=== bus_arbiter_flat ===
==> bus_arbiter_flat/power_grid.png <==
Scale bar: 50 um. Pins as bars on the die edge.
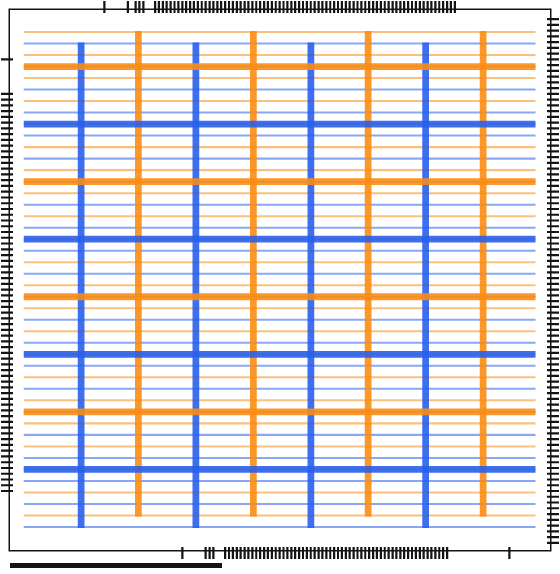

`config.mk`:
```
export PLATFORM = sky130hd
export DESIGN_NAME = bus_arbiter_flat
export DESIGN_NICKNAME = d
export VERILOG_FILES = /design/src/rtl/bus_arbiter_if.sv /design/src/rtl/bus_arbiter.sv /design/src/flat_wrapper.sv
export SDC_FILE = /design/constraint.sdc
export NUM_CORES = 1
export LEC_CHECK = 0
export CAP_MARGIN = 20
export CORE_MARGIN = 3
export CORE_UTILIZATION = 44
export CTS_CLUSTER_DIAMETER = 150
export DETAILED_ROUTE_END_ITERATION = 8
export GPL_ROUTABILITY_DRIVEN = 0
export PLACE_DENSITY_LB_ADDON = 0.3
export SYNTH_ARGS = -nofsm -noshare
export SYNTH_HDL_FRONTEND = slang
export SYNTH_SLANG_ARGS = --single-unit
```
`constraint.sdc`:
```
create_clock -name clk -period 15.4 [get_ports clk]
set_clock_uncertainty 0.2 [all_clocks]
set_input_delay 3.08 -clock clk [delete_from_list [all_inputs] [get_ports clk]]
set_output_delay 3.08 -clock clk [all_outputs]
set_load 0.02 [all_outputs]
```
`src/rtl/bus_arbiter_if.sv`:
```
// bus_arbiter_if
// Bundles the requester-side channel handshake and the memory-side
// request/acknowledge bus of the shared memory port arbiter.
//
// Channel side (flattened, channel k at slice [k*W +: W]):
//   ch_req, ch_rw, ch_addr, ch_size, ch_wdata   requester -> arbiter
//   ch_rdata, ch_done, ch_err                   arbiter -> requester
// Memory side:
//   mem_req, mem_rw, mem_addr, mem_be, mem_wdata  arbiter -> slave
//   mem_rdata, mem_ack                            slave -> arbiter
//
// modport master : the arbiter's view (it masters the memory bus)
// modport slave  : the surrounding system's view (requesters + memory)
interface bus_arbiter_if #(
  parameter int NUM_CH = 2,
  parameter int XLEN   = 32,
  parameter int DATA_W = 32
);
  localparam int BYTES = DATA_W / 8;

  logic [NUM_CH-1:0]        ch_req;
  logic [NUM_CH-1:0]        ch_rw;
  logic [NUM_CH*XLEN-1:0]   ch_addr;
  logic [NUM_CH*2-1:0]      ch_size;
  logic [NUM_CH*DATA_W-1:0] ch_wdata;
  logic [NUM_CH*DATA_W-1:0] ch_rdata;
  logic [NUM_CH-1:0]        ch_done;
  logic [NUM_CH-1:0]        ch_err;

  logic                     mem_req;
  logic                     mem_rw;
  logic [XLEN-1:0]          mem_addr;
  logic [BYTES-1:0]         mem_be;
  logic [DATA_W-1:0]        mem_wdata;
  logic [DATA_W-1:0]        mem_rdata;
  logic                     mem_ack;

  modport master (
    input  ch_req, ch_rw, ch_addr, ch_size, ch_wdata,
    output ch_rdata, ch_done, ch_err,
    output mem_req, mem_rw, mem_addr, mem_be, mem_wdata,
    input  mem_rdata, mem_ack
  );

  modport slave (
    output ch_req, ch_rw, ch_addr, ch_size, ch_wdata,
    input  ch_rdata, ch_done, ch_err,
    input  mem_req, mem_rw, mem_addr, mem_be, mem_wdata,
    output mem_rdata, mem_ack
  );
endinterface

```
`src/rtl/bus_arbiter.sv`:
```
// bus_arbiter
// Round-robin arbiter serialising up to NUM_CH requesters onto a single
// memory request/acknowledge bus. Generates byte enables, rejects
// oversized or misaligned accesses without touching the bus, and times
// out slaves that never acknowledge.
//
// Ports:
//   clk   rising-edge clock
//   rstn  asynchronous reset, active-high (1 = reset)
//   bus   bus_arbiter_if.master: channel handshake + memory bus
//
// Parameters: NUM_CH (1..8), XLEN, DATA_W (DATA_W/8 a power of two),
//   TIMEOUT (BUSY cycles before error, 0 = never time out).
module bus_arbiter #(
  parameter int NUM_CH  = 2,
  parameter int XLEN    = 32,
  parameter int DATA_W  = 32,
  parameter int TIMEOUT = 256
) (
  input  logic          clk,
  input  logic          rstn,
  bus_arbiter_if.master bus
);

  localparam int BYTES = DATA_W / 8;
  localparam int OFF_W = (BYTES > 1) ? $clog2(BYTES) : 1;
  localparam int GW    = (NUM_CH > 1) ? $clog2(NUM_CH) : 1;
  localparam int TW    = (TIMEOUT > 1) ? $clog2(TIMEOUT) : 1;

  typedef enum logic [1:0] {IDLE, BUSY, RESP} state_t;

  state_t            state;
  logic [GW-1:0]     grant;
  logic [GW-1:0]     last_grant;
  logic [TW-1:0]     tcount;

  logic              req_q;
  logic              rw_q;
  logic [XLEN-1:0]   addr_q;
  logic [BYTES-1:0]  be_q;
  logic [DATA_W-1:0] wdata_q;
  logic [NUM_CH-1:0] done_q;
  logic [NUM_CH-1:0] err_q;
  logic [DATA_W-1:0] rdata_q [NUM_CH];

  logic [XLEN-1:0]   addr_arr  [NUM_CH];
  logic [1:0]        size_arr  [NUM_CH];
  logic [DATA_W-1:0] wdata_arr [NUM_CH];

  // Unflatten channel inputs and flatten the per-channel read data.
  for (genvar k = 0; k < NUM_CH; k++) begin : g_ch
    assign addr_arr[k]  = bus.ch_addr[k*XLEN +: XLEN];
    assign size_arr[k]  = bus.ch_size[k*2 +: 2];
    assign wdata_arr[k] = bus.ch_wdata[k*DATA_W +: DATA_W];
    assign bus.ch_rdata[k*DATA_W +: DATA_W] = rdata_q[k];
  end

  assign bus.ch_done   = done_q;
  assign bus.ch_err    = err_q;
  assign bus.mem_req   = req_q;
  assign bus.mem_rw    = rw_q;
  assign bus.mem_addr  = addr_q;
  assign bus.mem_be    = be_q;
  assign bus.mem_wdata = wdata_q;

  // Round-robin pick: scan starting one past the last channel served so
  // the most recently served channel has the lowest priority.
  logic          found;
  logic [GW-1:0] pick;
  logic [GW-1:0] scan_idx;

  always_comb begin
    found    = 1'b0;
    pick     = last_grant;
    scan_idx = last_grant;
    for (int i = 1; i <= NUM_CH; i++) begin
      scan_idx = GW'((int'(last_grant) + i) % NUM_CH);
      if (!found && bus.ch_req[scan_idx]) begin
        found = 1'b1;
        pick  = scan_idx;
      end
    end
  end

  // Decode the candidate access: legality, lane offset and byte enables.
  // A legal access is naturally aligned, so the enable window never runs
  // past the top lane.
  logic [XLEN-1:0]  sel_addr;
  logic [1:0]       sel_size;
  logic [BYTES-1:0] sel_be;
  logic             legal;
  int               nbytes;
  int               off;

  always_comb begin
    sel_addr = addr_arr[pick];
    sel_size = size_arr[pick];
    nbytes   = 1 << sel_size;
    off      = int'(sel_addr[OFF_W-1:0]) & (BYTES - 1);
    legal    = (nbytes <= BYTES) &&
               ((sel_addr & XLEN'(nbytes - 1)) == '0);
    sel_be   = '0;
    for (int b = 0; b < BYTES; b++) begin
      sel_be[b] = (b >= off) && (b < off + nbytes);
    end
  end

  // Main FSM. ch_done is a pulse that is cleared every cycle and set only
  // on the transition into RESP; ch_err and ch_rdata are sticky per channel.
  always_ff @(posedge clk or posedge rstn) begin
    if (rstn) begin
      state      <= IDLE;
      grant      <= '0;
      last_grant <= GW'(NUM_CH - 1);
      tcount     <= '0;
      req_q      <= 1'b0;
      rw_q       <= 1'b0;
      addr_q     <= '0;
      be_q       <= '0;
      wdata_q    <= '0;
      done_q     <= '0;
      err_q      <= '0;
      for (int k = 0; k < NUM_CH; k++) begin
        rdata_q[k] <= '0;
      end
    end else begin
      done_q <= '0;
      case (state)
        IDLE: begin
          if (found) begin
            grant   <= pick;
            rw_q    <= bus.ch_rw[pick];
            addr_q  <= sel_addr & ~XLEN'(BYTES - 1);
            wdata_q <= wdata_arr[pick];
            tcount  <= '0;
            if (legal) begin
              be_q  <= sel_be;
              req_q <= 1'b1;
              state <= BUSY;
            end else begin
              be_q         <= '0;
              done_q[pick] <= 1'b1;
              err_q[pick]  <= 1'b1;
              state        <= RESP;
            end
          end
        end

        BUSY: begin
          if (bus.mem_ack) begin
            req_q <= 1'b0;
            if (!rw_q) begin
              rdata_q[grant] <= bus.mem_rdata;
            end
            done_q[grant] <= 1'b1;
            err_q[grant]  <= 1'b0;
            state         <= RESP;
          end else if (TIMEOUT != 0 && tcount == TW'(TIMEOUT - 1)) begin
            req_q         <= 1'b0;
            done_q[grant] <= 1'b1;
            err_q[grant]  <= 1'b1;
            state         <= RESP;
          end else begin
            tcount <= tcount + TW'(1);
          end
        end

        RESP: begin
          last_grant <= grant;
          state      <= IDLE;
        end

        default: state <= IDLE;
      endcase
    end
  end

endmodule

```
`src/flat_wrapper.sv`:
```
// flat-port wrapper written by rule: the top's interface ports become plain ports
module bus_arbiter_flat 
#(
  parameter int NUM_CH  = 2,
  parameter int XLEN    = 32,
  parameter int DATA_W  = 32,
  parameter int TIMEOUT = 256
)
  (clk, rstn, bus_ch_req, bus_ch_rw, bus_ch_addr, bus_ch_size, bus_ch_wdata, bus_ch_rdata, bus_ch_done, bus_ch_err, bus_mem_req, bus_mem_rw, bus_mem_addr, bus_mem_be, bus_mem_wdata, bus_mem_rdata, bus_mem_ack);
  bus_arbiter_if #(.NUM_CH(NUM_CH), .XLEN(XLEN), .DATA_W(DATA_W)) bus_i ();
  input  logic clk;
  input  logic rstn;
  input wire logic [$bits(bus_i.ch_req)-1:0] bus_ch_req;
  input wire logic [$bits(bus_i.ch_rw)-1:0] bus_ch_rw;
  input wire logic [$bits(bus_i.ch_addr)-1:0] bus_ch_addr;
  input wire logic [$bits(bus_i.ch_size)-1:0] bus_ch_size;
  input wire logic [$bits(bus_i.ch_wdata)-1:0] bus_ch_wdata;
  output wire logic [$bits(bus_i.ch_rdata)-1:0] bus_ch_rdata;
  output wire logic [$bits(bus_i.ch_done)-1:0] bus_ch_done;
  output wire logic [$bits(bus_i.ch_err)-1:0] bus_ch_err;
  output wire logic [$bits(bus_i.mem_req)-1:0] bus_mem_req;
  output wire logic [$bits(bus_i.mem_rw)-1:0] bus_mem_rw;
  output wire logic [$bits(bus_i.mem_addr)-1:0] bus_mem_addr;
  output wire logic [$bits(bus_i.mem_be)-1:0] bus_mem_be;
  output wire logic [$bits(bus_i.mem_wdata)-1:0] bus_mem_wdata;
  input wire logic [$bits(bus_i.mem_rdata)-1:0] bus_mem_rdata;
  input wire logic [$bits(bus_i.mem_ack)-1:0] bus_mem_ack;
  assign bus_i.ch_req = bus_ch_req;
  assign bus_i.ch_rw = bus_ch_rw;
  assign bus_i.ch_addr = bus_ch_addr;
  assign bus_i.ch_size = bus_ch_size;
  assign bus_i.ch_wdata = bus_ch_wdata;
  assign bus_ch_rdata = bus_i.ch_rdata;
  assign bus_ch_done = bus_i.ch_done;
  assign bus_ch_err = bus_i.ch_err;
  assign bus_mem_req = bus_i.mem_req;
  assign bus_mem_rw = bus_i.mem_rw;
  assign bus_mem_addr = bus_i.mem_addr;
  assign bus_mem_be = bus_i.mem_be;
  assign bus_mem_wdata = bus_i.mem_wdata;
  assign bus_i.mem_rdata = bus_mem_rdata;
  assign bus_i.mem_ack = bus_mem_ack;
  bus_arbiter #(.NUM_CH(NUM_CH), .XLEN(XLEN), .DATA_W(DATA_W), .TIMEOUT(TIMEOUT)) u_core (.clk(clk), .rstn(rstn), .bus(bus_i));
endmodule
```
=== vga_sync_gen ===
<file path="src/rtl/vga_timing_pkg.sv">
// vga_timing_pkg
//   Shared timing constants for the 640x480 @ 60 Hz raster generator:
//   default porch/sync/active widths, the derived line and frame totals,
//   the sync window bounds, and the 10-bit coordinate type used on the
//   x/y buses.
package vga_timing_pkg;

  typedef logic [9:0] coord_t;

  localparam int CLK_DIV_DEF  = 4;

  localparam int H_ACTIVE_DEF = 640;
  localparam int H_FP_DEF     = 16;
  localparam int H_SYNC_DEF   = 96;
  localparam int H_BP_DEF     = 48;

  localparam int V_ACTIVE_DEF = 480;
  localparam int V_FP_DEF     = 10;
  localparam int V_SYNC_DEF   = 2;
  localparam int V_BP_DEF     = 33;

  function automatic int axis_total(input int active, input int fp,
                                    input int sync, input int bp);
    return active + fp + sync + bp;
  endfunction

  localparam int H_TOTAL = axis_total(H_ACTIVE_DEF, H_FP_DEF, H_SYNC_DEF, H_BP_DEF);
  localparam int V_TOTAL = axis_total(V_ACTIVE_DEF, V_FP_DEF, V_SYNC_DEF, V_BP_DEF);

  // Sync is low for START <= count < END.
  localparam int H_SYNC_START = H_ACTIVE_DEF + H_FP_DEF;
  localparam int H_SYNC_END   = H_SYNC_START + H_SYNC_DEF;
  localparam int V_SYNC_START = V_ACTIVE_DEF + V_FP_DEF;
  localparam int V_SYNC_END   = V_SYNC_START + V_SYNC_DEF;

endpackage

</file>
<file path="src/rtl/vga_axis_counter.sv">
// vga_axis_counter
//   One raster axis (horizontal or vertical). Counts 0..TOTAL-1 on each
//   inc and wraps. sync_n and active are registered from the next-state
//   count so they always describe the same position as count.
// Ports:
//   clk, rst_n : system clock, async active-low reset
//   inc        : advance the count by one this cycle
//   count      : current position (registered)
//   sync_n     : low while count is inside the sync window (registered)
//   active     : high while count < ACTIVE (registered, 0 in reset)
//   wrap       : combinational, high when this inc takes count TOTAL-1 -> 0
module vga_axis_counter
  import vga_timing_pkg::*;
#(
  parameter int ACTIVE = H_ACTIVE_DEF,
  parameter int FP     = H_FP_DEF,
  parameter int SYNC   = H_SYNC_DEF,
  parameter int BP     = H_BP_DEF
) (
  input  logic   clk,
  input  logic   rst_n,
  input  logic   inc,
  output coord_t count,
  output logic   sync_n,
  output logic   active,
  output logic   wrap
);

  localparam int     TOTAL      = axis_total(ACTIVE, FP, SYNC, BP);
  localparam coord_t LAST       = coord_t'(TOTAL - 1);
  localparam coord_t ACT_END    = coord_t'(ACTIVE);
  localparam coord_t SYNC_START = coord_t'(ACTIVE + FP);
  localparam coord_t SYNC_END   = coord_t'(ACTIVE + FP + SYNC);

  coord_t r_count;
  coord_t w_count_nxt;
  logic   r_sync_n;
  logic   r_active;

  always_comb begin
    w_count_nxt = r_count;
    if (inc) begin
      w_count_nxt = (r_count == LAST) ? '0 : r_count + 1'b1;
    end
  end

  assign wrap = inc && (r_count == LAST);

  // Decodes are refreshed every clock, not only on inc: this is what makes
  // active rise on the first edge after reset release.
  always_ff @(posedge clk or negedge rst_n) begin
    if (!rst_n) begin
      r_count  <= '0;
      r_sync_n <= 1'b1;
      r_active <= 1'b0;
    end else begin
      r_count  <= w_count_nxt;
      r_sync_n <= !((w_count_nxt >= SYNC_START) && (w_count_nxt < SYNC_END));
      r_active <= (w_count_nxt < ACT_END);
    end
  end

  assign count  = r_count;
  assign sync_n = r_sync_n;
  assign active = r_active;

endmodule

</file>
<file path="src/rtl/vga_sync_gen.sv">
// vga_sync_gen
//   640x480 @ 60 Hz raster/sync generator on a single clock. The pixel rate
//   is a clock enable (pix_tick) from an integer divider; x/y advance on the
//   edge where pix_tick is high.
// Ports:
//   clk, rst_n  : system clock, async active-low reset
//   x, y        : current raster position
//   hsync/vsync : active-low sync pulses
//   video_on    : x < H_ACTIVE and y < V_ACTIVE (0 in reset)
//   pix_tick    : one-clock pulse per pixel period
//   frame_start : one-clock pulse when (x,y) wraps to (0,0)
//   frame_cnt   : 16-bit frame counter, present only when VGA_FRAME_CNT_EN
//                 is defined
module vga_sync_gen
  import vga_timing_pkg::*;
#(
  parameter int CLK_DIV  = CLK_DIV_DEF,
  parameter int H_ACTIVE = H_ACTIVE_DEF,
  parameter int H_FP     = H_FP_DEF,
  parameter int H_SYNC   = H_SYNC_DEF,
  parameter int H_BP     = H_BP_DEF,
  parameter int V_ACTIVE = V_ACTIVE_DEF,
  parameter int V_FP     = V_FP_DEF,
  parameter int V_SYNC   = V_SYNC_DEF,
  parameter int V_BP     = V_BP_DEF
) (
  input  logic        clk,
  input  logic        rst_n,
  output coord_t      x,
  output coord_t      y,
  output logic        hsync,
  output logic        vsync,
  output logic        video_on,
  output logic        pix_tick,
  output logic        frame_start
`ifdef VGA_FRAME_CNT_EN
  ,
  output logic [15:0] frame_cnt
`endif
);

  localparam int DIV_W = (CLK_DIV > 1) ? $clog2(CLK_DIV) : 1;
  localparam logic [DIV_W-1:0] DIV_LAST = DIV_W'(CLK_DIV - 1);

  logic [DIV_W-1:0] r_div;
  logic [DIV_W-1:0] w_div_nxt;
  logic             r_pix_tick;
  logic             r_frame_start;
  logic             w_h_wrap;
  logic             w_v_wrap;
  logic             w_h_active;
  logic             w_v_active;

  assign w_div_nxt = (r_div == DIV_LAST) ? '0 : r_div + 1'b1;

  // pix_tick is registered from the next divider value, so it is high in
  // exactly the cycle where r_div == CLK_DIV-1 (always, for CLK_DIV == 1).
  always_ff @(posedge clk or negedge rst_n) begin
    if (!rst_n) begin
      r_div      <= '0;
      r_pix_tick <= 1'b0;
    end else begin
      r_div      <= w_div_nxt;
      r_pix_tick <= (w_div_nxt == DIV_LAST);
    end
  end

  vga_axis_counter #(
    .ACTIVE(H_ACTIVE), .FP(H_FP), .SYNC(H_SYNC), .BP(H_BP)
  ) u_h_axis (
    .clk    (clk),
    .rst_n  (rst_n),
    .inc    (r_pix_tick),
    .count  (x),
    .sync_n (hsync),
    .active (w_h_active),
    .wrap   (w_h_wrap)
  );

  vga_axis_counter #(
    .ACTIVE(V_ACTIVE), .FP(V_FP), .SYNC(V_SYNC), .BP(V_BP)
  ) u_v_axis (
    .clk    (clk),
    .rst_n  (rst_n),
    .inc    (w_h_wrap),
    .count  (y),
    .sync_n (vsync),
    .active (w_v_active),
    .wrap   (w_v_wrap)
  );

  // Both operands are flops loaded on the same edge, so video_on never
  // skews against x/y.
  assign video_on = w_h_active & w_v_active;

  // A full-frame wrap happens only when both axes wrap on one edge, so the
  // reset-exit (0,0) never produces a pulse.
  always_ff @(posedge clk or negedge rst_n) begin
    if (!rst_n) begin
      r_frame_start <= 1'b0;
    end else begin
      r_frame_start <= w_h_wrap && w_v_wrap;
    end
  end

`ifdef VGA_FRAME_CNT_EN
  logic [15:0] r_frame_cnt;

  always_ff @(posedge clk or negedge rst_n) begin
    if (!rst_n) begin
      r_frame_cnt <= '0;
    end else if (w_h_wrap && w_v_wrap) begin
      r_frame_cnt <= r_frame_cnt + 16'd1;
    end
  end

  assign frame_cnt = r_frame_cnt;
`endif

  assign pix_tick    = r_pix_tick;
  assign frame_start = r_frame_start;

endmodule

</file>
<file path="config.mk">
export PLATFORM = sky130hd
export DESIGN_NAME = vga_sync_gen
export DESIGN_NICKNAME = d
export VERILOG_FILES = /design/src/rtl/vga_timing_pkg.sv /design/src/rtl/vga_axis_counter.sv /design/src/rtl/vga_sync_gen.sv
export SDC_FILE = /design/constraint.sdc
export NUM_CORES = 1
export LEC_CHECK = 0
export CORE_MARGIN = 2
export CORE_UTILIZATION = 30
export CTS_CLUSTER_SIZE = 10
export DETAILED_ROUTE_END_ITERATION = 12
export PLACE_DENSITY = 0.56
export SLEW_MARGIN = 20
export SYNTH_ARGS = -nofsm -noshare
export SYNTH_HDL_FRONTEND = slang
export SYNTH_SLANG_ARGS = --single-unit
</file>
<file path="constraint.sdc">
create_clock -name clk -period 2.4 [get_ports clk]
set_clock_uncertainty 0.1 [all_clocks]
set_input_delay 0.48 -clock clk [delete_from_list [all_inputs] [get_ports clk]]
set_output_delay 0.48 -clock clk [all_outputs]
set_load 0.03 [all_outputs]
</file>
=== ripple_cnt_sched ===
## src/rtl/ripple_cnt_sched.sv

```systemverilog
// Round-robin scheduler sharing one external ripple counter between NREQ requesters.
// Optional overflow detection is enabled by defining RIPPLE_CNT_SCHED_OVF_EN.
module ripple_cnt_sched #(
    parameter int unsigned NREQ   = 4,
    parameter int unsigned WIDTH  = 4,
    parameter int unsigned SETTLE = 2
) (
    input  logic                    clk,
    input  logic                    rst,
    input  logic [NREQ-1:0]         req,
    input  logic [7:0]              win_len,
    input  logic [WIDTH-1:0]        cnt_q,
    output logic [NREQ-1:0]         gnt,
    output logic                    cnt_rst,
    output logic                    cnt_en,
    output logic [WIDTH-1:0]        result,
    output logic                    result_valid,
    output logic [$clog2(NREQ)-1:0] result_id,
    output logic                    result_ovf,
    output logic                    busy
);

    localparam int unsigned IDW = $clog2(NREQ);

    typedef enum logic [2:0] {
        S_IDLE,
        S_CLEAR,
        S_COUNT,
        S_SETTLE,
        S_CAPTURE
    } state_t;

    state_t           state_q, state_d;
    logic [NREQ-1:0]  gnt_q, gnt_d;
    logic [IDW-1:0]   idx_q, idx_d;
    logic [IDW-1:0]   rr_q, rr_d;
    logic [7:0]       win_q, win_d;
    logic [7:0]       tmr_q, tmr_d;
    logic             cnt_rst_q, cnt_en_q;
    logic [WIDTH-1:0] sync1_q, sync2_q;
    logic [WIDTH-1:0] result_q;
    logic [IDW-1:0]   result_id_q;
    logic             result_valid_q;

    logic             pick_found;
    logic [IDW-1:0]   pick_idx;
    logic [IDW-1:0]   cand;
    int unsigned      arb_j;

    // First set request at or after rr_q, wrapping modulo NREQ.
    always_comb begin
        pick_found = 1'b0;
        pick_idx   = '0;
        cand       = '0;
        arb_j      = 0;
        for (int unsigned i = 0; i < NREQ; i++) begin
            arb_j = 32'(rr_q) + i;
            if (arb_j >= NREQ) begin
                arb_j = arb_j - NREQ;
            end
            cand = arb_j[IDW-1:0];
            if (!pick_found && req[cand]) begin
                pick_found = 1'b1;
                pick_idx   = cand;
            end
        end
    end

    always_comb begin
        state_d = state_q;
        gnt_d   = gnt_q;
        idx_d   = idx_q;
        rr_d    = rr_q;
        win_d   = win_q;
        tmr_d   = tmr_q;
        case (state_q)
            S_IDLE: begin
                if (pick_found) begin
                    state_d         = S_CLEAR;
                    gnt_d           = '0;
                    gnt_d[pick_idx] = 1'b1;
                    idx_d           = pick_idx;
                    win_d           = win_len;
                end
            end
            S_CLEAR: begin
                if (win_q == 8'd0) begin
                    state_d = S_SETTLE;
                    tmr_d   = 8'(SETTLE - 1);
                end else begin
                    state_d = S_COUNT;
                    tmr_d   = win_q - 8'd1;
                end
            end
            S_COUNT: begin
                if (tmr_q == 8'd0) begin
                    state_d = S_SETTLE;
                    tmr_d   = 8'(SETTLE - 1);
                end else begin
                    tmr_d = tmr_q - 8'd1;
                end
            end
            S_SETTLE: begin
                if (tmr_q == 8'd0) begin
                    state_d = S_CAPTURE;
                end else begin
                    tmr_d = tmr_q - 8'd1;
                end
            end
            S_CAPTURE: begin
                state_d = S_IDLE;
                gnt_d   = '0;
                if (idx_q == IDW'(NREQ - 1)) begin
                    rr_d = '0;
                end else begin
                    rr_d = idx_q + 1'b1;
                end
            end
            default: begin
                state_d = S_IDLE;
                gnt_d   = '0;
            end
        endcase
    end

    always_ff @(posedge clk or posedge rst) begin
        if (rst) begin
            state_q        <= S_IDLE;
            gnt_q          <= '0;
            idx_q          <= '0;
            rr_q           <= '0;
            win_q          <= '0;
            tmr_q          <= '0;
            cnt_rst_q      <= 1'b1;
            cnt_en_q       <= 1'b0;
            sync1_q        <= '0;
            sync2_q        <= '0;
            result_q       <= '0;
            result_id_q    <= '0;
            result_valid_q <= 1'b0;
        end else begin
            state_q   <= state_d;
            gnt_q     <= gnt_d;
            idx_q     <= idx_d;
            rr_q      <= rr_d;
            win_q     <= win_d;
            tmr_q     <= tmr_d;
            cnt_rst_q <= (state_d == S_CLEAR);
            cnt_en_q  <= (state_d == S_COUNT);
            // Counter is known zero after CLEAR; flush stale samples from the previous window.
            if (state_q == S_CLEAR) begin
                sync1_q <= '0;
                sync2_q <= '0;
            end else begin
                sync1_q <= cnt_q;
                sync2_q <= sync1_q;
            end
            result_valid_q <= (state_q == S_CAPTURE);
            if (state_q == S_CAPTURE) begin
                result_q    <= sync2_q;
                result_id_q <= idx_q;
            end
        end
    end

`ifdef RIPPLE_CNT_SCHED_OVF_EN
    logic msb_prev_q, ovf_acc_q, result_ovf_q;

    always_ff @(posedge clk or posedge rst) begin
        if (rst) begin
            msb_prev_q   <= 1'b0;
            ovf_acc_q    <= 1'b0;
            result_ovf_q <= 1'b0;
        end else begin
            if (state_q == S_CLEAR) begin
                msb_prev_q <= 1'b0;
                ovf_acc_q  <= 1'b0;
            end else begin
                msb_prev_q <= sync2_q[WIDTH-1];
                if ((state_q == S_COUNT || state_q == S_SETTLE) &&
                    msb_prev_q && !sync2_q[WIDTH-1]) begin
                    ovf_acc_q <= 1'b1;
                end
            end
            if (state_q == S_CAPTURE) begin
                result_ovf_q <= ovf_acc_q;
            end
        end
    end

    assign result_ovf = result_ovf_q;
`else
    assign result_ovf = 1'b0;
`endif

    assign gnt          = gnt_q;
    assign cnt_rst      = cnt_rst_q;
    assign cnt_en       = cnt_en_q;
    assign result       = result_q;
    assign result_valid = result_valid_q;
    assign result_id    = result_id_q;
    assign busy         = (state_q != S_IDLE);

endmodule
```

## config.mk

```make
export PLATFORM = sky130hd
export DESIGN_NAME = ripple_cnt_sched
export DESIGN_NICKNAME = d
export VERILOG_FILES = /design/src/rtl/ripple_cnt_sched.sv
export SDC_FILE = /design/constraint.sdc
export NUM_CORES = 1
export LEC_CHECK = 0
export ABC_AREA = 1
export CELL_PAD_IN_SITES_DETAIL_PLACEMENT = 2
export CELL_PAD_IN_SITES_GLOBAL_PLACEMENT = 2
export CORE_MARGIN = 3
export CORE_UTILIZATION = 29
export DETAILED_ROUTE_END_ITERATION = 10
export PLACE_DENSITY = 0.77
export SLEW_MARGIN = 10
export SYNTH_ARGS = -nofsm -noshare
export SYNTH_HDL_FRONTEND = slang
export SYNTH_SLANG_ARGS = --single-unit
```

## constraint.sdc

```tcl
create_clock -name clk -period 1.8 [get_ports clk]
set_clock_uncertainty 0.2 [all_clocks]
set_input_delay 0.54 -clock clk [delete_from_list [all_inputs] [get_ports clk]]
set_output_delay 0.54 -clock clk [all_outputs]
set_load 0.01 [all_outputs]
```


## Gallery

Cells colored by class.
shot_01.png
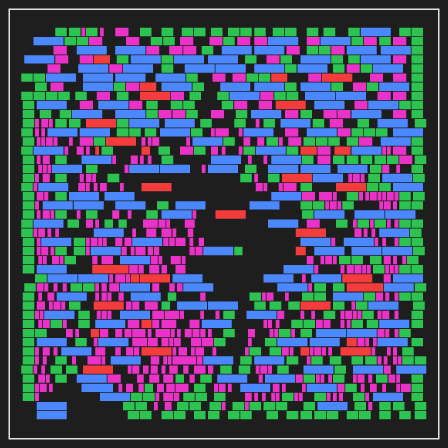
shot_02.png
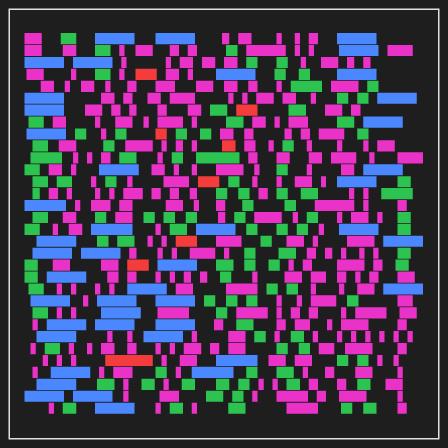
shot_03.png
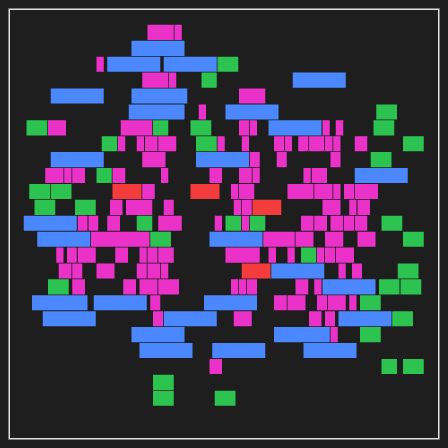
- fewest sequential cells: shot_03.png
- lowest utilization: shot_03.png
| picture | from |
|---|---|
| shot_02.png | ripple_cnt_sched |
| shot_01.png | bus_arbiter_flat |
| shot_03.png | vga_sync_gen |

Key to shot_01.png:
legend:
  blue:
    class: flops
    cells: 148
    share_of_their_area: 37%
  green:
    class: other buffers and delay cells
    cells: 313
    share_of_their_area: 31%
  red:
    class: clock drivers and dummy loads
    cells: 32
    share_of_their_area: 6.1%
  magenta:
    class: combinational and other logic
    cells: 445
    share_of_their_area: 26%

==> vga_sync_gen/clk_routes.png <==
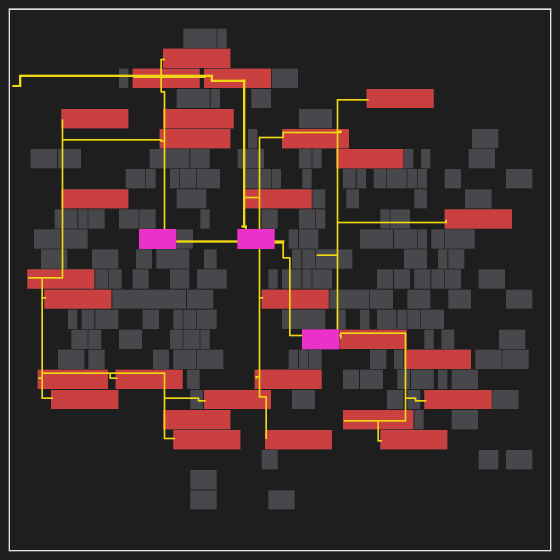
legend:
  yellow:
    item: clock wires
    length: 369 um
  red:
    item: flip-flops
    count: 28
  magenta:
    item: clock drivers
    count: 3
routed clock nets: 4

==> flow_metrics.env, vga_sync_gen <==
# physical design summary
export IMPL_slew_headroom_pct=70.35
export IMPL_cp_end_kind="flip-flop"
export IMPL_status="finished clean"
export IMPL_met2_length_mm=1.589
export IMPL_final_area_um2=1892
export IMPL_largestClassByArea="multi-input combinational cells"
export IMPL_synth_flops=28
export IMPL_synth_cells=146
export IMPL_grt_pass1_vias=1212
export IMPL_pg_clk_mw=0.290
export IMPL_switchingPower_mw=0.1526
export IMPL_common_cells="26 x dfrtp_1, 20 x nand2_1, 10 x nand4_1, 10 x nor2_1, 10 x o21ai_0"
export IMPL_lay_top_count="clkdlybuf4s50_1"
export IMPL_async_flop_share_pct=100.0
export IMPL_top_layer_used="met4"
export IMPL_sh_seq_area_pct=37.30
export IMPL_grt_start_max_net_pins=29
export IMPL_ys_warn_count=0
export IMPL_hold_path_class="reg2reg"
export IMPL_tapCellCount=54
export IMPL_max_stage_delay_ns=0.57
export IMPL_synth_distinct_cells=40
export IMPL_place_area_um2=1799
export IMPL_irDropWorstVdd_mv=0.2753
export IMPL_buffers=35
export IMPL_cp_depth=6
export IMPL_synth_area_leader_cell="dfrtp_1"
export IMPL_layout_nets=189
export IMPL_r2r_slack_ns=0.12
export IMPL_flops=28
export IMPL_regArea_um2=705.7
export IMPL_syn_to_final_growth_pct=31.71
export IMPL_grt_usage_pct=13.42
export IMPL_yosysMostFrequentCell="dfrtp_1"
export IMPL_final_layout_size_suffix_gt1_share_pct=14.92
export IMPL_die_w_um=73.20
export IMPL_utilization_pct=40.59
export IMPL_initCoreUtil_pct=30.82
export IMPL_clk_share_pct=2.910
export IMPL_via_per_inst=5.098
export IMPL_rows=25
export IMPL_worstHoldPathCells=1
export IMPL_critPathMaxFanout=4
export IMPL_hold_path_end="r_div[0]"
export IMPL_grt_ovfl_total=0
export IMPL_startpoint="u_h_axis.count[6]"
export IMPL_crit_end="u_v_axis.active"
export IMPL_grt_pass1_wl_mm=5.602
export IMPL_drt_first_pass_iters=4
export IMPL_use_met1_pct=18.05
export IMPL_timing_critical_path_buf_inv=0
export IMPL_ant_nets=0
export IMPL_edf_count=0
-- vga_sync_gen: cells by family (layout without fill, tap and decap cells) --
family	Yosys count	after routing	share of synthesized area (%)
buffers and inverters	11	46	3.223
and+or+nand+nor	71	71	27.53
AOI/OAI and AO/OA	19	19	7.754
DFF	28	28	48.95
muxes	4	4	3.310
xor gates and xnor gates	8	8	4.878
adders and majority gates	5	5	4.355
-- vga_sync_gen: what timing repair did --
| item | in CTS | in global routing |
|---|---|---|
| gates resized | 2 | 2 |
| setup buffers | 0 | 2 |
| endpoints found under the setup margin | 1 | 1 |
| pin swaps | 0 | 1 |
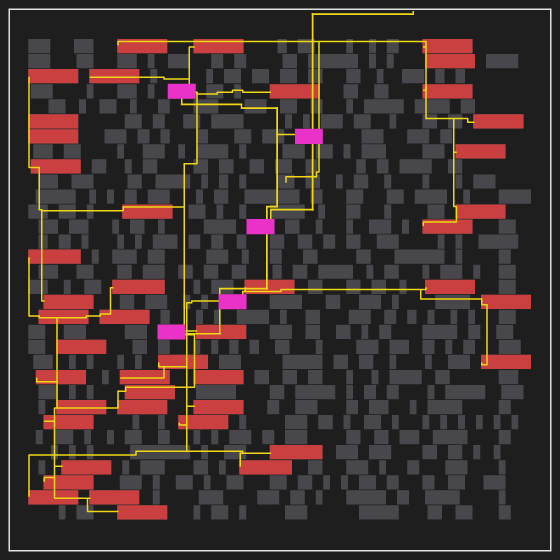
(ripple_cnt_sched/clk_routes.png)
legend:
  magenta:
    item: clock drivers
    count: 5
  yellow:
    item: clock wires
    length: 761 um
  red:
    item: flip-flops
    count: 44
flops lie: spread over the die

==> ripple_cnt_sched/wires.png <==
Scale bar: 20 um.
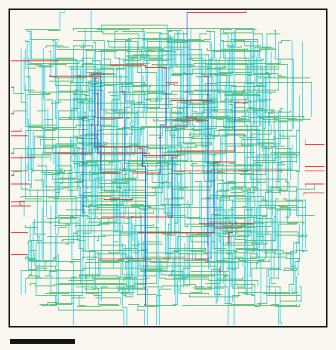
legend:
  green:
    layer: metal 1
    wire_length: 5750 um
  red:
    layer: metal 3
    wire_length: 451 um
  blue:
    layer: metal 4
    wire_length: 363 um
  cyan:
    layer: metal 2
    wire_length: 6720 um
Via Count: 2663
drt total wl: 13.29 mm
Wirelength per Cell: 25.21 um

==> flow_metrics.env, ripple_cnt_sched <==
# physical design summary
export IMPL_status="finished, violations left"
export IMPL_place_area_um2=3128
export IMPL_final_cell_mix="56 x nand2_1, 56 x buf_4, 40 x dfrtp_1"
export IMPL_reg2reg_from="rr_q[0]"
export IMPL_critPathMaxFanout=2
export IMPL_common_cells="94 x nand2_1, 43 x dfrtp_1, 42 x inv_1"
export IMPL_via_per_inst=5.053
export IMPL_final_area_um2=4257
export IMPL_r2r_slack_ns=-0.22
export IMPL_hold_path_end="sync2_q[0]"
export IMPL_setup_violations_final=32
export IMPL_initCoreUtil_pct=30.73
export IMPL_ys_warn_count=0
export IMPL_worst_r2r_endpoint="gnt[0]"
export IMPL_hold_path_class="reg2reg"
export IMPL_regArea_um2=1106
export IMPL_grt_pass1_wl_mm=17.35
export IMPL_cp_common_cell="inv_2"
export IMPL_grt_ovfl_total=0
export IMPL_synth_logic_top_family="simple AND/OR/NAND/NOR gates"
export IMPL_timing_critical_path_buf_inv=3
export IMPL_dieArea_um2=9537
export IMPL_gp_congestion=0.7943
export IMPL_criticalPathCategory="reg2out"
export IMPL_simple_gate_share_pct=31.33
export IMPL_met3WireLength_um=450
export IMPL_final_layout_size_suffix_gt1_share_pct=53.18
export IMPL_violations="setup timing"
export IMPL_muxShareOfSynthArea_pct=0
export IMPL_swShare_pct=50.05
export IMPL_post_place_ws_ns=-0.5679
export IMPL_layout_nets=447
export IMPL_root_buffer="clkbuf_8"
export IMPL_cp_data_arrival_time_ns=1.36
export IMPL_setup_tns_ns=-4.287
export IMPL_holdWs_ns=0.2915
export IMPL_postSynthSeqShare_pct=45.25
export IMPL_adder_share_pct=2.568
export IMPL_p_seq_share_pct=20.2
export IMPL_yosys_area_um2=2436
export IMPL_async_flop_share_pct=100.0
export IMPL_pin_count=33
export IMPL_timing_final_ws_setup_ns=-0.2974
export IMPL_warning_count=30
export IMPL_comb_power_mw=6.03
export IMPL_slowest_stage="dfrtp_1"
export IMPL_synth_area_leader_cell="dfrtp_1"
export IMPL_use_met1_pct=29.62
export IMPL_grt_met2_usage_pct=40.17
-- ripple_cnt_sched: stage by stage --
stage	power (mW)	std cells
after floorplan	3.467	314
after global placement	4.624	478
after detailed placement	4.831	478
after CTS	6.847	510
after global routing	9.039	527
final	8.626	527
-- ripple_cnt_sched: cell type report --
cell class | instances | share of cell area (%)
multi-input cells | 216 | 40.45
flip-flops and latches | 44 | 25.98
repair buffers | 105 | 22.37
inverters | 50 | 5.144
well taps | 102 | 2.998
clock buffers | 5 | 1.617
clock inverters | 3 | 1.088
repair inverters | 2 | 0.3527
==> bus_arbiter_flat/wires.png <==
Scale bar: 50 um.
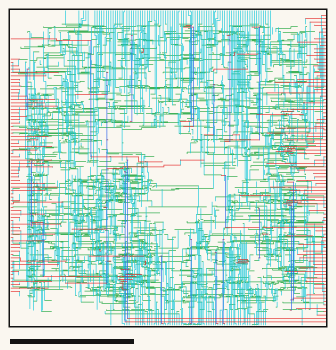
legend:
  cyan:
    layer: metal 2
    wire_length: 10200 um
  green:
    layer: metal 1
    wire_length: 7630 um
  red:
    layer: metal 3
    wire_length: 1760 um
  blue:
    layer: metal 4
    wire_length: 797 um
Wirelength per Cell: 18.27 um
Via Count: 5885
drt total wl: 20.43 mm

## Picture notes: bus_arbiter_flat/power_grid.png
legend:
  blue:
    net: VSS
  orange:
    net: VDD
met1 rails: 44
met5 straps: 8

==> flow_metrics.env, bus_arbiter_flat <==
# physical design summary
export IMPL_met2_length_mm=10.23
export IMPL_holdWs_ns=0.2930
export IMPL_setup_tns_ns=0
export IMPL_regArea_um2=3705
export IMPL_status="finished clean"
export IMPL_final_area_um2=10310
export IMPL_die_w_um=127.6
export IMPL_cp_data_arrival_time_ns=6.47
export IMPL_switchingPower_mw=0.7913
export IMPL_cts_sinks=148
export IMPL_yosys_area_um2=6506
export IMPL_lay_top_count="clkdlybuf4s50_1"
export IMPL_clockBufferDepth=2
export IMPL_fmax_mhz=156.7
export IMPL_top_layer_used="met4"
==> bus_arbiter_flat: kinds of logic after synthesis <==
| family | Yosys count | synth area share [%] |
|---|---|---|
| simple gates | 255 | 16.21 |
| flops | 148 | 56.94 |
| compound gates | 100 | 10.04 |
| mux | 68 | 11.73 |
| buf+inv | 53 | 3.404 |
| fa+ha+maj | 5 | 1.077 |
| xor+xnor | 4 | 0.5386 |
| other cells | 1 | 0.05764 |

=== exe_stage_md ===
==> exe_stage_md/wires.png <==
Scale bar: 100 um.
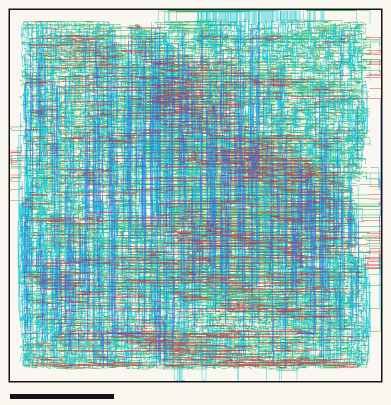

==> config.mk <==
export PLATFORM = sky130hd
export DESIGN_NAME = exe_stage_md
export DESIGN_NICKNAME = d
export VERILOG_FILES = /design/src/rtl/exe_stage_md.sv
export SDC_FILE = /design/constraint.sdc
export NUM_CORES = 2
export LEC_CHECK = 0
export CAP_MARGIN = 15
export CORE_MARGIN = 10
export CORE_UTILIZATION = 55
export CTS_CLUSTER_DIAMETER = 100
export DETAILED_ROUTE_END_ITERATION = 16
export PLACE_DENSITY_LB_ADDON = 0.2
export SYNTH_ARGS = -nofsm -noshare
export SYNTH_HDL_FRONTEND = slang
export SYNTH_SLANG_ARGS = --single-unit
==> constraint.sdc <==
create_clock -name clk -period 10.4 [get_ports clk]
set_clock_uncertainty 0.15 [all_clocks]
set_input_delay 2.08 -clock clk [delete_from_list [all_inputs] [get_ports clk]]
set_output_delay 2.08 -clock clk [all_outputs]
set_load 0.01 [all_outputs]
==> src/rtl/exe_stage_md.sv <==
`default_nettype none
// ============================================================================
// Module   : exe_stage_md
// Brief    : Execute stage with registered valid/ready output, branch/jump
//            resolution and an RV-M multiply/divide path (iterative divide).
// Revision : 1.0 - initial release
// ============================================================================
module exe_stage_md #(
  parameter int XLEN     = 32,
  parameter int ADDR_W   = 32,
  parameter int DIV_BITS = 1
) (
  input  logic              clk,
  input  logic              rst,
  input  logic              in_valid,
  output logic              in_ready,
  input  logic [ADDR_W-1:0] pc,
  input  logic              is_md,
  input  logic [3:0]        alu_op,
  input  logic [2:0]        md_op,
  input  logic [2:0]        br_op,
  input  logic [XLEN-1:0]   data_a,
  input  logic [XLEN-1:0]   data_b,
  input  logic [ADDR_W-1:0] offset,
  input  logic              reg_we_in,
  output logic              out_valid,
  input  logic              out_ready,
  output logic [XLEN-1:0]   result,
  output logic              reg_we,
  output logic              br_taken,
  output logic [ADDR_W-1:0] br_target,
  output logic              busy
);

  localparam int SHW  = $clog2(XLEN);
  localparam int ITER = XLEN / DIV_BITS;
  localparam int CW   = $clog2(ITER);

  typedef enum logic [1:0] {S_IDLE = 2'd0, S_DIV = 2'd1, S_FIN = 2'd2} state_t;

  state_t              r_state;
  logic                r_out_valid;
  logic [XLEN-1:0]     r_result;
  logic                r_reg_we;
  logic                r_br_taken;
  logic [ADDR_W-1:0]   r_br_target;
  logic [CW-1:0]       r_cnt;
  logic [XLEN-1:0]     r_quo;
  logic [XLEN-1:0]     r_rem;
  logic [XLEN-1:0]     r_div;
  logic                r_neg_q;
  logic                r_neg_r;
  logic                r_is_rem;
  logic                r_p_we;
  logic                r_p_taken;
  logic [ADDR_W-1:0]   r_p_target;

  logic                w_accept;
  logic [SHW-1:0]      w_shamt;
  logic [XLEN-1:0]     w_alu;
  logic                w_sa, w_sb;
  logic [2*XLEN-1:0]   w_ma, w_mb, w_prod;
  logic [XLEN-1:0]     w_mul;
  logic                w_dsigned, w_div_zero, w_ovf, w_div_slow;
  logic [XLEN-1:0]     w_fast_div;
  logic [XLEN-1:0]     w_res;
  logic                w_taken;
  logic [ADDR_W-1:0]   w_target;
  logic [XLEN-1:0]     w_mag_a, w_mag_b;
  logic [XLEN-1:0]     w_nquo, w_nrem;
  logic [XLEN:0]       w_sh;
  logic [XLEN-1:0]     w_fin_q, w_fin_r;

  assign in_ready  = (r_state == S_IDLE) && (!r_out_valid || out_ready);
  assign w_accept  = in_valid && in_ready;
  assign busy      = (r_state != S_IDLE);
  assign out_valid = r_out_valid;
  assign result    = r_result;
  assign reg_we    = r_reg_we;
  assign br_taken  = r_br_taken;
  assign br_target = r_br_target;

  // Integer ALU
  assign w_shamt = data_b[SHW-1:0];
  always_comb begin
    w_alu = '0;
    case (alu_op)
      4'd0:    w_alu = data_a + data_b;
      4'd1:    w_alu = data_a - data_b;
      4'd2:    w_alu = data_a & data_b;
      4'd3:    w_alu = data_a | data_b;
      4'd4:    w_alu = data_a ^ data_b;
      4'd5:    w_alu = data_a << w_shamt;
      4'd6:    w_alu = data_a >> w_shamt;
      4'd7:    w_alu = $unsigned($signed(data_a) >>> w_shamt);
      4'd8:    w_alu = {{(XLEN-1){1'b0}}, ($signed(data_a) < $signed(data_b))};
      4'd9:    w_alu = {{(XLEN-1){1'b0}}, (data_a < data_b)};
      4'd10:   w_alu = data_b;
      default: w_alu = '0;
    endcase
  end

  // Single-cycle multiplier: operands sign/zero-extended to 2*XLEN so one
  // unsigned product covers all four signedness combinations.
  assign w_sa   = (md_op[1:0] == 2'd1) || (md_op[1:0] == 2'd2);
  assign w_sb   = (md_op[1:0] == 2'd1);
  assign w_ma   = {{XLEN{w_sa & data_a[XLEN-1]}}, data_a};
  assign w_mb   = {{XLEN{w_sb & data_b[XLEN-1]}}, data_b};
  assign w_prod = w_ma * w_mb;
  assign w_mul  = (md_op[1:0] == 2'd0) ? w_prod[XLEN-1:0] : w_prod[2*XLEN-1:XLEN];

  // Divide special cases that resolve without iterating
  assign w_dsigned  = !md_op[0];
  assign w_div_zero = (data_b == '0);
  assign w_ovf      = w_dsigned && (data_a == {1'b1, {(XLEN-1){1'b0}}}) && (data_b == '1);
  assign w_div_slow = is_md && md_op[2] && !w_div_zero && !w_ovf;
  always_comb begin
    w_fast_div = '0;
    if (w_div_zero) w_fast_div = md_op[1] ? data_a : '1;
    else            w_fast_div = md_op[1] ? '0 : data_a;
  end

  // Single-cycle result mux
  always_comb begin
    w_res = w_alu;
    if (is_md) w_res = md_op[2] ? w_fast_div : w_mul;
  end

  // Branch resolution
  always_comb begin
    w_taken = 1'b0;
    case (br_op)
      3'd1:    w_taken = (data_a == data_b);
      3'd2:    w_taken = (data_a != data_b);
      3'd3:    w_taken = ($signed(data_a) <  $signed(data_b));
      3'd4:    w_taken = ($signed(data_a) >= $signed(data_b));
      3'd5:    w_taken = (data_a <  data_b);
      3'd6:    w_taken = (data_a >= data_b);
      3'd7:    w_taken = 1'b1;
      default: w_taken = 1'b0;
    endcase
  end
  assign w_target = pc + offset;

  assign w_mag_a = (w_dsigned && data_a[XLEN-1]) ? -data_a : data_a;
  assign w_mag_b = (w_dsigned && data_b[XLEN-1]) ? -data_b : data_b;

  // Restoring divider step: DIV_BITS quotient bits per cycle
  always_comb begin
    w_nquo = r_quo;
    w_nrem = r_rem;
    w_sh   = '0;
    for (int k = 0; k < DIV_BITS; k++) begin
      w_sh   = {w_nrem, w_nquo[XLEN-1]};
      w_nquo = {w_nquo[XLEN-2:0], 1'b0};
      if (w_sh >= {1'b0, r_div}) begin
        w_sh      = w_sh - {1'b0, r_div};
        w_nquo[0] = 1'b1;
      end
      w_nrem = w_sh[XLEN-1:0];
    end
  end

  assign w_fin_q = r_neg_q ? -r_quo : r_quo;
  assign w_fin_r = r_neg_r ? -r_rem : r_rem;

  // Control FSM, divider state and output register
  always_ff @(posedge clk) begin
    if (rst) begin
      r_state     <= S_IDLE;
      r_out_valid <= 1'b0;
      r_result    <= '0;
      r_reg_we    <= 1'b0;
      r_br_taken  <= 1'b0;
      r_br_target <= '0;
      r_cnt       <= '0;
      r_quo       <= '0;
      r_rem       <= '0;
      r_div       <= '0;
      r_neg_q     <= 1'b0;
      r_neg_r     <= 1'b0;
      r_is_rem    <= 1'b0;
      r_p_we      <= 1'b0;
      r_p_taken   <= 1'b0;
      r_p_target  <= '0;
    end else begin
      case (r_state)
        S_IDLE: begin
          if (w_accept && w_div_slow) begin
            r_quo       <= w_mag_a;
            r_rem       <= '0;
            r_div       <= w_mag_b;
            r_neg_q     <= w_dsigned && (data_a[XLEN-1] ^ data_b[XLEN-1]);
            r_neg_r     <= w_dsigned && data_a[XLEN-1];
            r_is_rem    <= md_op[1];
            r_p_we      <= reg_we_in;
            r_p_taken   <= w_taken;
            r_p_target  <= w_target;
            r_cnt       <= CW'(ITER - 1);
            r_out_valid <= 1'b0;
            r_state     <= S_DIV;
          end else if (w_accept) begin
            r_out_valid <= 1'b1;
            r_result    <= w_res;
            r_reg_we    <= reg_we_in;
            r_br_taken  <= w_taken;
            r_br_target <= w_target;
          end else if (out_ready) begin
            r_out_valid <= 1'b0;
          end
        end
        S_DIV: begin
          if (out_ready) r_out_valid <= 1'b0;
          r_quo <= w_nquo;
          r_rem <= w_nrem;
          if (r_cnt == '0) r_state <= S_FIN;
          else             r_cnt   <= r_cnt - CW'(1);
        end
        S_FIN: begin
          if (!r_out_valid || out_ready) begin
            r_out_valid <= 1'b1;
            r_result    <= r_is_rem ? w_fin_r : w_fin_q;
            r_reg_we    <= r_p_we;
            r_br_taken  <= r_p_taken;
            r_br_target <= r_p_target;
            r_state     <= S_IDLE;
          end
        end
        default: r_state <= S_IDLE;
      endcase
    end
  end

endmodule
`default_nettype wire

=== bus_avalon_bridge ===
File: src/rtl/bus_avalon_bridge.sv
// Core unified-bus to Avalon-MM master bridge with posted-write FIFO.
// Reads are ordered behind all posted writes via a drain-before-read rule.
module bus_avalon_bridge #(
  parameter int unsigned WB_DEPTH   = 2,
  parameter int unsigned AVL_ADDR_W = 32
) (
  input  logic                  clk,
  input  logic                  rst_n,
  input  logic [29:0]           bus_addr,
  input  logic                  bus_start,
  input  logic                  bus_write,
  input  logic [31:0]           bus_data_wr,
  input  logic [3:0]            bus_data_be,
  output logic                  bus_ready,
  output logic [31:0]           bus_data_rd,
  output logic [AVL_ADDR_W-1:0] avl_address,
  output logic                  avl_read,
  output logic                  avl_write,
  output logic [31:0]           avl_writedata,
  output logic [3:0]            avl_byteenable,
  input  logic                  avl_waitrequest,
  input  logic [31:0]           avl_readdata,
  input  logic                  avl_readdatavalid,
  output logic                  wb_empty
);
  localparam int unsigned PW = $clog2(WB_DEPTH);
  localparam int unsigned CW = $clog2(WB_DEPTH) + 1;

  typedef enum logic [2:0] {
    S_IDLE, S_WSTALL, S_RDRAIN, S_RCMD, S_RDATA, S_RRESP
  } state_t;

  state_t state, state_n;

  logic [29:0]   fifo_addr [WB_DEPTH];
  logic [31:0]   fifo_data [WB_DEPTH];
  logic [3:0]    fifo_be   [WB_DEPTH];
  logic [PW-1:0] wr_ptr, rd_ptr, rd_ptr_nx;
  logic [CW-1:0] count, count_n, remain;

  logic [29:0]   req_addr;
  logic [31:0]   req_data;
  logic [3:0]    req_be;

  logic          accept, full, push, pop, capture;
  logic [29:0]   push_addr;
  logic [31:0]   push_data;
  logic [3:0]    push_be;

  logic                  ready_n, read_n, write_n, wb_empty_n;
  logic [AVL_ADDR_W-1:0] address_n;
  logic [31:0]           writedata_n;
  logic [3:0]            byteenable_n;

  assign accept    = bus_start && (state == S_IDLE || state == S_RRESP);
  assign full      = (count == CW'(WB_DEPTH));
  assign pop       = avl_write && !avl_waitrequest;
  assign rd_ptr_nx = rd_ptr + PW'(1);

  always_ff @(posedge clk or negedge rst_n) begin
    if (!rst_n) state <= S_IDLE;
    else        state <= state_n;
  end

  // Request sequencing; full is the registered count, so a same-cycle pop cannot unblock a stall
  always_comb begin
    state_n   = state;
    push      = 1'b0;
    ready_n   = 1'b0;
    capture   = 1'b0;
    push_addr = bus_addr;
    push_data = bus_data_wr;
    push_be   = bus_data_be;
    case (state)
      S_IDLE, S_RRESP: begin
        state_n = S_IDLE;
        if (bus_start) begin
          if (bus_write) begin
            if (full) begin
              state_n = S_WSTALL;
            end else begin
              push    = 1'b1;
              ready_n = 1'b1;
            end
          end else begin
            state_n = wb_empty ? S_RCMD : S_RDRAIN;
          end
        end
      end
      S_WSTALL: begin
        push_addr = req_addr;
        push_data = req_data;
        push_be   = req_be;
        if (!full) begin
          push    = 1'b1;
          ready_n = 1'b1;
          state_n = S_IDLE;
        end
      end
      S_RDRAIN: if (wb_empty) state_n = S_RCMD;
      S_RCMD:   if (!avl_waitrequest) state_n = S_RDATA;
      S_RDATA: begin
        if (avl_readdatavalid) begin
          capture = 1'b1;
          ready_n = 1'b1;
          state_n = S_RRESP;
        end
      end
      default: state_n = S_IDLE;
    endcase
  end

  // Next Avalon command: read command, or the FIFO head (bypassing the push when it becomes head)
  always_comb begin
    count_n      = count + CW'(push) - CW'(pop);
    remain       = count - CW'(pop);
    write_n      = (count_n != '0);
    wb_empty_n   = (count_n == '0) && !write_n;
    read_n       = (state_n == S_RCMD);
    address_n    = avl_address;
    writedata_n  = avl_writedata;
    byteenable_n = avl_byteenable;
    if (state_n == S_RCMD && state != S_RCMD) begin
      address_n    = AVL_ADDR_W'({(state == S_RDRAIN) ? req_addr : bus_addr, 2'b00});
      byteenable_n = 4'hF;
    end else if (push && remain == '0) begin
      address_n    = AVL_ADDR_W'({push_addr, 2'b00});
      writedata_n  = push_data;
      byteenable_n = push_be;
    end else if (pop && remain != '0) begin
      address_n    = AVL_ADDR_W'({fifo_addr[rd_ptr_nx], 2'b00});
      writedata_n  = fifo_data[rd_ptr_nx];
      byteenable_n = fifo_be[rd_ptr_nx];
    end
  end

  always_ff @(posedge clk or negedge rst_n) begin
    if (!rst_n) begin
      count          <= '0;
      wr_ptr         <= '0;
      rd_ptr         <= '0;
      req_addr       <= '0;
      req_data       <= '0;
      req_be         <= '0;
      bus_ready      <= 1'b0;
      bus_data_rd    <= '0;
      avl_read       <= 1'b0;
      avl_write      <= 1'b0;
      avl_address    <= '0;
      avl_writedata  <= '0;
      avl_byteenable <= '0;
      wb_empty       <= 1'b1;
    end else begin
      count <= count_n;
      if (push) wr_ptr <= wr_ptr + PW'(1);
      if (pop)  rd_ptr <= rd_ptr_nx;
      if (accept) begin
        req_addr <= bus_addr;
        req_data <= bus_data_wr;
        req_be   <= bus_data_be;
      end
      bus_ready <= ready_n;
      if (capture) bus_data_rd <= avl_readdata;
      avl_read       <= read_n;
      avl_write      <= write_n;
      avl_address    <= address_n;
      avl_writedata  <= writedata_n;
      avl_byteenable <= byteenable_n;
      wb_empty       <= wb_empty_n;
    end
  end

  // FIFO storage needs no reset: occupancy is tracked by count/pointers
  always_ff @(posedge clk) begin
    if (push) begin
      fifo_addr[wr_ptr] <= push_addr;
      fifo_data[wr_ptr] <= push_data;
      fifo_be[wr_ptr]   <= push_be;
    end
  end

endmodule
File: config.mk
export PLATFORM = sky130hd
export DESIGN_NAME = bus_avalon_bridge
export DESIGN_NICKNAME = d
export VERILOG_FILES = /design/src/rtl/bus_avalon_bridge.sv
export SDC_FILE = /design/constraint.sdc
export NUM_CORES = 1
export LEC_CHECK = 0
export CORE_ASPECT_RATIO = 0.9
export CORE_MARGIN = 2
export CORE_UTILIZATION = 30
export CTS_CLUSTER_DIAMETER = 80
export CTS_CLUSTER_SIZE = 20
export DETAILED_ROUTE_END_ITERATION = 10
export GPL_ROUTABILITY_DRIVEN = 0
export PLACE_DENSITY = 0.6
export SLEW_MARGIN = 25
export SYNTH_ARGS = -nofsm -noshare
export SYNTH_HDL_FRONTEND = slang
export SYNTH_SLANG_ARGS = --single-unit
File: constraint.sdc
create_clock -name clk -period 5.9 [get_ports clk]
set_input_delay 1.475 -clock clk [delete_from_list [all_inputs] [get_ports clk]]
set_output_delay 1.475 -clock clk [all_outputs]
set_load 0.005 [all_outputs]
=== uart_rx_fifo ===
===== config.mk =====
export PLATFORM = sky130hd
export DESIGN_NAME = uart_rx_fifo
export DESIGN_NICKNAME = d
export VERILOG_FILES = /design/src/rtl/uart_pkg.sv /design/src/rtl/sync_fifo.sv /design/src/rtl/uart_rx_fifo.sv
export SDC_FILE = /design/constraint.sdc
export NUM_CORES = 1
export LEC_CHECK = 0
export CAP_MARGIN = 0
export CORE_MARGIN = 2
export CORE_UTILIZATION = 45
export CTS_BUF_LIST = sky130_fd_sc_hd__clkbuf_4
export CTS_CLUSTER_DIAMETER = 80
export DETAILED_ROUTE_END_ITERATION = 10
export HOLD_SLACK_MARGIN = 0.15
export SLEW_MARGIN = 20
export SYNTH_ARGS = -nofsm -noshare
export SYNTH_HDL_FRONTEND = slang
export SYNTH_SLANG_ARGS = --single-unit
export TNS_END_PERCENT = 50

===== constraint.sdc =====
create_clock -name clk_25M -period 2.8 [get_ports clk_25M]
set_input_delay 0.56 -clock clk_25M [delete_from_list [all_inputs] [get_ports clk_25M]]
set_output_delay 0.56 -clock clk_25M [all_outputs]
set_load 0.02 [all_outputs]

===== src/rtl/uart_pkg.sv =====
// rtl/uart_pkg.sv - shared UART receiver state type, parity modes and divider math
package uart_pkg;

  typedef enum logic [2:0] {
    ST_IDLE,
    ST_START,
    ST_DATA,
    ST_PARITY,
    ST_STOP,
    ST_BREAK_WAIT
  } rx_state_t;

  localparam int PARITY_NONE = 0;
  localparam int PARITY_ODD  = 1;
  localparam int PARITY_EVEN = 2;

  // Clocks per oversample tick, rounded to nearest.
  function automatic int calc_div(input longint clk_hz, input longint baud, input longint os);
    longint den;
    den = baud * os;
    return int'((clk_hz + den / 2) / den);
  endfunction

endpackage


===== src/rtl/sync_fifo.sv =====
// rtl/sync_fifo.sv - single-clock FIFO; a pop frees room for a same-cycle push when full
module sync_fifo #(
  parameter int WIDTH = 10,
  parameter int DEPTH = 4
) (
  input  logic             clk,
  input  logic             rst_n,
  input  logic             push,
  input  logic [WIDTH-1:0] push_data,
  input  logic             pop,
  output logic [WIDTH-1:0] pop_data,
  output logic             full,
  output logic             empty
);

  localparam int AW = $clog2(DEPTH);

  logic [WIDTH-1:0] mem [DEPTH];
  logic [AW:0]      wr_ptr;
  logic [AW:0]      rd_ptr;
  logic             do_push;
  logic             do_pop;

  assign empty    = (wr_ptr == rd_ptr);
  assign full     = (wr_ptr[AW] != rd_ptr[AW]) && (wr_ptr[AW-1:0] == rd_ptr[AW-1:0]);
  assign do_pop   = pop && !empty;
  assign do_push  = push && (!full || do_pop);
  // Head reads as zero when empty so the outputs are clean after reset.
  assign pop_data = empty ? '0 : mem[rd_ptr[AW-1:0]];

  always_ff @(posedge clk or negedge rst_n) begin
    if (!rst_n) begin
      wr_ptr <= '0;
      rd_ptr <= '0;
    end else begin
      if (do_push) wr_ptr <= wr_ptr + 1'b1;
      if (do_pop)  rd_ptr <= rd_ptr + 1'b1;
    end
  end

  always_ff @(posedge clk) begin
    if (do_push) mem[wr_ptr[AW-1:0]] <= push_data;
  end

endmodule


===== src/rtl/uart_rx_fifo.sv =====
// rtl/uart_rx_fifo.sv - oversampling UART receiver with majority vote feeding a receive FIFO
module uart_rx_fifo
  import uart_pkg::*;
#(
  parameter int CLK_HZ     = 25000000,
  parameter int BAUD       = 9600,
  parameter int OVERSAMPLE = 16,
  parameter int DATA_BITS  = 8,
  parameter int PARITY     = 0,
  parameter int STOP_BITS  = 1,
  parameter int FIFO_DEPTH = 4
) (
  input  logic                 clk_25M,
  input  logic                 rst_n,
  input  logic                 rx,
  output logic [DATA_BITS-1:0] data,
  output logic                 valid,
  input  logic                 ready,
  output logic                 parity_err,
  output logic                 frame_err,
  output logic                 overrun,
  output logic                 busy
);

  localparam int DIV   = calc_div(CLK_HZ, BAUD, OVERSAMPLE);
  localparam int DIV_W = (DIV > 2) ? $clog2(DIV) : 1;
  localparam int OS_W  = $clog2(OVERSAMPLE) + 1;
  localparam int BC_W  = $clog2(DATA_BITS + 1);
  localparam int WIDTH = DATA_BITS + 2;

  localparam logic [OS_W-1:0]  SMP_A     = OS_W'(OVERSAMPLE / 2 - 1);
  localparam logic [OS_W-1:0]  SMP_B     = OS_W'(OVERSAMPLE / 2);
  localparam logic [OS_W-1:0]  SMP_C     = OS_W'(OVERSAMPLE / 2 + 1);
  localparam logic [OS_W-1:0]  BIT_END   = OS_W'(OVERSAMPLE);
  localparam logic [BC_W-1:0]  DATA_LAST = BC_W'(DATA_BITS - 1);
  localparam logic [BC_W-1:0]  STOP_LAST = BC_W'(STOP_BITS - 1);
  localparam logic [DIV_W-1:0] DIV_LAST  = DIV_W'(DIV - 1);

  if (DIV < 2) begin : g_bad_div
    $error("uart_rx_fifo: CLK_HZ/(BAUD*OVERSAMPLE) must round to at least 2");
  end
  if (OVERSAMPLE < 8 || OVERSAMPLE > 32 || (OVERSAMPLE % 2) != 0) begin : g_bad_os
    $error("uart_rx_fifo: OVERSAMPLE must be even, 8..32");
  end
  if (DATA_BITS < 5 || DATA_BITS > 9 || PARITY < 0 || PARITY > 2 ||
      STOP_BITS < 1 || STOP_BITS > 2) begin : g_bad_frame
    $error("uart_rx_fifo: unsupported frame format");
  end
  if (FIFO_DEPTH < 2 || (FIFO_DEPTH & (FIFO_DEPTH - 1)) != 0) begin : g_bad_depth
    $error("uart_rx_fifo: FIFO_DEPTH must be a power of 2, at least 2");
  end

  rx_state_t            state, state_next;
  logic                 rx_meta, rx_s;
  logic [DIV_W-1:0]     div_cnt;
  logic                 tick, div_restart;
  logic [OS_W-1:0]      os_cnt, os_next, idx;
  logic [BC_W-1:0]      bit_cnt, bit_next;
  logic [1:0]           smp, smp_next;
  logic                 vote;
  logic [DATA_BITS-1:0] shift_reg, shift_next;
  logic                 perr_r, perr_next;
  logic                 ferr_r, ferr_next;
  logic                 push_q, push_next;
  logic [WIDTH-1:0]     head;
  logic                 full, empty;

  assign tick = (div_cnt == DIV_LAST);
  assign idx  = os_cnt + 1'b1;
  assign vote = (smp[0] & smp[1]) | (smp[0] & rx_s) | (smp[1] & rx_s);
  assign busy = (state != ST_IDLE);

  always_comb begin
    state_next  = state;
    os_next     = os_cnt;
    bit_next    = bit_cnt;
    smp_next    = smp;
    shift_next  = shift_reg;
    perr_next   = perr_r;
    ferr_next   = ferr_r;
    push_next   = 1'b0;
    div_restart = 1'b0;
    case (state)
      ST_IDLE: begin
        if (tick && !rx_s) begin
          state_next  = ST_START;
          os_next     = '0;
          bit_next    = '0;
          perr_next   = 1'b0;
          ferr_next   = 1'b0;
          div_restart = 1'b1;
        end
      end
      ST_BREAK_WAIT: begin
        if (tick && rx_s) state_next = ST_IDLE;
      end
      default: begin
        if (state == ST_STOP && push_q) begin
          state_next = ferr_r ? ST_BREAK_WAIT : ST_IDLE;
        end else if (tick) begin
          os_next = idx;
          if (idx == SMP_A) smp_next[0] = rx_s;
          if (idx == SMP_B) smp_next[1] = rx_s;
          // Third sample completes the vote; act on the bit at mid-point.
          if (idx == SMP_C) begin
            case (state)
              ST_START:  if (vote) state_next = ST_IDLE;
              ST_DATA:   shift_next = {vote, shift_reg[DATA_BITS-1:1]};
              ST_PARITY: perr_next = (PARITY == PARITY_EVEN) ? (^shift_reg ^ vote)
                                                             : ~(^shift_reg ^ vote);
              ST_STOP: begin
                if (!vote) ferr_next = 1'b1;
                if (bit_cnt == STOP_LAST) push_next = 1'b1;
              end
              default: ;
            endcase
          end
          if (idx == BIT_END) begin
            os_next = '0;
            case (state)
              ST_START: begin
                state_next = ST_DATA;
                bit_next   = '0;
              end
              ST_DATA: begin
                if (bit_cnt == DATA_LAST) begin
                  bit_next   = '0;
                  state_next = (PARITY == PARITY_NONE) ? ST_STOP : ST_PARITY;
                end else begin
                  bit_next = bit_cnt + 1'b1;
                end
              end
              ST_PARITY: begin
                state_next = ST_STOP;
                bit_next   = '0;
              end
              ST_STOP: bit_next = bit_cnt + 1'b1;
              default: ;
            endcase
          end
        end
      end
    endcase
  end

  always_ff @(posedge clk_25M or negedge rst_n) begin
    if (!rst_n) begin
      state     <= ST_IDLE;
      rx_meta   <= 1'b1;
      rx_s      <= 1'b1;
      div_cnt   <= '0;
      os_cnt    <= '0;
      bit_cnt   <= '0;
      smp       <= 2'b11;
      shift_reg <= '0;
      perr_r    <= 1'b0;
      ferr_r    <= 1'b0;
      push_q    <= 1'b0;
      overrun   <= 1'b0;
    end else begin
      state     <= state_next;
      rx_meta   <= rx;
      rx_s      <= rx_meta;
      div_cnt   <= (tick || div_restart) ? '0 : div_cnt + 1'b1;
      os_cnt    <= os_next;
      bit_cnt   <= bit_next;
      smp       <= smp_next;
      shift_reg <= shift_next;
      perr_r    <= perr_next;
      ferr_r    <= ferr_next;
      push_q    <= push_next;
      overrun   <= push_q && full && !ready;
    end
  end

  sync_fifo #(
    .WIDTH (WIDTH),
    .DEPTH (FIFO_DEPTH)
  ) u_fifo (
    .clk       (clk_25M),
    .rst_n     (rst_n),
    .push      (push_q),
    .push_data ({perr_r, ferr_r, shift_reg}),
    .pop       (ready),
    .pop_data  (head),
    .full      (full),
    .empty     (empty)
  );

  assign valid      = !empty;
  assign data       = head[DATA_BITS-1:0];
  assign frame_err  = head[DATA_BITS];
  assign parity_err = head[DATA_BITS+1];

endmodule

=== cmp_arbiter_flat ===
**src/rtl/cmp_pkg.sv**
```systemverilog
// Shared constants for the compare arbiter: flag bit positions, FSM encoding, flag type.
package cmp_pkg;

  localparam int FLAG_EQ = 0;
  localparam int FLAG_GT = 1;
  localparam int FLAG_LT = 2;

  localparam logic [0:0] IDLE = 1'b0;
  localparam logic [0:0] HOLD = 1'b1;

  typedef logic [2:0] flag_t;

endpackage

```
**src/rtl/cmp_arbiter_if.sv**
```systemverilog
// Request/response bundle between the control units (master) and the compare arbiter (slave).
interface cmp_arbiter_if #(
  parameter int NREQ = 4,
  parameter int IDW  = 2,
  parameter int W    = 8
);
  import cmp_pkg::*;

  logic [NREQ-1:0]   req_valid;
  logic [NREQ*W-1:0] req_a;
  logic [NREQ*W-1:0] req_b;
  logic [NREQ-1:0]   req_signed;
  logic [NREQ-1:0]   req_ready;
  logic              rsp_valid;
  logic              rsp_ready;
  logic [IDW-1:0]    rsp_id;
  flag_t             rsp_flag;

  modport master (
    output req_valid, req_a, req_b, req_signed, rsp_ready,
    input  req_ready, rsp_valid, rsp_id, rsp_flag
  );

  modport slave (
    input  req_valid, req_a, req_b, req_signed, rsp_ready,
    output req_ready, rsp_valid, rsp_id, rsp_flag
  );

endinterface

```
**src/rtl/cmp_core.sv**
```systemverilog
// Combinational magnitude comparator; signed mode flips the sign bit so one unsigned compare serves both.
module cmp_core
  import cmp_pkg::*;
#(
  parameter int W = 8
) (
  input  logic [W-1:0] i_a,
  input  logic [W-1:0] i_b,
  input  logic         i_is_signed,
  output flag_t        o_flag
);

  logic [W-1:0] w_a;
  logic [W-1:0] w_b;

  // Offset-binary mapping: negative values sort below positive ones.
  assign w_a = {i_a[W-1] ^ i_is_signed, i_a[W-2:0]};
  assign w_b = {i_b[W-1] ^ i_is_signed, i_b[W-2:0]};

  always_comb begin
    o_flag = '0;
    if (w_a == w_b)     o_flag[FLAG_EQ] = 1'b1;
    else if (w_a > w_b) o_flag[FLAG_GT] = 1'b1;
    else                o_flag[FLAG_LT] = 1'b1;
  end

endmodule

```
**src/rtl/cmp_arbiter.sv**
```systemverilog
// Round-robin sharing of one comparator among NREQ requesters, result returned over valid/ready.
//   state | meaning
//   IDLE  | no response held
//   HOLD  | rsp_valid=1, response registers frozen until rsp_ready
module cmp_arbiter
  import cmp_pkg::*;
#(
  parameter int NREQ = 4,
  parameter int IDW  = 2,
  parameter int W    = 8
) (
  input logic           clk,
  input logic           rst,
  cmp_arbiter_if.slave  bus
);

  logic [0:0]      r_state;
  logic [IDW-1:0]  r_rr_ptr;
  logic [IDW-1:0]  r_rsp_id;
  flag_t           r_rsp_flag;

  logic            w_accept;
  logic            w_any;
  int              w_idx;
  logic [IDW-1:0]  w_grant_idx;
  logic [NREQ-1:0] w_grant;
  logic [W-1:0]    w_sel_a;
  logic [W-1:0]    w_sel_b;
  logic            w_sel_signed;
  flag_t           w_flag;

  // Rotating priority search starting at rr_ptr.
  always_comb begin
    w_any       = 1'b0;
    w_idx       = 0;
    w_grant_idx = '0;
    for (int k = 0; k < NREQ; k++) begin
      w_idx = int'(r_rr_ptr) + k;
      if (w_idx >= NREQ) w_idx = w_idx - NREQ;
      if (!w_any && bus.req_valid[w_idx]) begin
        w_any       = 1'b1;
        w_grant_idx = IDW'(w_idx);
      end
    end
  end

  assign w_accept = !rst && ((r_state == IDLE) || bus.rsp_ready);
  assign w_grant  = (w_accept && w_any) ? ({{(NREQ-1){1'b0}}, 1'b1} << w_grant_idx) : '0;

  assign w_sel_a      = bus.req_a[int'(w_grant_idx)*W +: W];
  assign w_sel_b      = bus.req_b[int'(w_grant_idx)*W +: W];
  assign w_sel_signed = bus.req_signed[w_grant_idx];

  cmp_core #(.W(W)) u_core (
    .i_a         (w_sel_a),
    .i_b         (w_sel_b),
    .i_is_signed (w_sel_signed),
    .o_flag      (w_flag)
  );

  always_ff @(posedge clk) begin
    if (rst) begin
      r_state    <= IDLE;
      r_rr_ptr   <= '0;
      r_rsp_id   <= '0;
      r_rsp_flag <= '0;
    end else if (w_accept && w_any) begin
      r_state    <= HOLD;
      r_rsp_id   <= w_grant_idx;
      r_rsp_flag <= w_flag;
      r_rr_ptr   <= (int'(w_grant_idx) == NREQ-1) ? '0 : IDW'(int'(w_grant_idx) + 1);
    end else if (r_state == HOLD && bus.rsp_ready) begin
      r_state <= IDLE;
    end
  end

  assign bus.req_ready = w_grant;
  assign bus.rsp_valid = (r_state == HOLD);
  assign bus.rsp_id    = r_rsp_id;
  assign bus.rsp_flag  = r_rsp_flag;

endmodule

```
**src/flat_wrapper.sv**
```systemverilog
// flat-port wrapper written by rule: the top's interface ports become plain ports
module cmp_arbiter_flat import cmp_pkg::*;
#(
  parameter int NREQ = 4,
  parameter int IDW  = 2,
  parameter int W    = 8
)
  (clk, rst, bus_req_valid, bus_req_a, bus_req_b, bus_req_signed, bus_rsp_ready, bus_req_ready, bus_rsp_valid, bus_rsp_id, bus_rsp_flag);
  cmp_arbiter_if #(.NREQ(NREQ), .IDW(IDW), .W(W)) bus_i ();
  input logic clk;
  input logic rst;
  input wire logic [$bits(bus_i.req_valid)-1:0] bus_req_valid;
  input wire logic [$bits(bus_i.req_a)-1:0] bus_req_a;
  input wire logic [$bits(bus_i.req_b)-1:0] bus_req_b;
  input wire logic [$bits(bus_i.req_signed)-1:0] bus_req_signed;
  input wire logic [$bits(bus_i.rsp_ready)-1:0] bus_rsp_ready;
  output wire logic [$bits(bus_i.req_ready)-1:0] bus_req_ready;
  output wire logic [$bits(bus_i.rsp_valid)-1:0] bus_rsp_valid;
  output wire logic [$bits(bus_i.rsp_id)-1:0] bus_rsp_id;
  output wire logic [$bits(bus_i.rsp_flag)-1:0] bus_rsp_flag;
  assign bus_i.req_valid = bus_req_valid;
  assign bus_i.req_a = bus_req_a;
  assign bus_i.req_b = bus_req_b;
  assign bus_i.req_signed = bus_req_signed;
  assign bus_i.rsp_ready = bus_rsp_ready;
  assign bus_req_ready = bus_i.req_ready;
  assign bus_rsp_valid = bus_i.rsp_valid;
  assign bus_rsp_id = bus_i.rsp_id;
  assign bus_rsp_flag = bus_i.rsp_flag;
  cmp_arbiter #(.NREQ(NREQ), .IDW(IDW), .W(W)) u_core (.clk(clk), .rst(rst), .bus(bus_i));
endmodule
```
**config.mk**
```make
export PLATFORM = sky130hd
export DESIGN_NAME = cmp_arbiter_flat
export DESIGN_NICKNAME = d
export VERILOG_FILES = /design/src/rtl/cmp_pkg.sv /design/src/rtl/cmp_arbiter_if.sv /design/src/rtl/cmp_core.sv /design/src/rtl/cmp_arbiter.sv /design/src/flat_wrapper.sv
export SDC_FILE = /design/constraint.sdc
export NUM_CORES = 1
export LEC_CHECK = 0
export ABC_AREA = 0
export CELL_PAD_IN_SITES_DETAIL_PLACEMENT = 1
export CELL_PAD_IN_SITES_GLOBAL_PLACEMENT = 2
export CORE_AREA = 4 4 71 106
export CTS_BUF_LIST = sky130_fd_sc_hd__clkbuf_4 sky130_fd_sc_hd__clkbuf_8
export DETAILED_ROUTE_END_ITERATION = 16
export DIE_AREA = 0 0 75 110
export PLACE_DENSITY = 0.87
export SLEW_MARGIN = 25
export SYNTH_ARGS = -nofsm -noshare
export SYNTH_HDL_FRONTEND = slang
export SYNTH_SLANG_ARGS = --single-unit
```
**constraint.sdc**
```tcl
create_clock -name clk -period 4.1 [get_ports clk]
set_input_delay 0.615 -clock clk [delete_from_list [all_inputs] [get_ports clk]]
set_output_delay 0.615 -clock clk [all_outputs]
set_load 0.01 [all_outputs]
```
==> uart_rx_fifo/placement_by_type.png <==
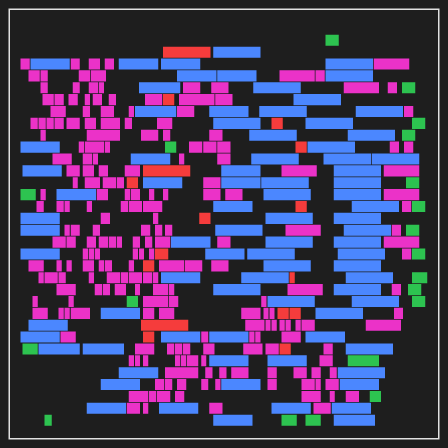
legend:
  blue:
    class: flops
    cells: 82
    share_of_their_area: 53%
  red:
    class: clock drivers and dummy loads
    cells: 16
    share_of_their_area: 4.3%
  magenta:
    class: combinational and other logic
    cells: 217
    share_of_their_area: 39%
  green:
    class: other buffers and delay cells
    cells: 20
    share_of_their_area: 4.3%
post-route cell area: 4429 um^2
Seq/total area: 50.99%
core footprint: 8636 um^2
Final Util: 51.29%

==> uart_rx_fifo/congestion.png <==
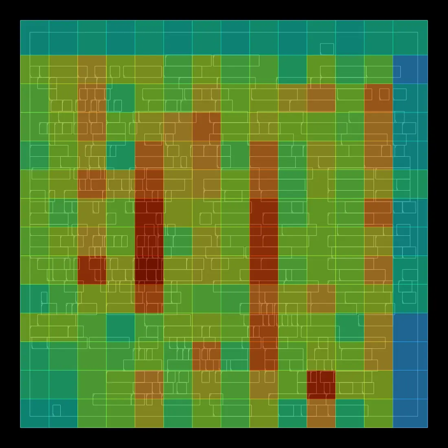
Wirelength per Cell: 15.84 um
met3 GRT Util: 3.221%
GR peak layer: met2
met2 usage: 26.29%
GR Util All Layers: 15.95%

==> flow_metrics.env, uart_rx_fifo <==
# physical design summary
export IMPL_status="finished clean"
export IMPL_clockBufferDepth=2
export IMPL_buffer_area_share_pct=4.181
export IMPL_timing_final_ws_setup_ns=0.1889
export IMPL_synth_area_per_cell_um2=12.80
export IMPL_slew_headroom_pct=33.70
export IMPL_pin_count=17
export IMPL_synth_xor_xnor_area_share_pct=4.305
export IMPL_holdWs_ns=0.2810
export IMPL_place_area_um2=4253
export IMPL_die_w_um=98.06
export IMPL_critPathMaxFanout=16
export IMPL_cp_end_kind="output port"
export IMPL_simple_gate_share_pct=13.86
export IMPL_post_cts_buffers=0
export IMPL_largest_reg_flops=40
export IMPL_logic_gates=201
export IMPL_comb_area_share_pct=36.24
export IMPL_clock_buffers=11
export IMPL_grt_pass1_vias=2421
export IMPL_startpoint="state[2]"
export IMPL_crit_end="busy"
export IMPL_cts_hold_buf=0
export IMPL_adder_share_pct=4.023
export IMPL_fillCellCount=773
export IMPL_met2_length_mm=3.426
export IMPL_drv_slew=0
export IMPL_htree_levels=3
export IMPL_finalClockPeriodUsage_pct=93.25
export IMPL_initCoreUtil_pct=46.10
export IMPL_critPathRequiredTime_ns=2.24
export IMPL_fmax_mhz=383.0
export IMPL_antennaDiodeCount=0
export IMPL_top_cell_area_share_pct=30.17
-- uart_rx_fifo: worst max-delay path: stages, from the launching register on --
cell	delay (ns)
dfrtp_1	0.68
nor3_1	0.15
inv_1	0.18
clkdlybuf4s50_1	0.63
==> cmp_arbiter_flat/wires.png <==
Scale bar: 20 um.
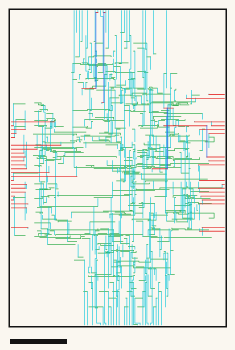
legend:
  cyan:
    layer: metal 2
    wire_length: 2460 um
  red:
    layer: metal 3
    wire_length: 309 um
  blue:
    layer: metal 4
    wire_length: 89.8 um
  green:
    layer: metal 1
    wire_length: 1720 um
Wirelength per Cell: 13.31 um
Via Count: 1542
GR Util All Layers: 11.06%
drt total wl: 4.580 mm

==> flow_metrics.env, cmp_arbiter_flat <==
# physical design summary
export IMPL_worst_pin_slew_ns=0.6556
export IMPL_use_met1_pct=12.21
export IMPL_critPathMaxFanout=12
export IMPL_cp_common_cell="clkdlybuf4s50_1"
export IMPL_adder_share_pct=12.85
export IMPL_root_buffer="clkbuf_8"
export IMPL_buffer_area_share_pct=40.93
export IMPL_criticalPathCategory="in2out"
export IMPL_nNonClkInverters=6
export IMPL_edf_count=0
export IMPL_yosys_area_share_aoi_pct=18.42
export IMPL_sh_seq_area_pct=7.464
export IMPL_simple_gate_share_pct=39.61
export IMPL_lay_top_count="clkdlybuf4s50_1"
export IMPL_post_cts_buffers=0
export IMPL_status="finished clean"
export IMPL_final_comb_area_um2=948.4
export IMPL_placed_cells=341
export IMPL_top_layer_used="met4"
export IMPL_worstHoldPathCells=2
[cmp_arbiter_flat: metrics by stage]
step / setup slack [ns] / cell area [um^2] / utilization [%]
after CTS: 0.4753 / 2146 / 32.85
after detailed placement: 0.4254 / 2105 / 32.22
after global routing: 0.3469 / 2146 / 32.85
final: 0.5236 / 2146 / 32.85
after global placement: 0.4865 / 2105 / 32.22
after floorplan: 1.220 / 1169 / -
[cmp_arbiter_flat: sequential cells by signal (all words and copies together), names as in the netlist]
name,count
u_core.bus.rsp_flag,3
u_core.bus.rsp_id,2
u_core.r_rr_ptr,2
u_core.bus.rsp_valid,1
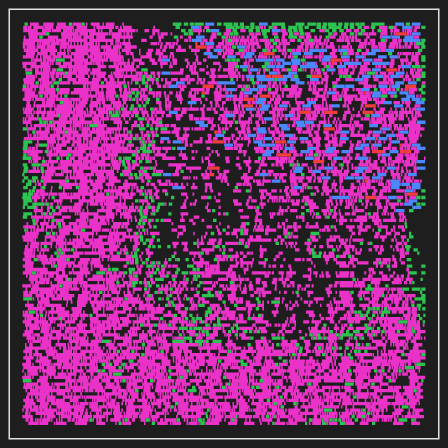
(exe_stage_md/placement_by_type.png)
legend:
  blue:
    class: flops
    cells: 207
    share_of_their_area: 6.1%
  green:
    class: other buffers and delay cells
    cells: 803
    share_of_their_area: 10%
  red:
    class: clock drivers and dummy loads
    cells: 38
    share_of_their_area: 1.1%
  magenta:
    class: combinational and other logic
    cells: 7031
    share_of_their_area: 83%

==> exe_stage_md/power_grid.png <==
Scale bar: 100 um. Pins as bars on the die edge.
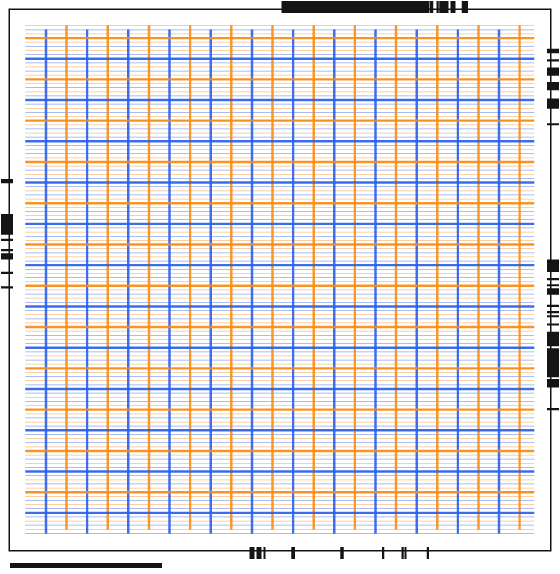
legend:
  orange:
    net: VDD
  blue:
    net: VSS
signal pins: 213
rows: 123
met4 straps: 24
die height: 355.8 um
width of the die: 355.8 um
core footprint: 112200 um^2

About exe_stage_md/wires.png:
legend:
  green:
    layer: metal 1
    wire_length: 101 mm
  purple:
    layer: metal 5
    wire_length: 69.9 um
  cyan:
    layer: metal 2
    wire_length: 114 mm
  blue:
    layer: metal 4
    wire_length: 23.8 mm
  red:
    layer: metal 3
    wire_length: 35.8 mm

==> flow_metrics.env, exe_stage_md <==
# physical design summary
export IMPL_postSynthSeqShare_pct=6.682
export IMPL_hold_path_class="reg2reg"
export IMPL_startpoint="md_op[0]"
export IMPL_max_cap_violations=1
export IMPL_post_cts_buffers=0
export IMPL_numPortBuffers=212
export IMPL_final_layout_size_suffix_gt1_share_pct=10.15
export IMPL_yosys_area_share_aoi_pct=14.59
export IMPL_drv_slew=2
export IMPL_final_min_clock_period_ns=10.34
export IMPL_finalClockPeriodUsage_pct=99.45
export IMPL_grt_start_max_net_pins=70
export IMPL_simple_gate_share_pct=15.92
export IMPL_clock_latency_ns=0.56
export IMPL_layout_nets=9724
export IMPL_worst_r2r_endpoint="result[27]"
export IMPL_flops=207
export IMPL_ys_warn_count=0
export IMPL_top_cell_area_share_pct=36.45
export IMPL_critPathMaxFanout=7
export IMPL_vias=59958
export IMPL_cp_data_arrival_time_ns=10.60
export IMPL_via_per_inst=6.257
export IMPL_drt_first_pass_iters=7
export IMPL_violations="capacitance limit, slew limit"
export IMPL_placed_cells=9538
export IMPL_final_hold_viol_count=0
export IMPL_warning_count=98
export IMPL_largestClassByArea="multi-input combinational cells"
export IMPL_cts_tree="built"
export IMPL_setup_tns_ns=0
export IMPL_status="finished, violations left"
export IMPL_synth_area_per_cell_um2=8.003
export IMPL_grt_usage_pct=42.74
export IMPL_fillCellCount=10005
export IMPL_syn_to_final_growth_pct=12.32
export IMPL_common_cells="1348 x inv_1, 1223 x nand2_1, 1129 x fa_1"
export IMPL_flop_cell="dfxtp_1"
export IMPL_critPathRequiredTime_ns=10.65
[exe_stage_md: worst max-delay path, delay by kind of cell]
kind | cells | cell delay (ns)
simple gates | 2 | 0.14
buf+inv | 12 | 2.03
fa+ha+maj | 10 | 4.70
compound gates | 6 | 1.44
xor+xnor | 1 | 0.19
[exe_stage_md: metal layers]
layer	vias up	routed length [um]	GRT usage (%)
met5	-	69	0
met4	8	23760	28.80
met3	1030	35830	13.18
met2	4065	113800	62.12
met1	29511	100800	54.38
li1	25344	-	-
==> bus_avalon_bridge/placement_by_type.png <==
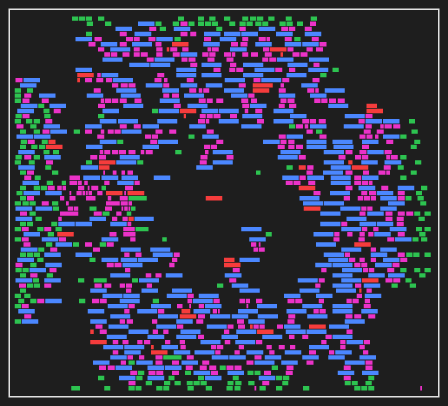
legend:
  magenta:
    class: combinational and other logic
    cells: 476
    share_of_their_area: 30%
  red:
    class: clock drivers and dummy loads
    cells: 40
    share_of_their_area: 4.6%
  blue:
    class: flops
    cells: 307
    share_of_their_area: 52%
  green:
    class: other buffers and delay cells
    cells: 217
    share_of_their_area: 14%
Final Util: 38.20%
core footprint: 44120 um^2
FP Rows: 73
post-route cell area: 16850 um^2

==> flow_metrics.env, bus_avalon_bridge <==
# physical design summary
export IMPL_syn_cell_area_um2=13400
export IMPL_yosys_area_share_aoi_pct=6.566
export IMPL_globalRoute_busiestLayer="met2"
export IMPL_top_layer_used="met5"
export IMPL_pin_count=208
export IMPL_root_buffer="clkbuf_16"
export IMPL_rsz0062_at_grt="false"
export IMPL_final_cell_mix="225 x mux2_2, 204 x clkdlybuf4s50_1, 173 x dfrtp_1"
export IMPL_startpoint="bus_write"
export IMPL_cts_sinks=307
export IMPL_worst_r2r_endpoint="avl_address[26]"
export IMPL_grt_start_max_net_pins=111
export IMPL_synth_logic_top_family="multiplexers"
export IMPL_crit_end="avl_address[26]"
export IMPL_dp_hpwl_mm=18.47
export IMPL_post_drt_wl_per_cell_um=19.10
export IMPL_final_comb_area_um2=4770
export IMPL_synthTopCellsByArea="dfrtp_1 33%, edfxtp_1 30%, mux2_2 19%"
export IMPL_worst_pin_slew_ns=1.021
export IMPL_criticalPathCategory="in2reg"
export IMPL_grt_met2_usage_pct=21.92
export IMPL_post_place_ws_ns=1.288
export IMPL_status="finished clean"
bus_avalon_bridge: area by class of cell:
| type | instances | share of cell area, % |
|---|---|---|
| clock inverter | 15 | 0.9057 |
| antenna | 1 | 0.01485 |
| timing repair buffer | 217 | 13.16 |
| clock buffer | 25 | 3.519 |
| tap | 600 | 4.454 |
| inverter | 5 | 0.1114 |
| multi-input combinational | 471 | 28.30 |
| sequential | 307 | 49.53 |

=== id_ex_stage_flat ===
==> id_ex_stage_flat/wires.png <==
Scale bar: 20 um.
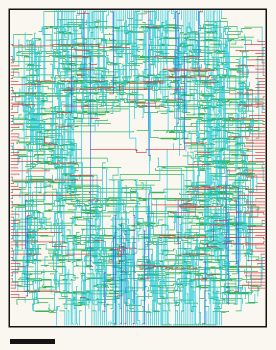

`src/rtl/cpu_pkg.sv`:
```
// Shared types and constants for the ID/EX stage.
//   - ALU control codes driven to the EX-stage ALU
//   - ALUOp codes produced by main control
//   - R-type funct codes understood by the ALU decoder
//   - ex_regs_t: the full set of fields held in the ID/EX register
package cpu_pkg;

    localparam logic [3:0] ALU_NONE = 4'b0000;
    localparam logic [3:0] ALU_ADDI = 4'b0001;
    localparam logic [3:0] ALU_SUB  = 4'b0011;
    localparam logic [3:0] ALU_MUL  = 4'b0100;
    localparam logic [3:0] ALU_OR   = 4'b0101;
    localparam logic [3:0] ALU_AND  = 4'b0110;
    localparam logic [3:0] ALU_ADD  = 4'b0111;

    typedef enum logic [1:0] {
        ALUOP_ADD   = 2'b00,
        ALUOP_SUB   = 2'b01,
        ALUOP_RTYPE = 2'b10,
        ALUOP_ADDI  = 2'b11
    } aluop_e;

    localparam logic [5:0] FUNCT_ADD = 6'h20;
    localparam logic [5:0] FUNCT_SUB = 6'h22;
    localparam logic [5:0] FUNCT_AND = 6'h24;
    localparam logic [5:0] FUNCT_OR  = 6'h25;
    localparam logic [5:0] FUNCT_MUL = 6'h18;

    typedef struct packed {
        logic        valid;
        logic [31:0] rs_data;
        logic [31:0] rt_data;
        logic [31:0] imm;
        logic [4:0]  rs;
        logic [4:0]  rt;
        logic [4:0]  wreg;
        logic [3:0]  alu_ctrl;
        logic        alusrc;
        logic        regwrite;
        logic        memread;
        logic        memwrite;
        logic        memtoreg;
    } ex_regs_t;

endpackage

```
`src/rtl/id_ex_stage_if.sv`:
```
// Bus bundle between ID, the forwarding sources and the ID/EX stage.
//   master: ID decode / EX-MEM / MEM-WB side (drives id_*, exm_*, wb_*)
//   slave : the ID/EX stage (drives ALU operands, control and hazard_o)
interface id_ex_stage_if;
    logic [31:0] id_rs_data_i;
    logic [31:0] id_rt_data_i;
    logic [31:0] id_imm_i;
    logic [4:0]  id_rs_i;
    logic [4:0]  id_rt_i;
    logic [4:0]  id_rd_i;
    logic [5:0]  id_funct_i;
    logic [1:0]  id_aluop_i;
    logic        id_alusrc_i;
    logic        id_regdst_i;
    logic        id_regwrite_i;
    logic        id_memread_i;
    logic        id_memwrite_i;
    logic        id_memtoreg_i;

    logic        exm_regwrite_i;
    logic [4:0]  exm_rd_i;
    logic [31:0] exm_data_i;
    logic        wb_regwrite_i;
    logic [4:0]  wb_rd_i;
    logic [31:0] wb_data_i;

    logic [31:0] data1_o;
    logic [31:0] data2_o;
    logic [3:0]  alu_ctrl_o;
    logic [31:0] mem_wdata_o;
    logic [4:0]  wreg_o;
    logic        regwrite_o;
    logic        memread_o;
    logic        memwrite_o;
    logic        memtoreg_o;
    logic        hazard_o;

    modport master (
        output id_rs_data_i, id_rt_data_i, id_imm_i, id_rs_i, id_rt_i, id_rd_i,
               id_funct_i, id_aluop_i, id_alusrc_i, id_regdst_i, id_regwrite_i,
               id_memread_i, id_memwrite_i, id_memtoreg_i,
               exm_regwrite_i, exm_rd_i, exm_data_i,
               wb_regwrite_i, wb_rd_i, wb_data_i,
        input  data1_o, data2_o, alu_ctrl_o, mem_wdata_o, wreg_o,
               regwrite_o, memread_o, memwrite_o, memtoreg_o, hazard_o
    );

    modport slave (
        input  id_rs_data_i, id_rt_data_i, id_imm_i, id_rs_i, id_rt_i, id_rd_i,
               id_funct_i, id_aluop_i, id_alusrc_i, id_regdst_i, id_regwrite_i,
               id_memread_i, id_memwrite_i, id_memtoreg_i,
               exm_regwrite_i, exm_rd_i, exm_data_i,
               wb_regwrite_i, wb_rd_i, wb_data_i,
        output data1_o, data2_o, alu_ctrl_o, mem_wdata_o, wreg_o,
               regwrite_o, memread_o, memwrite_o, memtoreg_o, hazard_o
    );
endinterface

```
`src/rtl/id_ex_stage_alu_control.sv`:
```
// ALU control decoder, purely combinational.
//   aluop in 2 : main-control ALUOp
//   funct in 6 : R-type function field (only used for R-type)
//   ctrl  out 4: ALU control code
module alu_control
    import cpu_pkg::*;
(
    input  logic [1:0] aluop,
    input  logic [5:0] funct,
    output logic [3:0] ctrl
);

    always_comb begin
        ctrl = ALU_NONE;
        case (aluop)
            ALUOP_ADD:  ctrl = ALU_ADD;
            ALUOP_SUB:  ctrl = ALU_SUB;
            ALUOP_ADDI: ctrl = ALU_ADDI;
            default: begin
                case (funct)
                    FUNCT_ADD: ctrl = ALU_ADD;
                    FUNCT_SUB: ctrl = ALU_SUB;
                    FUNCT_AND: ctrl = ALU_AND;
                    FUNCT_OR:  ctrl = ALU_OR;
                    FUNCT_MUL: ctrl = ALU_MUL;
                    default:   ctrl = ALU_NONE;
                endcase
            end
        endcase
    end

endmodule

```
`src/rtl/id_ex_stage.sv`:
```
// ID/EX pipeline register with operand forwarding and load-use detection.
//   clk_i   in : clock, rising edge
//   rst_i   in : synchronous active-high reset
//   stall_i in : freeze, holds all state (wins over flush)
//   flush_i in : load a bubble on the next edge
//   bus        : id_ex_stage_if.slave (ID fields, forwarding sources, EX outputs)
module id_ex_stage
    import cpu_pkg::*;
(
    input  logic          clk_i,
    input  logic          rst_i,
    input  logic          stall_i,
    input  logic          flush_i,
    id_ex_stage_if.slave  bus
);

    ex_regs_t    ex_q;
    ex_regs_t    ex_d;
    logic [3:0]  alu_ctrl_d;
    logic        hazard;
    logic [31:0] fwd_a;
    logic [31:0] fwd_b;

    alu_control u_alu_control (
        .aluop (bus.id_aluop_i),
        .funct (bus.id_funct_i),
        .ctrl  (alu_ctrl_d)
    );

    always_comb begin
        ex_d          = '0;
        ex_d.valid    = 1'b1;
        ex_d.rs_data  = bus.id_rs_data_i;
        ex_d.rt_data  = bus.id_rt_data_i;
        ex_d.imm      = bus.id_imm_i;
        ex_d.rs       = bus.id_rs_i;
        ex_d.rt       = bus.id_rt_i;
        ex_d.wreg     = bus.id_regdst_i ? bus.id_rd_i : bus.id_rt_i;
        ex_d.alu_ctrl = alu_ctrl_d;
        ex_d.alusrc   = bus.id_alusrc_i;
        ex_d.regwrite = bus.id_regwrite_i;
        ex_d.memread  = bus.id_memread_i;
        ex_d.memwrite = bus.id_memwrite_i;
        ex_d.memtoreg = bus.id_memtoreg_i;
    end

    // A load in EX whose target is read by the instruction now in ID.
    assign hazard = !rst_i && ex_q.valid && ex_q.memread && (ex_q.rt != 5'd0) &&
                    ((ex_q.rt == bus.id_rs_i) || (ex_q.rt == bus.id_rt_i));

    always_ff @(posedge clk_i) begin
        if (rst_i) begin
            ex_q <= '0;
        end else if (!stall_i) begin
            if (flush_i || hazard) begin
                ex_q <= '0;
            end else begin
                ex_q <= ex_d;
            end
        end
    end

    // Bubbles carry rs/rt = 0, so the $0 guard also stops them forwarding.
    always_comb begin
        fwd_a = ex_q.rs_data;
        if (bus.exm_regwrite_i && (bus.exm_rd_i == ex_q.rs) && (ex_q.rs != 5'd0)) begin
            fwd_a = bus.exm_data_i;
        end else if (bus.wb_regwrite_i && (bus.wb_rd_i == ex_q.rs) && (ex_q.rs != 5'd0)) begin
            fwd_a = bus.wb_data_i;
        end
    end

    always_comb begin
        fwd_b = ex_q.rt_data;
        if (bus.exm_regwrite_i && (bus.exm_rd_i == ex_q.rt) && (ex_q.rt != 5'd0)) begin
            fwd_b = bus.exm_data_i;
        end else if (bus.wb_regwrite_i && (bus.wb_rd_i == ex_q.rt) && (ex_q.rt != 5'd0)) begin
            fwd_b = bus.wb_data_i;
        end
    end

    assign bus.data1_o     = fwd_a;
    assign bus.data2_o     = ex_q.alusrc ? ex_q.imm : fwd_b;
    assign bus.mem_wdata_o = fwd_b;
    assign bus.alu_ctrl_o  = ex_q.alu_ctrl;
    assign bus.wreg_o      = ex_q.wreg;
    assign bus.regwrite_o  = ex_q.regwrite;
    assign bus.memread_o   = ex_q.memread;
    assign bus.memwrite_o  = ex_q.memwrite;
    assign bus.memtoreg_o  = ex_q.memtoreg;
    assign bus.hazard_o    = hazard;

endmodule

```
`src/flat_wrapper.sv`:
```
// flat-port wrapper written by rule: the top's interface ports become plain ports
module id_ex_stage_flat import cpu_pkg::*;
  (clk_i, rst_i, stall_i, flush_i, bus_id_rs_data_i, bus_id_rt_data_i, bus_id_imm_i, bus_id_rs_i, bus_id_rt_i, bus_id_rd_i, bus_id_funct_i, bus_id_aluop_i, bus_id_alusrc_i, bus_id_regdst_i, bus_id_regwrite_i, bus_id_memread_i, bus_id_memwrite_i, bus_id_memtoreg_i, bus_exm_regwrite_i, bus_exm_rd_i, bus_exm_data_i, bus_wb_regwrite_i, bus_wb_rd_i, bus_wb_data_i, bus_data1_o, bus_data2_o, bus_alu_ctrl_o, bus_mem_wdata_o, bus_wreg_o, bus_regwrite_o, bus_memread_o, bus_memwrite_o, bus_memtoreg_o, bus_hazard_o);
  id_ex_stage_if bus_i ();
  input  logic clk_i;
  input  logic rst_i;
  input  logic stall_i;
  input  logic flush_i;
  input wire logic [$bits(bus_i.id_rs_data_i)-1:0] bus_id_rs_data_i;
  input wire logic [$bits(bus_i.id_rt_data_i)-1:0] bus_id_rt_data_i;
  input wire logic [$bits(bus_i.id_imm_i)-1:0] bus_id_imm_i;
  input wire logic [$bits(bus_i.id_rs_i)-1:0] bus_id_rs_i;
  input wire logic [$bits(bus_i.id_rt_i)-1:0] bus_id_rt_i;
  input wire logic [$bits(bus_i.id_rd_i)-1:0] bus_id_rd_i;
  input wire logic [$bits(bus_i.id_funct_i)-1:0] bus_id_funct_i;
  input wire logic [$bits(bus_i.id_aluop_i)-1:0] bus_id_aluop_i;
  input wire logic [$bits(bus_i.id_alusrc_i)-1:0] bus_id_alusrc_i;
  input wire logic [$bits(bus_i.id_regdst_i)-1:0] bus_id_regdst_i;
  input wire logic [$bits(bus_i.id_regwrite_i)-1:0] bus_id_regwrite_i;
  input wire logic [$bits(bus_i.id_memread_i)-1:0] bus_id_memread_i;
  input wire logic [$bits(bus_i.id_memwrite_i)-1:0] bus_id_memwrite_i;
  input wire logic [$bits(bus_i.id_memtoreg_i)-1:0] bus_id_memtoreg_i;
  input wire logic [$bits(bus_i.exm_regwrite_i)-1:0] bus_exm_regwrite_i;
  input wire logic [$bits(bus_i.exm_rd_i)-1:0] bus_exm_rd_i;
  input wire logic [$bits(bus_i.exm_data_i)-1:0] bus_exm_data_i;
  input wire logic [$bits(bus_i.wb_regwrite_i)-1:0] bus_wb_regwrite_i;
  input wire logic [$bits(bus_i.wb_rd_i)-1:0] bus_wb_rd_i;
  input wire logic [$bits(bus_i.wb_data_i)-1:0] bus_wb_data_i;
  output wire logic [$bits(bus_i.data1_o)-1:0] bus_data1_o;
  output wire logic [$bits(bus_i.data2_o)-1:0] bus_data2_o;
  output wire logic [$bits(bus_i.alu_ctrl_o)-1:0] bus_alu_ctrl_o;
  output wire logic [$bits(bus_i.mem_wdata_o)-1:0] bus_mem_wdata_o;
  output wire logic [$bits(bus_i.wreg_o)-1:0] bus_wreg_o;
  output wire logic [$bits(bus_i.regwrite_o)-1:0] bus_regwrite_o;
  output wire logic [$bits(bus_i.memread_o)-1:0] bus_memread_o;
  output wire logic [$bits(bus_i.memwrite_o)-1:0] bus_memwrite_o;
  output wire logic [$bits(bus_i.memtoreg_o)-1:0] bus_memtoreg_o;
  output wire logic [$bits(bus_i.hazard_o)-1:0] bus_hazard_o;
  assign bus_i.id_rs_data_i = bus_id_rs_data_i;
  assign bus_i.id_rt_data_i = bus_id_rt_data_i;
  assign bus_i.id_imm_i = bus_id_imm_i;
  assign bus_i.id_rs_i = bus_id_rs_i;
  assign bus_i.id_rt_i = bus_id_rt_i;
  assign bus_i.id_rd_i = bus_id_rd_i;
  assign bus_i.id_funct_i = bus_id_funct_i;
  assign bus_i.id_aluop_i = bus_id_aluop_i;
  assign bus_i.id_alusrc_i = bus_id_alusrc_i;
  assign bus_i.id_regdst_i = bus_id_regdst_i;
  assign bus_i.id_regwrite_i = bus_id_regwrite_i;
  assign bus_i.id_memread_i = bus_id_memread_i;
  assign bus_i.id_memwrite_i = bus_id_memwrite_i;
  assign bus_i.id_memtoreg_i = bus_id_memtoreg_i;
  assign bus_i.exm_regwrite_i = bus_exm_regwrite_i;
  assign bus_i.exm_rd_i = bus_exm_rd_i;
  assign bus_i.exm_data_i = bus_exm_data_i;
  assign bus_i.wb_regwrite_i = bus_wb_regwrite_i;
  assign bus_i.wb_rd_i = bus_wb_rd_i;
  assign bus_i.wb_data_i = bus_wb_data_i;
  assign bus_data1_o = bus_i.data1_o;
  assign bus_data2_o = bus_i.data2_o;
  assign bus_alu_ctrl_o = bus_i.alu_ctrl_o;
  assign bus_mem_wdata_o = bus_i.mem_wdata_o;
  assign bus_wreg_o = bus_i.wreg_o;
  assign bus_regwrite_o = bus_i.regwrite_o;
  assign bus_memread_o = bus_i.memread_o;
  assign bus_memwrite_o = bus_i.memwrite_o;
  assign bus_memtoreg_o = bus_i.memtoreg_o;
  assign bus_hazard_o = bus_i.hazard_o;
  id_ex_stage u_core (.clk_i(clk_i), .rst_i(rst_i), .stall_i(stall_i), .flush_i(flush_i), .bus(bus_i));
endmodule
```
`config.mk`:
```
export PLATFORM = sky130hd
export DESIGN_NAME = id_ex_stage_flat
export DESIGN_NICKNAME = d
export VERILOG_FILES = /design/src/rtl/cpu_pkg.sv /design/src/rtl/id_ex_stage_if.sv /design/src/rtl/id_ex_stage_alu_control.sv /design/src/rtl/id_ex_stage.sv /design/src/flat_wrapper.sv
export SDC_FILE = /design/constraint.sdc
export NUM_CORES = 1
export LEC_CHECK = 0
export CORE_ASPECT_RATIO = 1.25
export CORE_MARGIN = 3
export CORE_UTILIZATION = 45
export CTS_BUF_LIST = sky130_fd_sc_hd__clkbuf_4 sky130_fd_sc_hd__clkbuf_8
export DETAILED_ROUTE_END_ITERATION = 16
export HOLD_SLACK_MARGIN = 0.05
export MAX_ROUTING_LAYER = met4
export PLACE_DENSITY = 0.84
export SYNTH_ARGS = -nofsm -noshare
export SYNTH_HDL_FRONTEND = slang
export SYNTH_SLANG_ARGS = --single-unit
export TNS_END_PERCENT = 5
```
`constraint.sdc`:
```
create_clock -name clk_i -period 5.6 [get_ports clk_i]
set_input_delay 1.12 -clock clk_i [delete_from_list [all_inputs] [get_ports clk_i]]
set_output_delay 1.12 -clock clk_i [all_outputs]
set_load 0.02 [all_outputs]
```
=== piccolo_diffusion_matrix ===
File: src/rtl/piccolo_pkg.sv
// piccolo_pkg: GF(2^4) helpers, word types and the Piccolo S-box shared by the diffusion datapath
package piccolo_pkg;
  localparam logic [3:0] GF_POLY = 4'h3;
  typedef logic [3:0] nibble_t;
  typedef logic [15:0] word_t;
  localparam nibble_t SBOX [16] = '{4'he, 4'h4, 4'hb, 4'h2, 4'h3, 4'h8, 4'h0, 4'h9,
                                    4'h1, 4'ha, 4'h7, 4'hf, 4'h6, 4'hc, 4'h5, 4'hd};
  function automatic nibble_t xtime(input nibble_t a);
    return {a[2:0], 1'b0} ^ (a[3] ? GF_POLY : 4'h0);
  endfunction
  function automatic nibble_t mul3(input nibble_t a);
    return xtime(a) ^ a;
  endfunction
  function automatic word_t sub_word(input word_t w);
    return {SBOX[w[15:12]], SBOX[w[11:8]], SBOX[w[7:4]], SBOX[w[3:0]]};
  endfunction
endpackage

File: src/rtl/gf16_mix_col.sv
// gf16_mix_col: combinational product of a 4-nibble vector with the Piccolo circulant matrix M
module gf16_mix_col
  import piccolo_pkg::*;
(
  input  logic [15:0] x,
  output logic [15:0] y
);
  nibble_t x0, x1, x2, x3;
  assign {x0, x1, x2, x3} = x;
  assign y = {xtime(x0) ^ mul3(x1) ^ x2 ^ x3,
              x0 ^ xtime(x1) ^ mul3(x2) ^ x3,
              x0 ^ x1 ^ xtime(x2) ^ mul3(x3),
              mul3(x0) ^ x1 ^ x2 ^ xtime(x3)};
endmodule

File: src/rtl/piccolo_diffusion_matrix.sv
// piccolo_diffusion_matrix: registered Piccolo M layer; with PICCOLO_FFUNC_EN defined computes full F = S(M(S(X)))
module piccolo_diffusion_matrix
  import piccolo_pkg::*;
#(
  parameter int REG_OUT = 1
) (
  input  logic        clk,
  input  logic        reset,
  input  logic        in_valid,
  input  logic [15:0] in_data,
  output logic        out_valid,
  output logic [15:0] out_data
);
  word_t m_in, m_out, f_out;
`ifdef PICCOLO_FFUNC_EN
  assign m_in  = sub_word(in_data);
  assign f_out = sub_word(m_out);
`else
  assign m_in  = in_data;
  assign f_out = m_out;
`endif
  gf16_mix_col u_mix (.x(m_in), .y(m_out));
  always_ff @(posedge clk)
    out_valid <= reset ? 1'b0 : in_valid;
  if (REG_OUT != 0) begin : g_reg
    always_ff @(posedge clk)
      if (reset) out_data <= '0;
      else if (in_valid) out_data <= f_out;
  end else begin : g_comb
    assign out_data = f_out;
  end
endmodule

File: config.mk
export PLATFORM = sky130hd
export DESIGN_NAME = piccolo_diffusion_matrix
export DESIGN_NICKNAME = d
export VERILOG_FILES = /design/src/rtl/piccolo_pkg.sv /design/src/rtl/gf16_mix_col.sv /design/src/rtl/piccolo_diffusion_matrix.sv
export SDC_FILE = /design/constraint.sdc
export NUM_CORES = 1
export LEC_CHECK = 0
export CAP_MARGIN = 20
export CORE_MARGIN = 2
export CORE_UTILIZATION = 40
export CTS_BUF_LIST = sky130_fd_sc_hd__clkbuf_8 sky130_fd_sc_hd__clkbuf_16
export CTS_CLUSTER_SIZE = 25
export DETAILED_ROUTE_END_ITERATION = 10
export GPL_TIMING_DRIVEN = 0
export PLACE_DENSITY = 0.7
export SYNTH_ARGS = -nofsm -noshare
export SYNTH_HDL_FRONTEND = slang
export SYNTH_HIERARCHICAL = 1
export SYNTH_SLANG_ARGS = --single-unit
File: constraint.sdc
create_clock -name clk -period 3.2 [get_ports clk]
set_input_delay 0.64 -clock clk [delete_from_list [all_inputs] [get_ports clk]]
set_output_delay 0.64 -clock clk [all_outputs]
set_load 0.01 [all_outputs]
=== fifomult_operand_feeder ===
### src/rtl/fifomult_operand_feeder.sv
`default_nettype none
// +--------------------------------------------------------------------------+
// | fifomult_operand_feeder                                                  |
// | Buffers (A,B) operand pairs and serialises them into the fifomult2024    |
// | input as two parity-tagged one-cycle strobes with programmable gaps.     |
// | Optional: FIFOMULT_FEEDER_PARITY_INJECT_EN adds per-word parity invert.  |
// | Revision: 1.0                                                            |
// +--------------------------------------------------------------------------+
module fifomult_operand_feeder #(
  parameter int DEPTH = 4,
  parameter int GAP   = 1
) (
  input  logic                     clk,
  input  logic                     rst_n,
  input  logic                     pair_valid,
  output logic                     pair_ready,
  input  logic [15:0]              pair_a,
  input  logic [15:0]              pair_b,
`ifdef FIFOMULT_FEEDER_PARITY_INJECT_EN
  input  logic                     pair_inj_a,
  input  logic                     pair_inj_b,
`endif
  input  logic                     busy_in,
  output logic [15:0]              data_in,
  output logic                     data_in_parity,
  output logic                     data_in_valid,
  output logic [$clog2(DEPTH):0]   level,
  output logic [15:0]              pairs_sent
);

  localparam int                  c_addr_w  = $clog2(DEPTH);
  localparam logic [c_addr_w:0]   c_depth   = DEPTH[c_addr_w:0];
  localparam logic [c_addr_w:0]   c_lvl_one = 1;
  localparam logic [c_addr_w-1:0] c_ptr_one = 1;
  localparam logic [3:0]          c_gap     = GAP[3:0];

  typedef enum logic [2:0] {
    S_IDLE   = 3'd0,
    S_SEND_A = 3'd1,
    S_GAP_A  = 3'd2,
    S_SEND_B = 3'd3,
    S_GAP_B  = 3'd4
  } state_t;

  state_t                r_state, w_state_nxt;
  logic [3:0]            r_gap_cnt, w_gap_nxt;
  logic                  w_load_a, w_load_b;
  logic [15:0]           r_mem_a [DEPTH];
  logic [15:0]           r_mem_b [DEPTH];
  logic [c_addr_w-1:0]   r_wr_ptr, r_rd_ptr;
  logic [c_addr_w:0]     r_level;
  logic [15:0]           r_data, r_pairs_sent;
  logic                  r_parity, r_valid;
  logic                  w_full, w_push, w_pop;
  logic                  w_inj_a, w_inj_b;

  assign w_full = (r_level == c_depth);
  assign w_push = pair_valid && !w_full;
  assign w_pop  = (r_state == S_SEND_B);

`ifdef FIFOMULT_FEEDER_PARITY_INJECT_EN
  logic [1:0] r_mem_inj [DEPTH];

  always_ff @(posedge clk) begin
    if (w_push) r_mem_inj[r_wr_ptr] <= {pair_inj_b, pair_inj_a};
  end

  assign w_inj_a = r_mem_inj[r_rd_ptr][0];
  assign w_inj_b = r_mem_inj[r_rd_ptr][1];
`else
  assign w_inj_a = 1'b0;
  assign w_inj_b = 1'b0;
`endif

  // Payload storage needs no reset; occupancy is tracked by the pointers.
  always_ff @(posedge clk) begin
    if (w_push) begin
      r_mem_a[r_wr_ptr] <= pair_a;
      r_mem_b[r_wr_ptr] <= pair_b;
    end
  end

  always_ff @(posedge clk or negedge rst_n) begin
    if (!rst_n) begin
      r_wr_ptr     <= '0;
      r_rd_ptr     <= '0;
      r_level      <= '0;
      r_pairs_sent <= '0;
    end else begin
      if (w_push) r_wr_ptr <= r_wr_ptr + c_ptr_one;
      if (w_pop) begin
        r_rd_ptr     <= r_rd_ptr + c_ptr_one;
        r_pairs_sent <= r_pairs_sent + 16'd1;
      end
      case ({w_push, w_pop})
        2'b10:   r_level <= r_level + c_lvl_one;
        2'b01:   r_level <= r_level - c_lvl_one;
        default: r_level <= r_level;
      endcase
    end
  end

  // busy_in is consulted only when leaving IDLE or a gap, never in SEND.
  always_comb begin
    w_state_nxt = r_state;
    w_gap_nxt   = r_gap_cnt;
    w_load_a    = 1'b0;
    w_load_b    = 1'b0;
    case (r_state)
      S_IDLE: begin
        if (r_level != '0 && !busy_in) begin
          w_state_nxt = S_SEND_A;
          w_load_a    = 1'b1;
        end
      end
      S_SEND_A: begin
        w_state_nxt = S_GAP_A;
        w_gap_nxt   = c_gap;
      end
      S_GAP_A: begin
        if (r_gap_cnt != 4'd0) w_gap_nxt = r_gap_cnt - 4'd1;
        if (r_gap_cnt <= 4'd1 && !busy_in) begin
          w_state_nxt = S_SEND_B;
          w_load_b    = 1'b1;
        end
      end
      S_SEND_B: begin
        w_state_nxt = S_GAP_B;
        w_gap_nxt   = c_gap;
      end
      S_GAP_B: begin
        if (r_gap_cnt != 4'd0) w_gap_nxt = r_gap_cnt - 4'd1;
        if (r_gap_cnt <= 4'd1 && !busy_in) w_state_nxt = S_IDLE;
      end
      default: w_state_nxt = S_IDLE;
    endcase
  end

  always_ff @(posedge clk or negedge rst_n) begin
    if (!rst_n) begin
      r_state   <= S_IDLE;
      r_gap_cnt <= 4'd0;
      r_data    <= 16'd0;
      r_parity  <= 1'b0;
      r_valid   <= 1'b0;
    end else begin
      r_state   <= w_state_nxt;
      r_gap_cnt <= w_gap_nxt;
      r_valid   <= w_load_a || w_load_b;
      if (w_load_a) begin
        r_data   <= r_mem_a[r_rd_ptr];
        r_parity <= (^r_mem_a[r_rd_ptr]) ^ w_inj_a;
      end else if (w_load_b) begin
        r_data   <= r_mem_b[r_rd_ptr];
        r_parity <= (^r_mem_b[r_rd_ptr]) ^ w_inj_b;
      end
    end
  end

  assign pair_ready     = !w_full;
  assign data_in        = r_data;
  assign data_in_parity = r_parity;
  assign data_in_valid  = r_valid;
  assign level          = r_level;
  assign pairs_sent     = r_pairs_sent;

endmodule
`default_nettype wire

### config.mk
export PLATFORM = sky130hd
export DESIGN_NAME = fifomult_operand_feeder
export DESIGN_NICKNAME = d
export VERILOG_FILES = /design/src/rtl/fifomult_operand_feeder.sv
export SDC_FILE = /design/constraint.sdc
export NUM_CORES = 1
export LEC_CHECK = 0
export ABC_AREA = 1
export CORE_MARGIN = 4
export CORE_UTILIZATION = 55
export DETAILED_ROUTE_END_ITERATION = 12
export PLACE_DENSITY = 0.8
export SYNTH_ARGS = -nofsm -noshare
export SYNTH_HDL_FRONTEND = slang
export SYNTH_SLANG_ARGS = --single-unit
### constraint.sdc
create_clock -name clk -period 3.7 [get_ports clk]
set_clock_uncertainty 0.2 [all_clocks]
set_input_delay 0.555 -clock clk [delete_from_list [all_inputs] [get_ports clk]]
set_output_delay 0.555 -clock clk [all_outputs]
set_load 0.01 [all_outputs]
==> fifomult_operand_feeder/placement_by_type.png <==
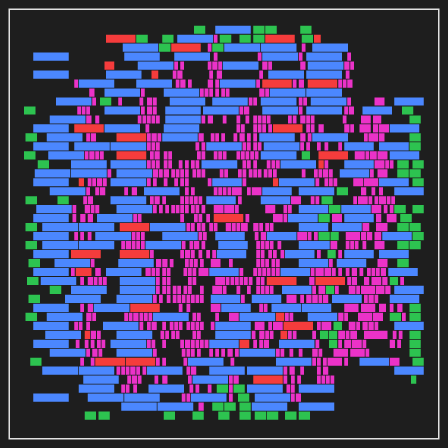
legend:
  red:
    class: clock drivers and dummy loads
    cells: 32
    share_of_their_area: 6.4%
  blue:
    class: flops
    cells: 176
    share_of_their_area: 54%
  green:
    class: other buffers and delay cells
    cells: 83
    share_of_their_area: 8.5%
  magenta:
    class: combinational and other logic
    cells: 663
    share_of_their_area: 31%
FP Rows: 44
post-route cell area: 9625 um^2
Final Util: 66.23%
core footprint: 14530 um^2

==> flow_metrics.env, fifomult_operand_feeder <==
# physical design summary
export IMPL_status="finished clean"
export IMPL_grt_ovfl_total=0
export IMPL_ys_cells=868
export IMPL_layout_nets=986
export IMPL_finalClockPeriodUsage_pct=72.65
export IMPL_p_leak_nw=4.294
export IMPL_gp_congestion=0.8012
export IMPL_grt_usage_pct=21.46
export IMPL_crit_path_start_kind="flip-flop"
export IMPL_largestClassByArea="flip-flops and latches"
export IMPL_vias=6019
export IMPL_met3WireLength_mm=1.002
export IMPL_die_h_um=129.8
export IMPL_worstHoldPathCells=1
export IMPL_drt_total_wl_mm=17.11
export IMPL_syn_cell_area_um2=8153
export IMPL_slew_headroom_pct=50.62
export IMPL_fillCellCount=1111
export IMPL_critPathMaxFanout=19
export IMPL_synth_cells=868
export IMPL_regArea_um2=5046
export IMPL_drt_first_pass_iters=5
export IMPL_setup_tns_ns=0
export IMPL_use_met1_pct=27.23
export IMPL_r2r_slack_ns=1.01
export IMPL_antenna_found_initial=0
export IMPL_post_cts_resized=0
export IMPL_initCoreUtil_pct=56.10
export IMPL_synth_logic_top_family="simple AND/OR/NAND/NOR gates"
export IMPL_flops=176
export IMPL_comb_power_mw=3.73
export IMPL_globalRoute_busiestLayer="met2"
export IMPL_hold_path_class="reg2reg"
export IMPL_max_stage_delay_ns=0.60
export IMPL_synth_nets=913
export IMPL_hp_start="pairs_sent[15]"
export IMPL_criticalPathCategory="reg2reg"
fifomult_operand_feeder: per-stage QoR:
stage / instances / cell area, um^2 / utilization (%) / setup WS [ns] / power, mW
3_3_place_gp: 1105 / 9012 / 62.01 / 0.9105 / 6.455
3_5_place_dp: 1105 / 9012 / 62.01 / 0.8541 / 6.582
2_1_floorplan: 868 / 8153 / - / 0.8610 / 5.539
6_report: 1138 / 9625 / 66.23 / 1.012 / 8.356
5_1_grt: 1138 / 9625 / 66.23 / 0.6261 / 9.050
4_1_cts: 1138 / 9625 / 66.23 / 1.030 / 8.385
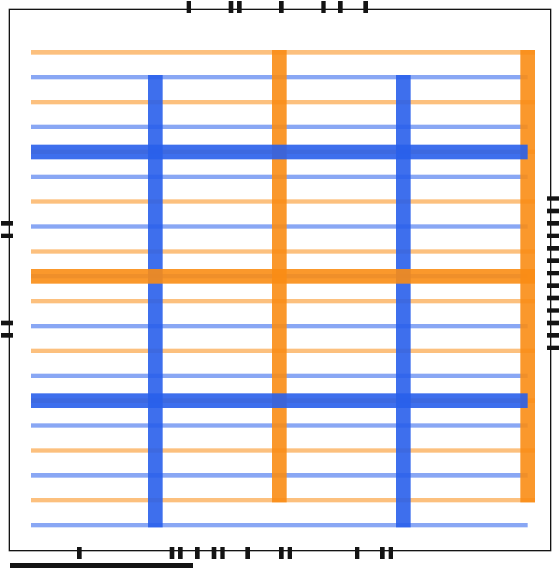
(piccolo_diffusion_matrix/power_grid.png)
Scale bar: 20 um. Pins as bars on the die edge.
legend:
  orange:
    net: VDD
  blue:
    net: VSS
signal pins: 36
rows: 19
met5 straps: 3
met4 straps: 4
met1 rails: 20

==> flow_metrics.env, piccolo_diffusion_matrix <==
# physical design summary
export IMPL_synth_area_leader_cell="dfxtp_1"
export IMPL_path_cells="clkdlybuf4s50_1, xnor3_1, xnor3_1, mux2i_1, nor2_1"
export IMPL_simple_gate_share_pct=5.475
export IMPL_synth_area_per_cell_um2=13.16
export IMPL_clockBufferDepth=2
export IMPL_yosys_area_um2=1211
export IMPL_startpoint="in_data[8]"
export IMPL_switchingPower_mw=0.1957
export IMPL_buffer_area_share_pct=22.68
export IMPL_edf_count=0
export IMPL_flops=17
export IMPL_status="finished clean"
export IMPL_criticalPathCategory="in2reg"
export IMPL_worst_pin_slew_ns=0.5408
export IMPL_initCoreUtil_pct=43.18
export IMPL_grt_start_max_net_pins=11
export IMPL_warning_count=26
[piccolo_diffusion_matrix: worst min path at each step]
stage | start | endpoint | slack (ns) | depth (start not counted)
3_5_place_dp | out_data[9] | out_data[9] | 0.48 | 2
5_1_grt | out_data[7] | out_data[7] | 0.52 | 2
2_1_floorplan | out_data[0] | out_data[0] | 0.53 | 2
3_3_place_gp | out_data[14] | out_data[14] | 0.48 | 2
6_report | out_data[7] | out_data[7] | 0.50 | 2
4_1_cts | out_data[10] | out_data[10] | 0.50 | 2
==> id_ex_stage_flat/congestion.png <==
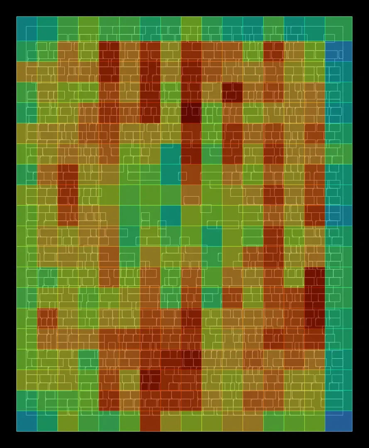
GR peak layer: met2
met3 GRT Util: 5.263%
met2 usage: 51.19%
Final Util: 70.95%

Notes on id_ex_stage_flat/wires.png above:
legend:
  blue:
    layer: metal 4
    wire_length: 951 um
  green:
    layer: metal 1
    wire_length: 9190 um
  red:
    layer: metal 3
    wire_length: 1660 um
  cyan:
    layer: metal 2
    wire_length: 12100 um

==> flow_metrics.env, id_ex_stage_flat <==
# physical design summary
export IMPL_status="finished clean"
export IMPL_irDropWorstVdd_mv=0.1468
export IMPL_comb_power_mw=0.501
export IMPL_top_layer_used="met4"
export IMPL_synth_logic_top_family="AND-OR/OR-AND gates"
export IMPL_via_per_inst=5.938
export IMPL_cp_end_kind="output port"
export IMPL_postSynthSeqShare_pct=37.58
export IMPL_final_comb_area_um2=3593
export IMPL_cts_sinks=120
export IMPL_worst_r2r_endpoint="u_core.ex_q[101]"
export IMPL_power_total_mw=2.124
export IMPL_syn_to_final_growth_pct=53.98
export IMPL_timing_critical_path_buf_inv=3
export IMPL_post_drt_wl_per_cell_um=21.00
export IMPL_fillCellCount=1088
export IMPL_edf_count=0
export IMPL_max_cap_violations=0
export IMPL_largest_reg_flops=108
[id_ex_stage_flat: stage by stage]
| stage | cell area [um^2] | cells | setup slack [ns] | hold WS, ns |
|---|---|---|---|---|
| 3_3_place_gp | 9500 | 1111 | 0.5177 | 0.4348 |
| 3_5_place_dp | 9500 | 1111 | 0.4980 | 0.4464 |
| 4_1_cts | 9841 | 1138 | 0.4986 | 0.4625 |
| 5_1_grt | 9843 | 1139 | 0.4340 | 0.4826 |
| 2_1_floorplan | 6392 | 689 | 1.645 | 0.4258 |
| 6_report | 9843 | 1139 | 0.5022 | 0.4569 |


==> notes/layouts.md <==
Pictures saved along the way, in no particular order.

Routing congestion.
image #1
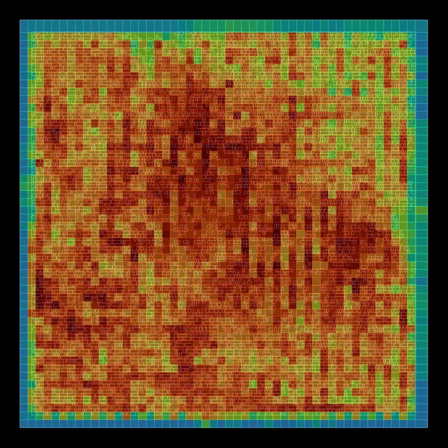
image #2
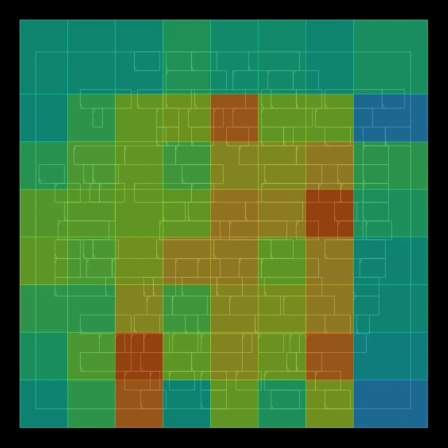
image #3
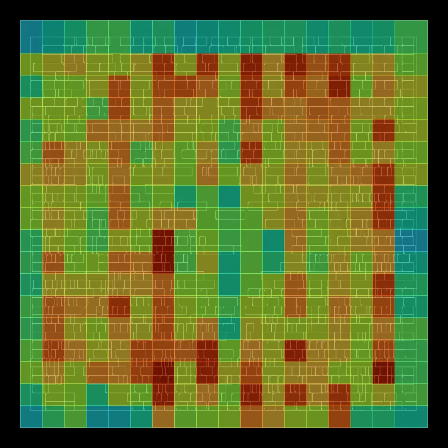
image #4
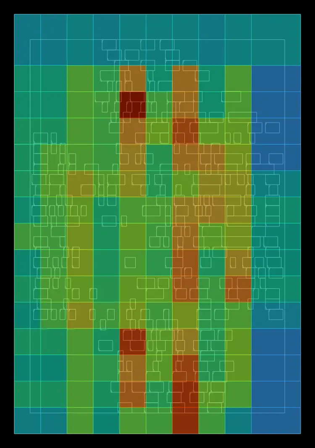
image #5
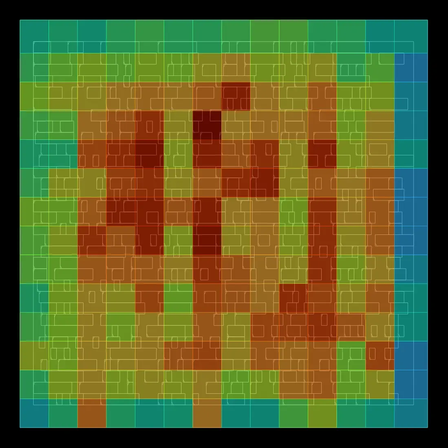
image #6
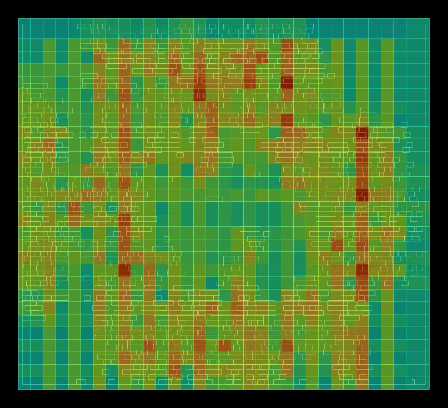
Image #4 comes from cmp_arbiter_flat.
Image #2 comes from piccolo_diffusion_matrix.
Image #3 comes from bus_arbiter_flat.
Image #1 comes from exe_stage_md.
Image #5 comes from ripple_cnt_sched.
Image #6 comes from bus_avalon_bridge.
Of these, highest track usage: image #1
Of these, lowest utilization: image #4


==> notes/layouts.md <==
Pictures saved along the way, in no particular order.

Wiring by layer.
(a)
Scale bar: 20 um.
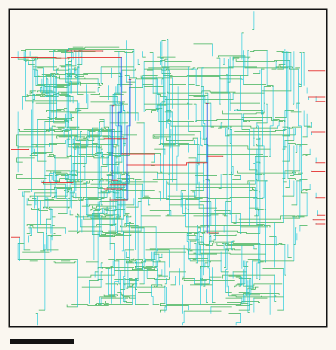
(b)
Scale bar: 50 um.
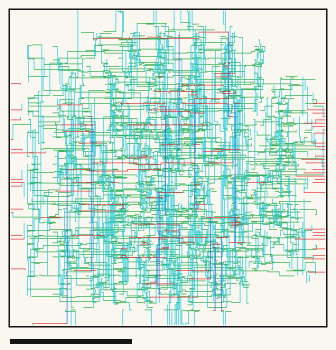
(c)
Scale bar: 20 um.
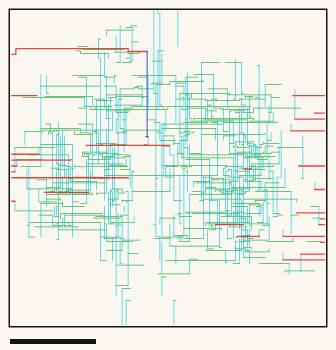
(d)
Scale bar: 20 um.
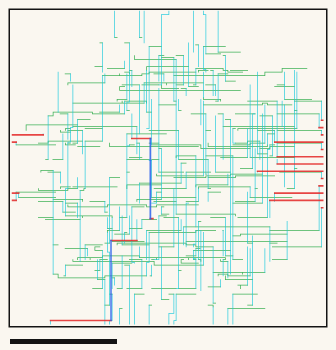
(e)
Scale bar: 50 um.
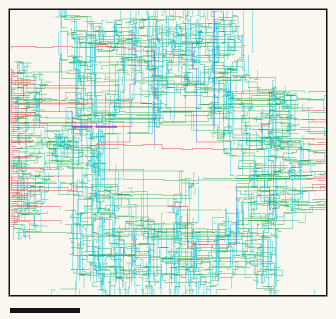
For bus_avalon_bridge, see (e).
For fifomult_operand_feeder, see (b).
For uart_rx_fifo, see (a).
For vga_sync_gen, see (c).
For piccolo_diffusion_matrix, see (d).
Of these, largest die: (e)

Key to (c):
legend:
  green:
    layer: metal 1
    wire_length: 1500 um
  red:
    layer: metal 3
    wire_length: 197 um
  cyan:
    layer: metal 2
    wire_length: 1590 um
  blue:
    layer: metal 4
    wire_length: 19.7 um

Power is estimated from default activity; no workload was simulated.
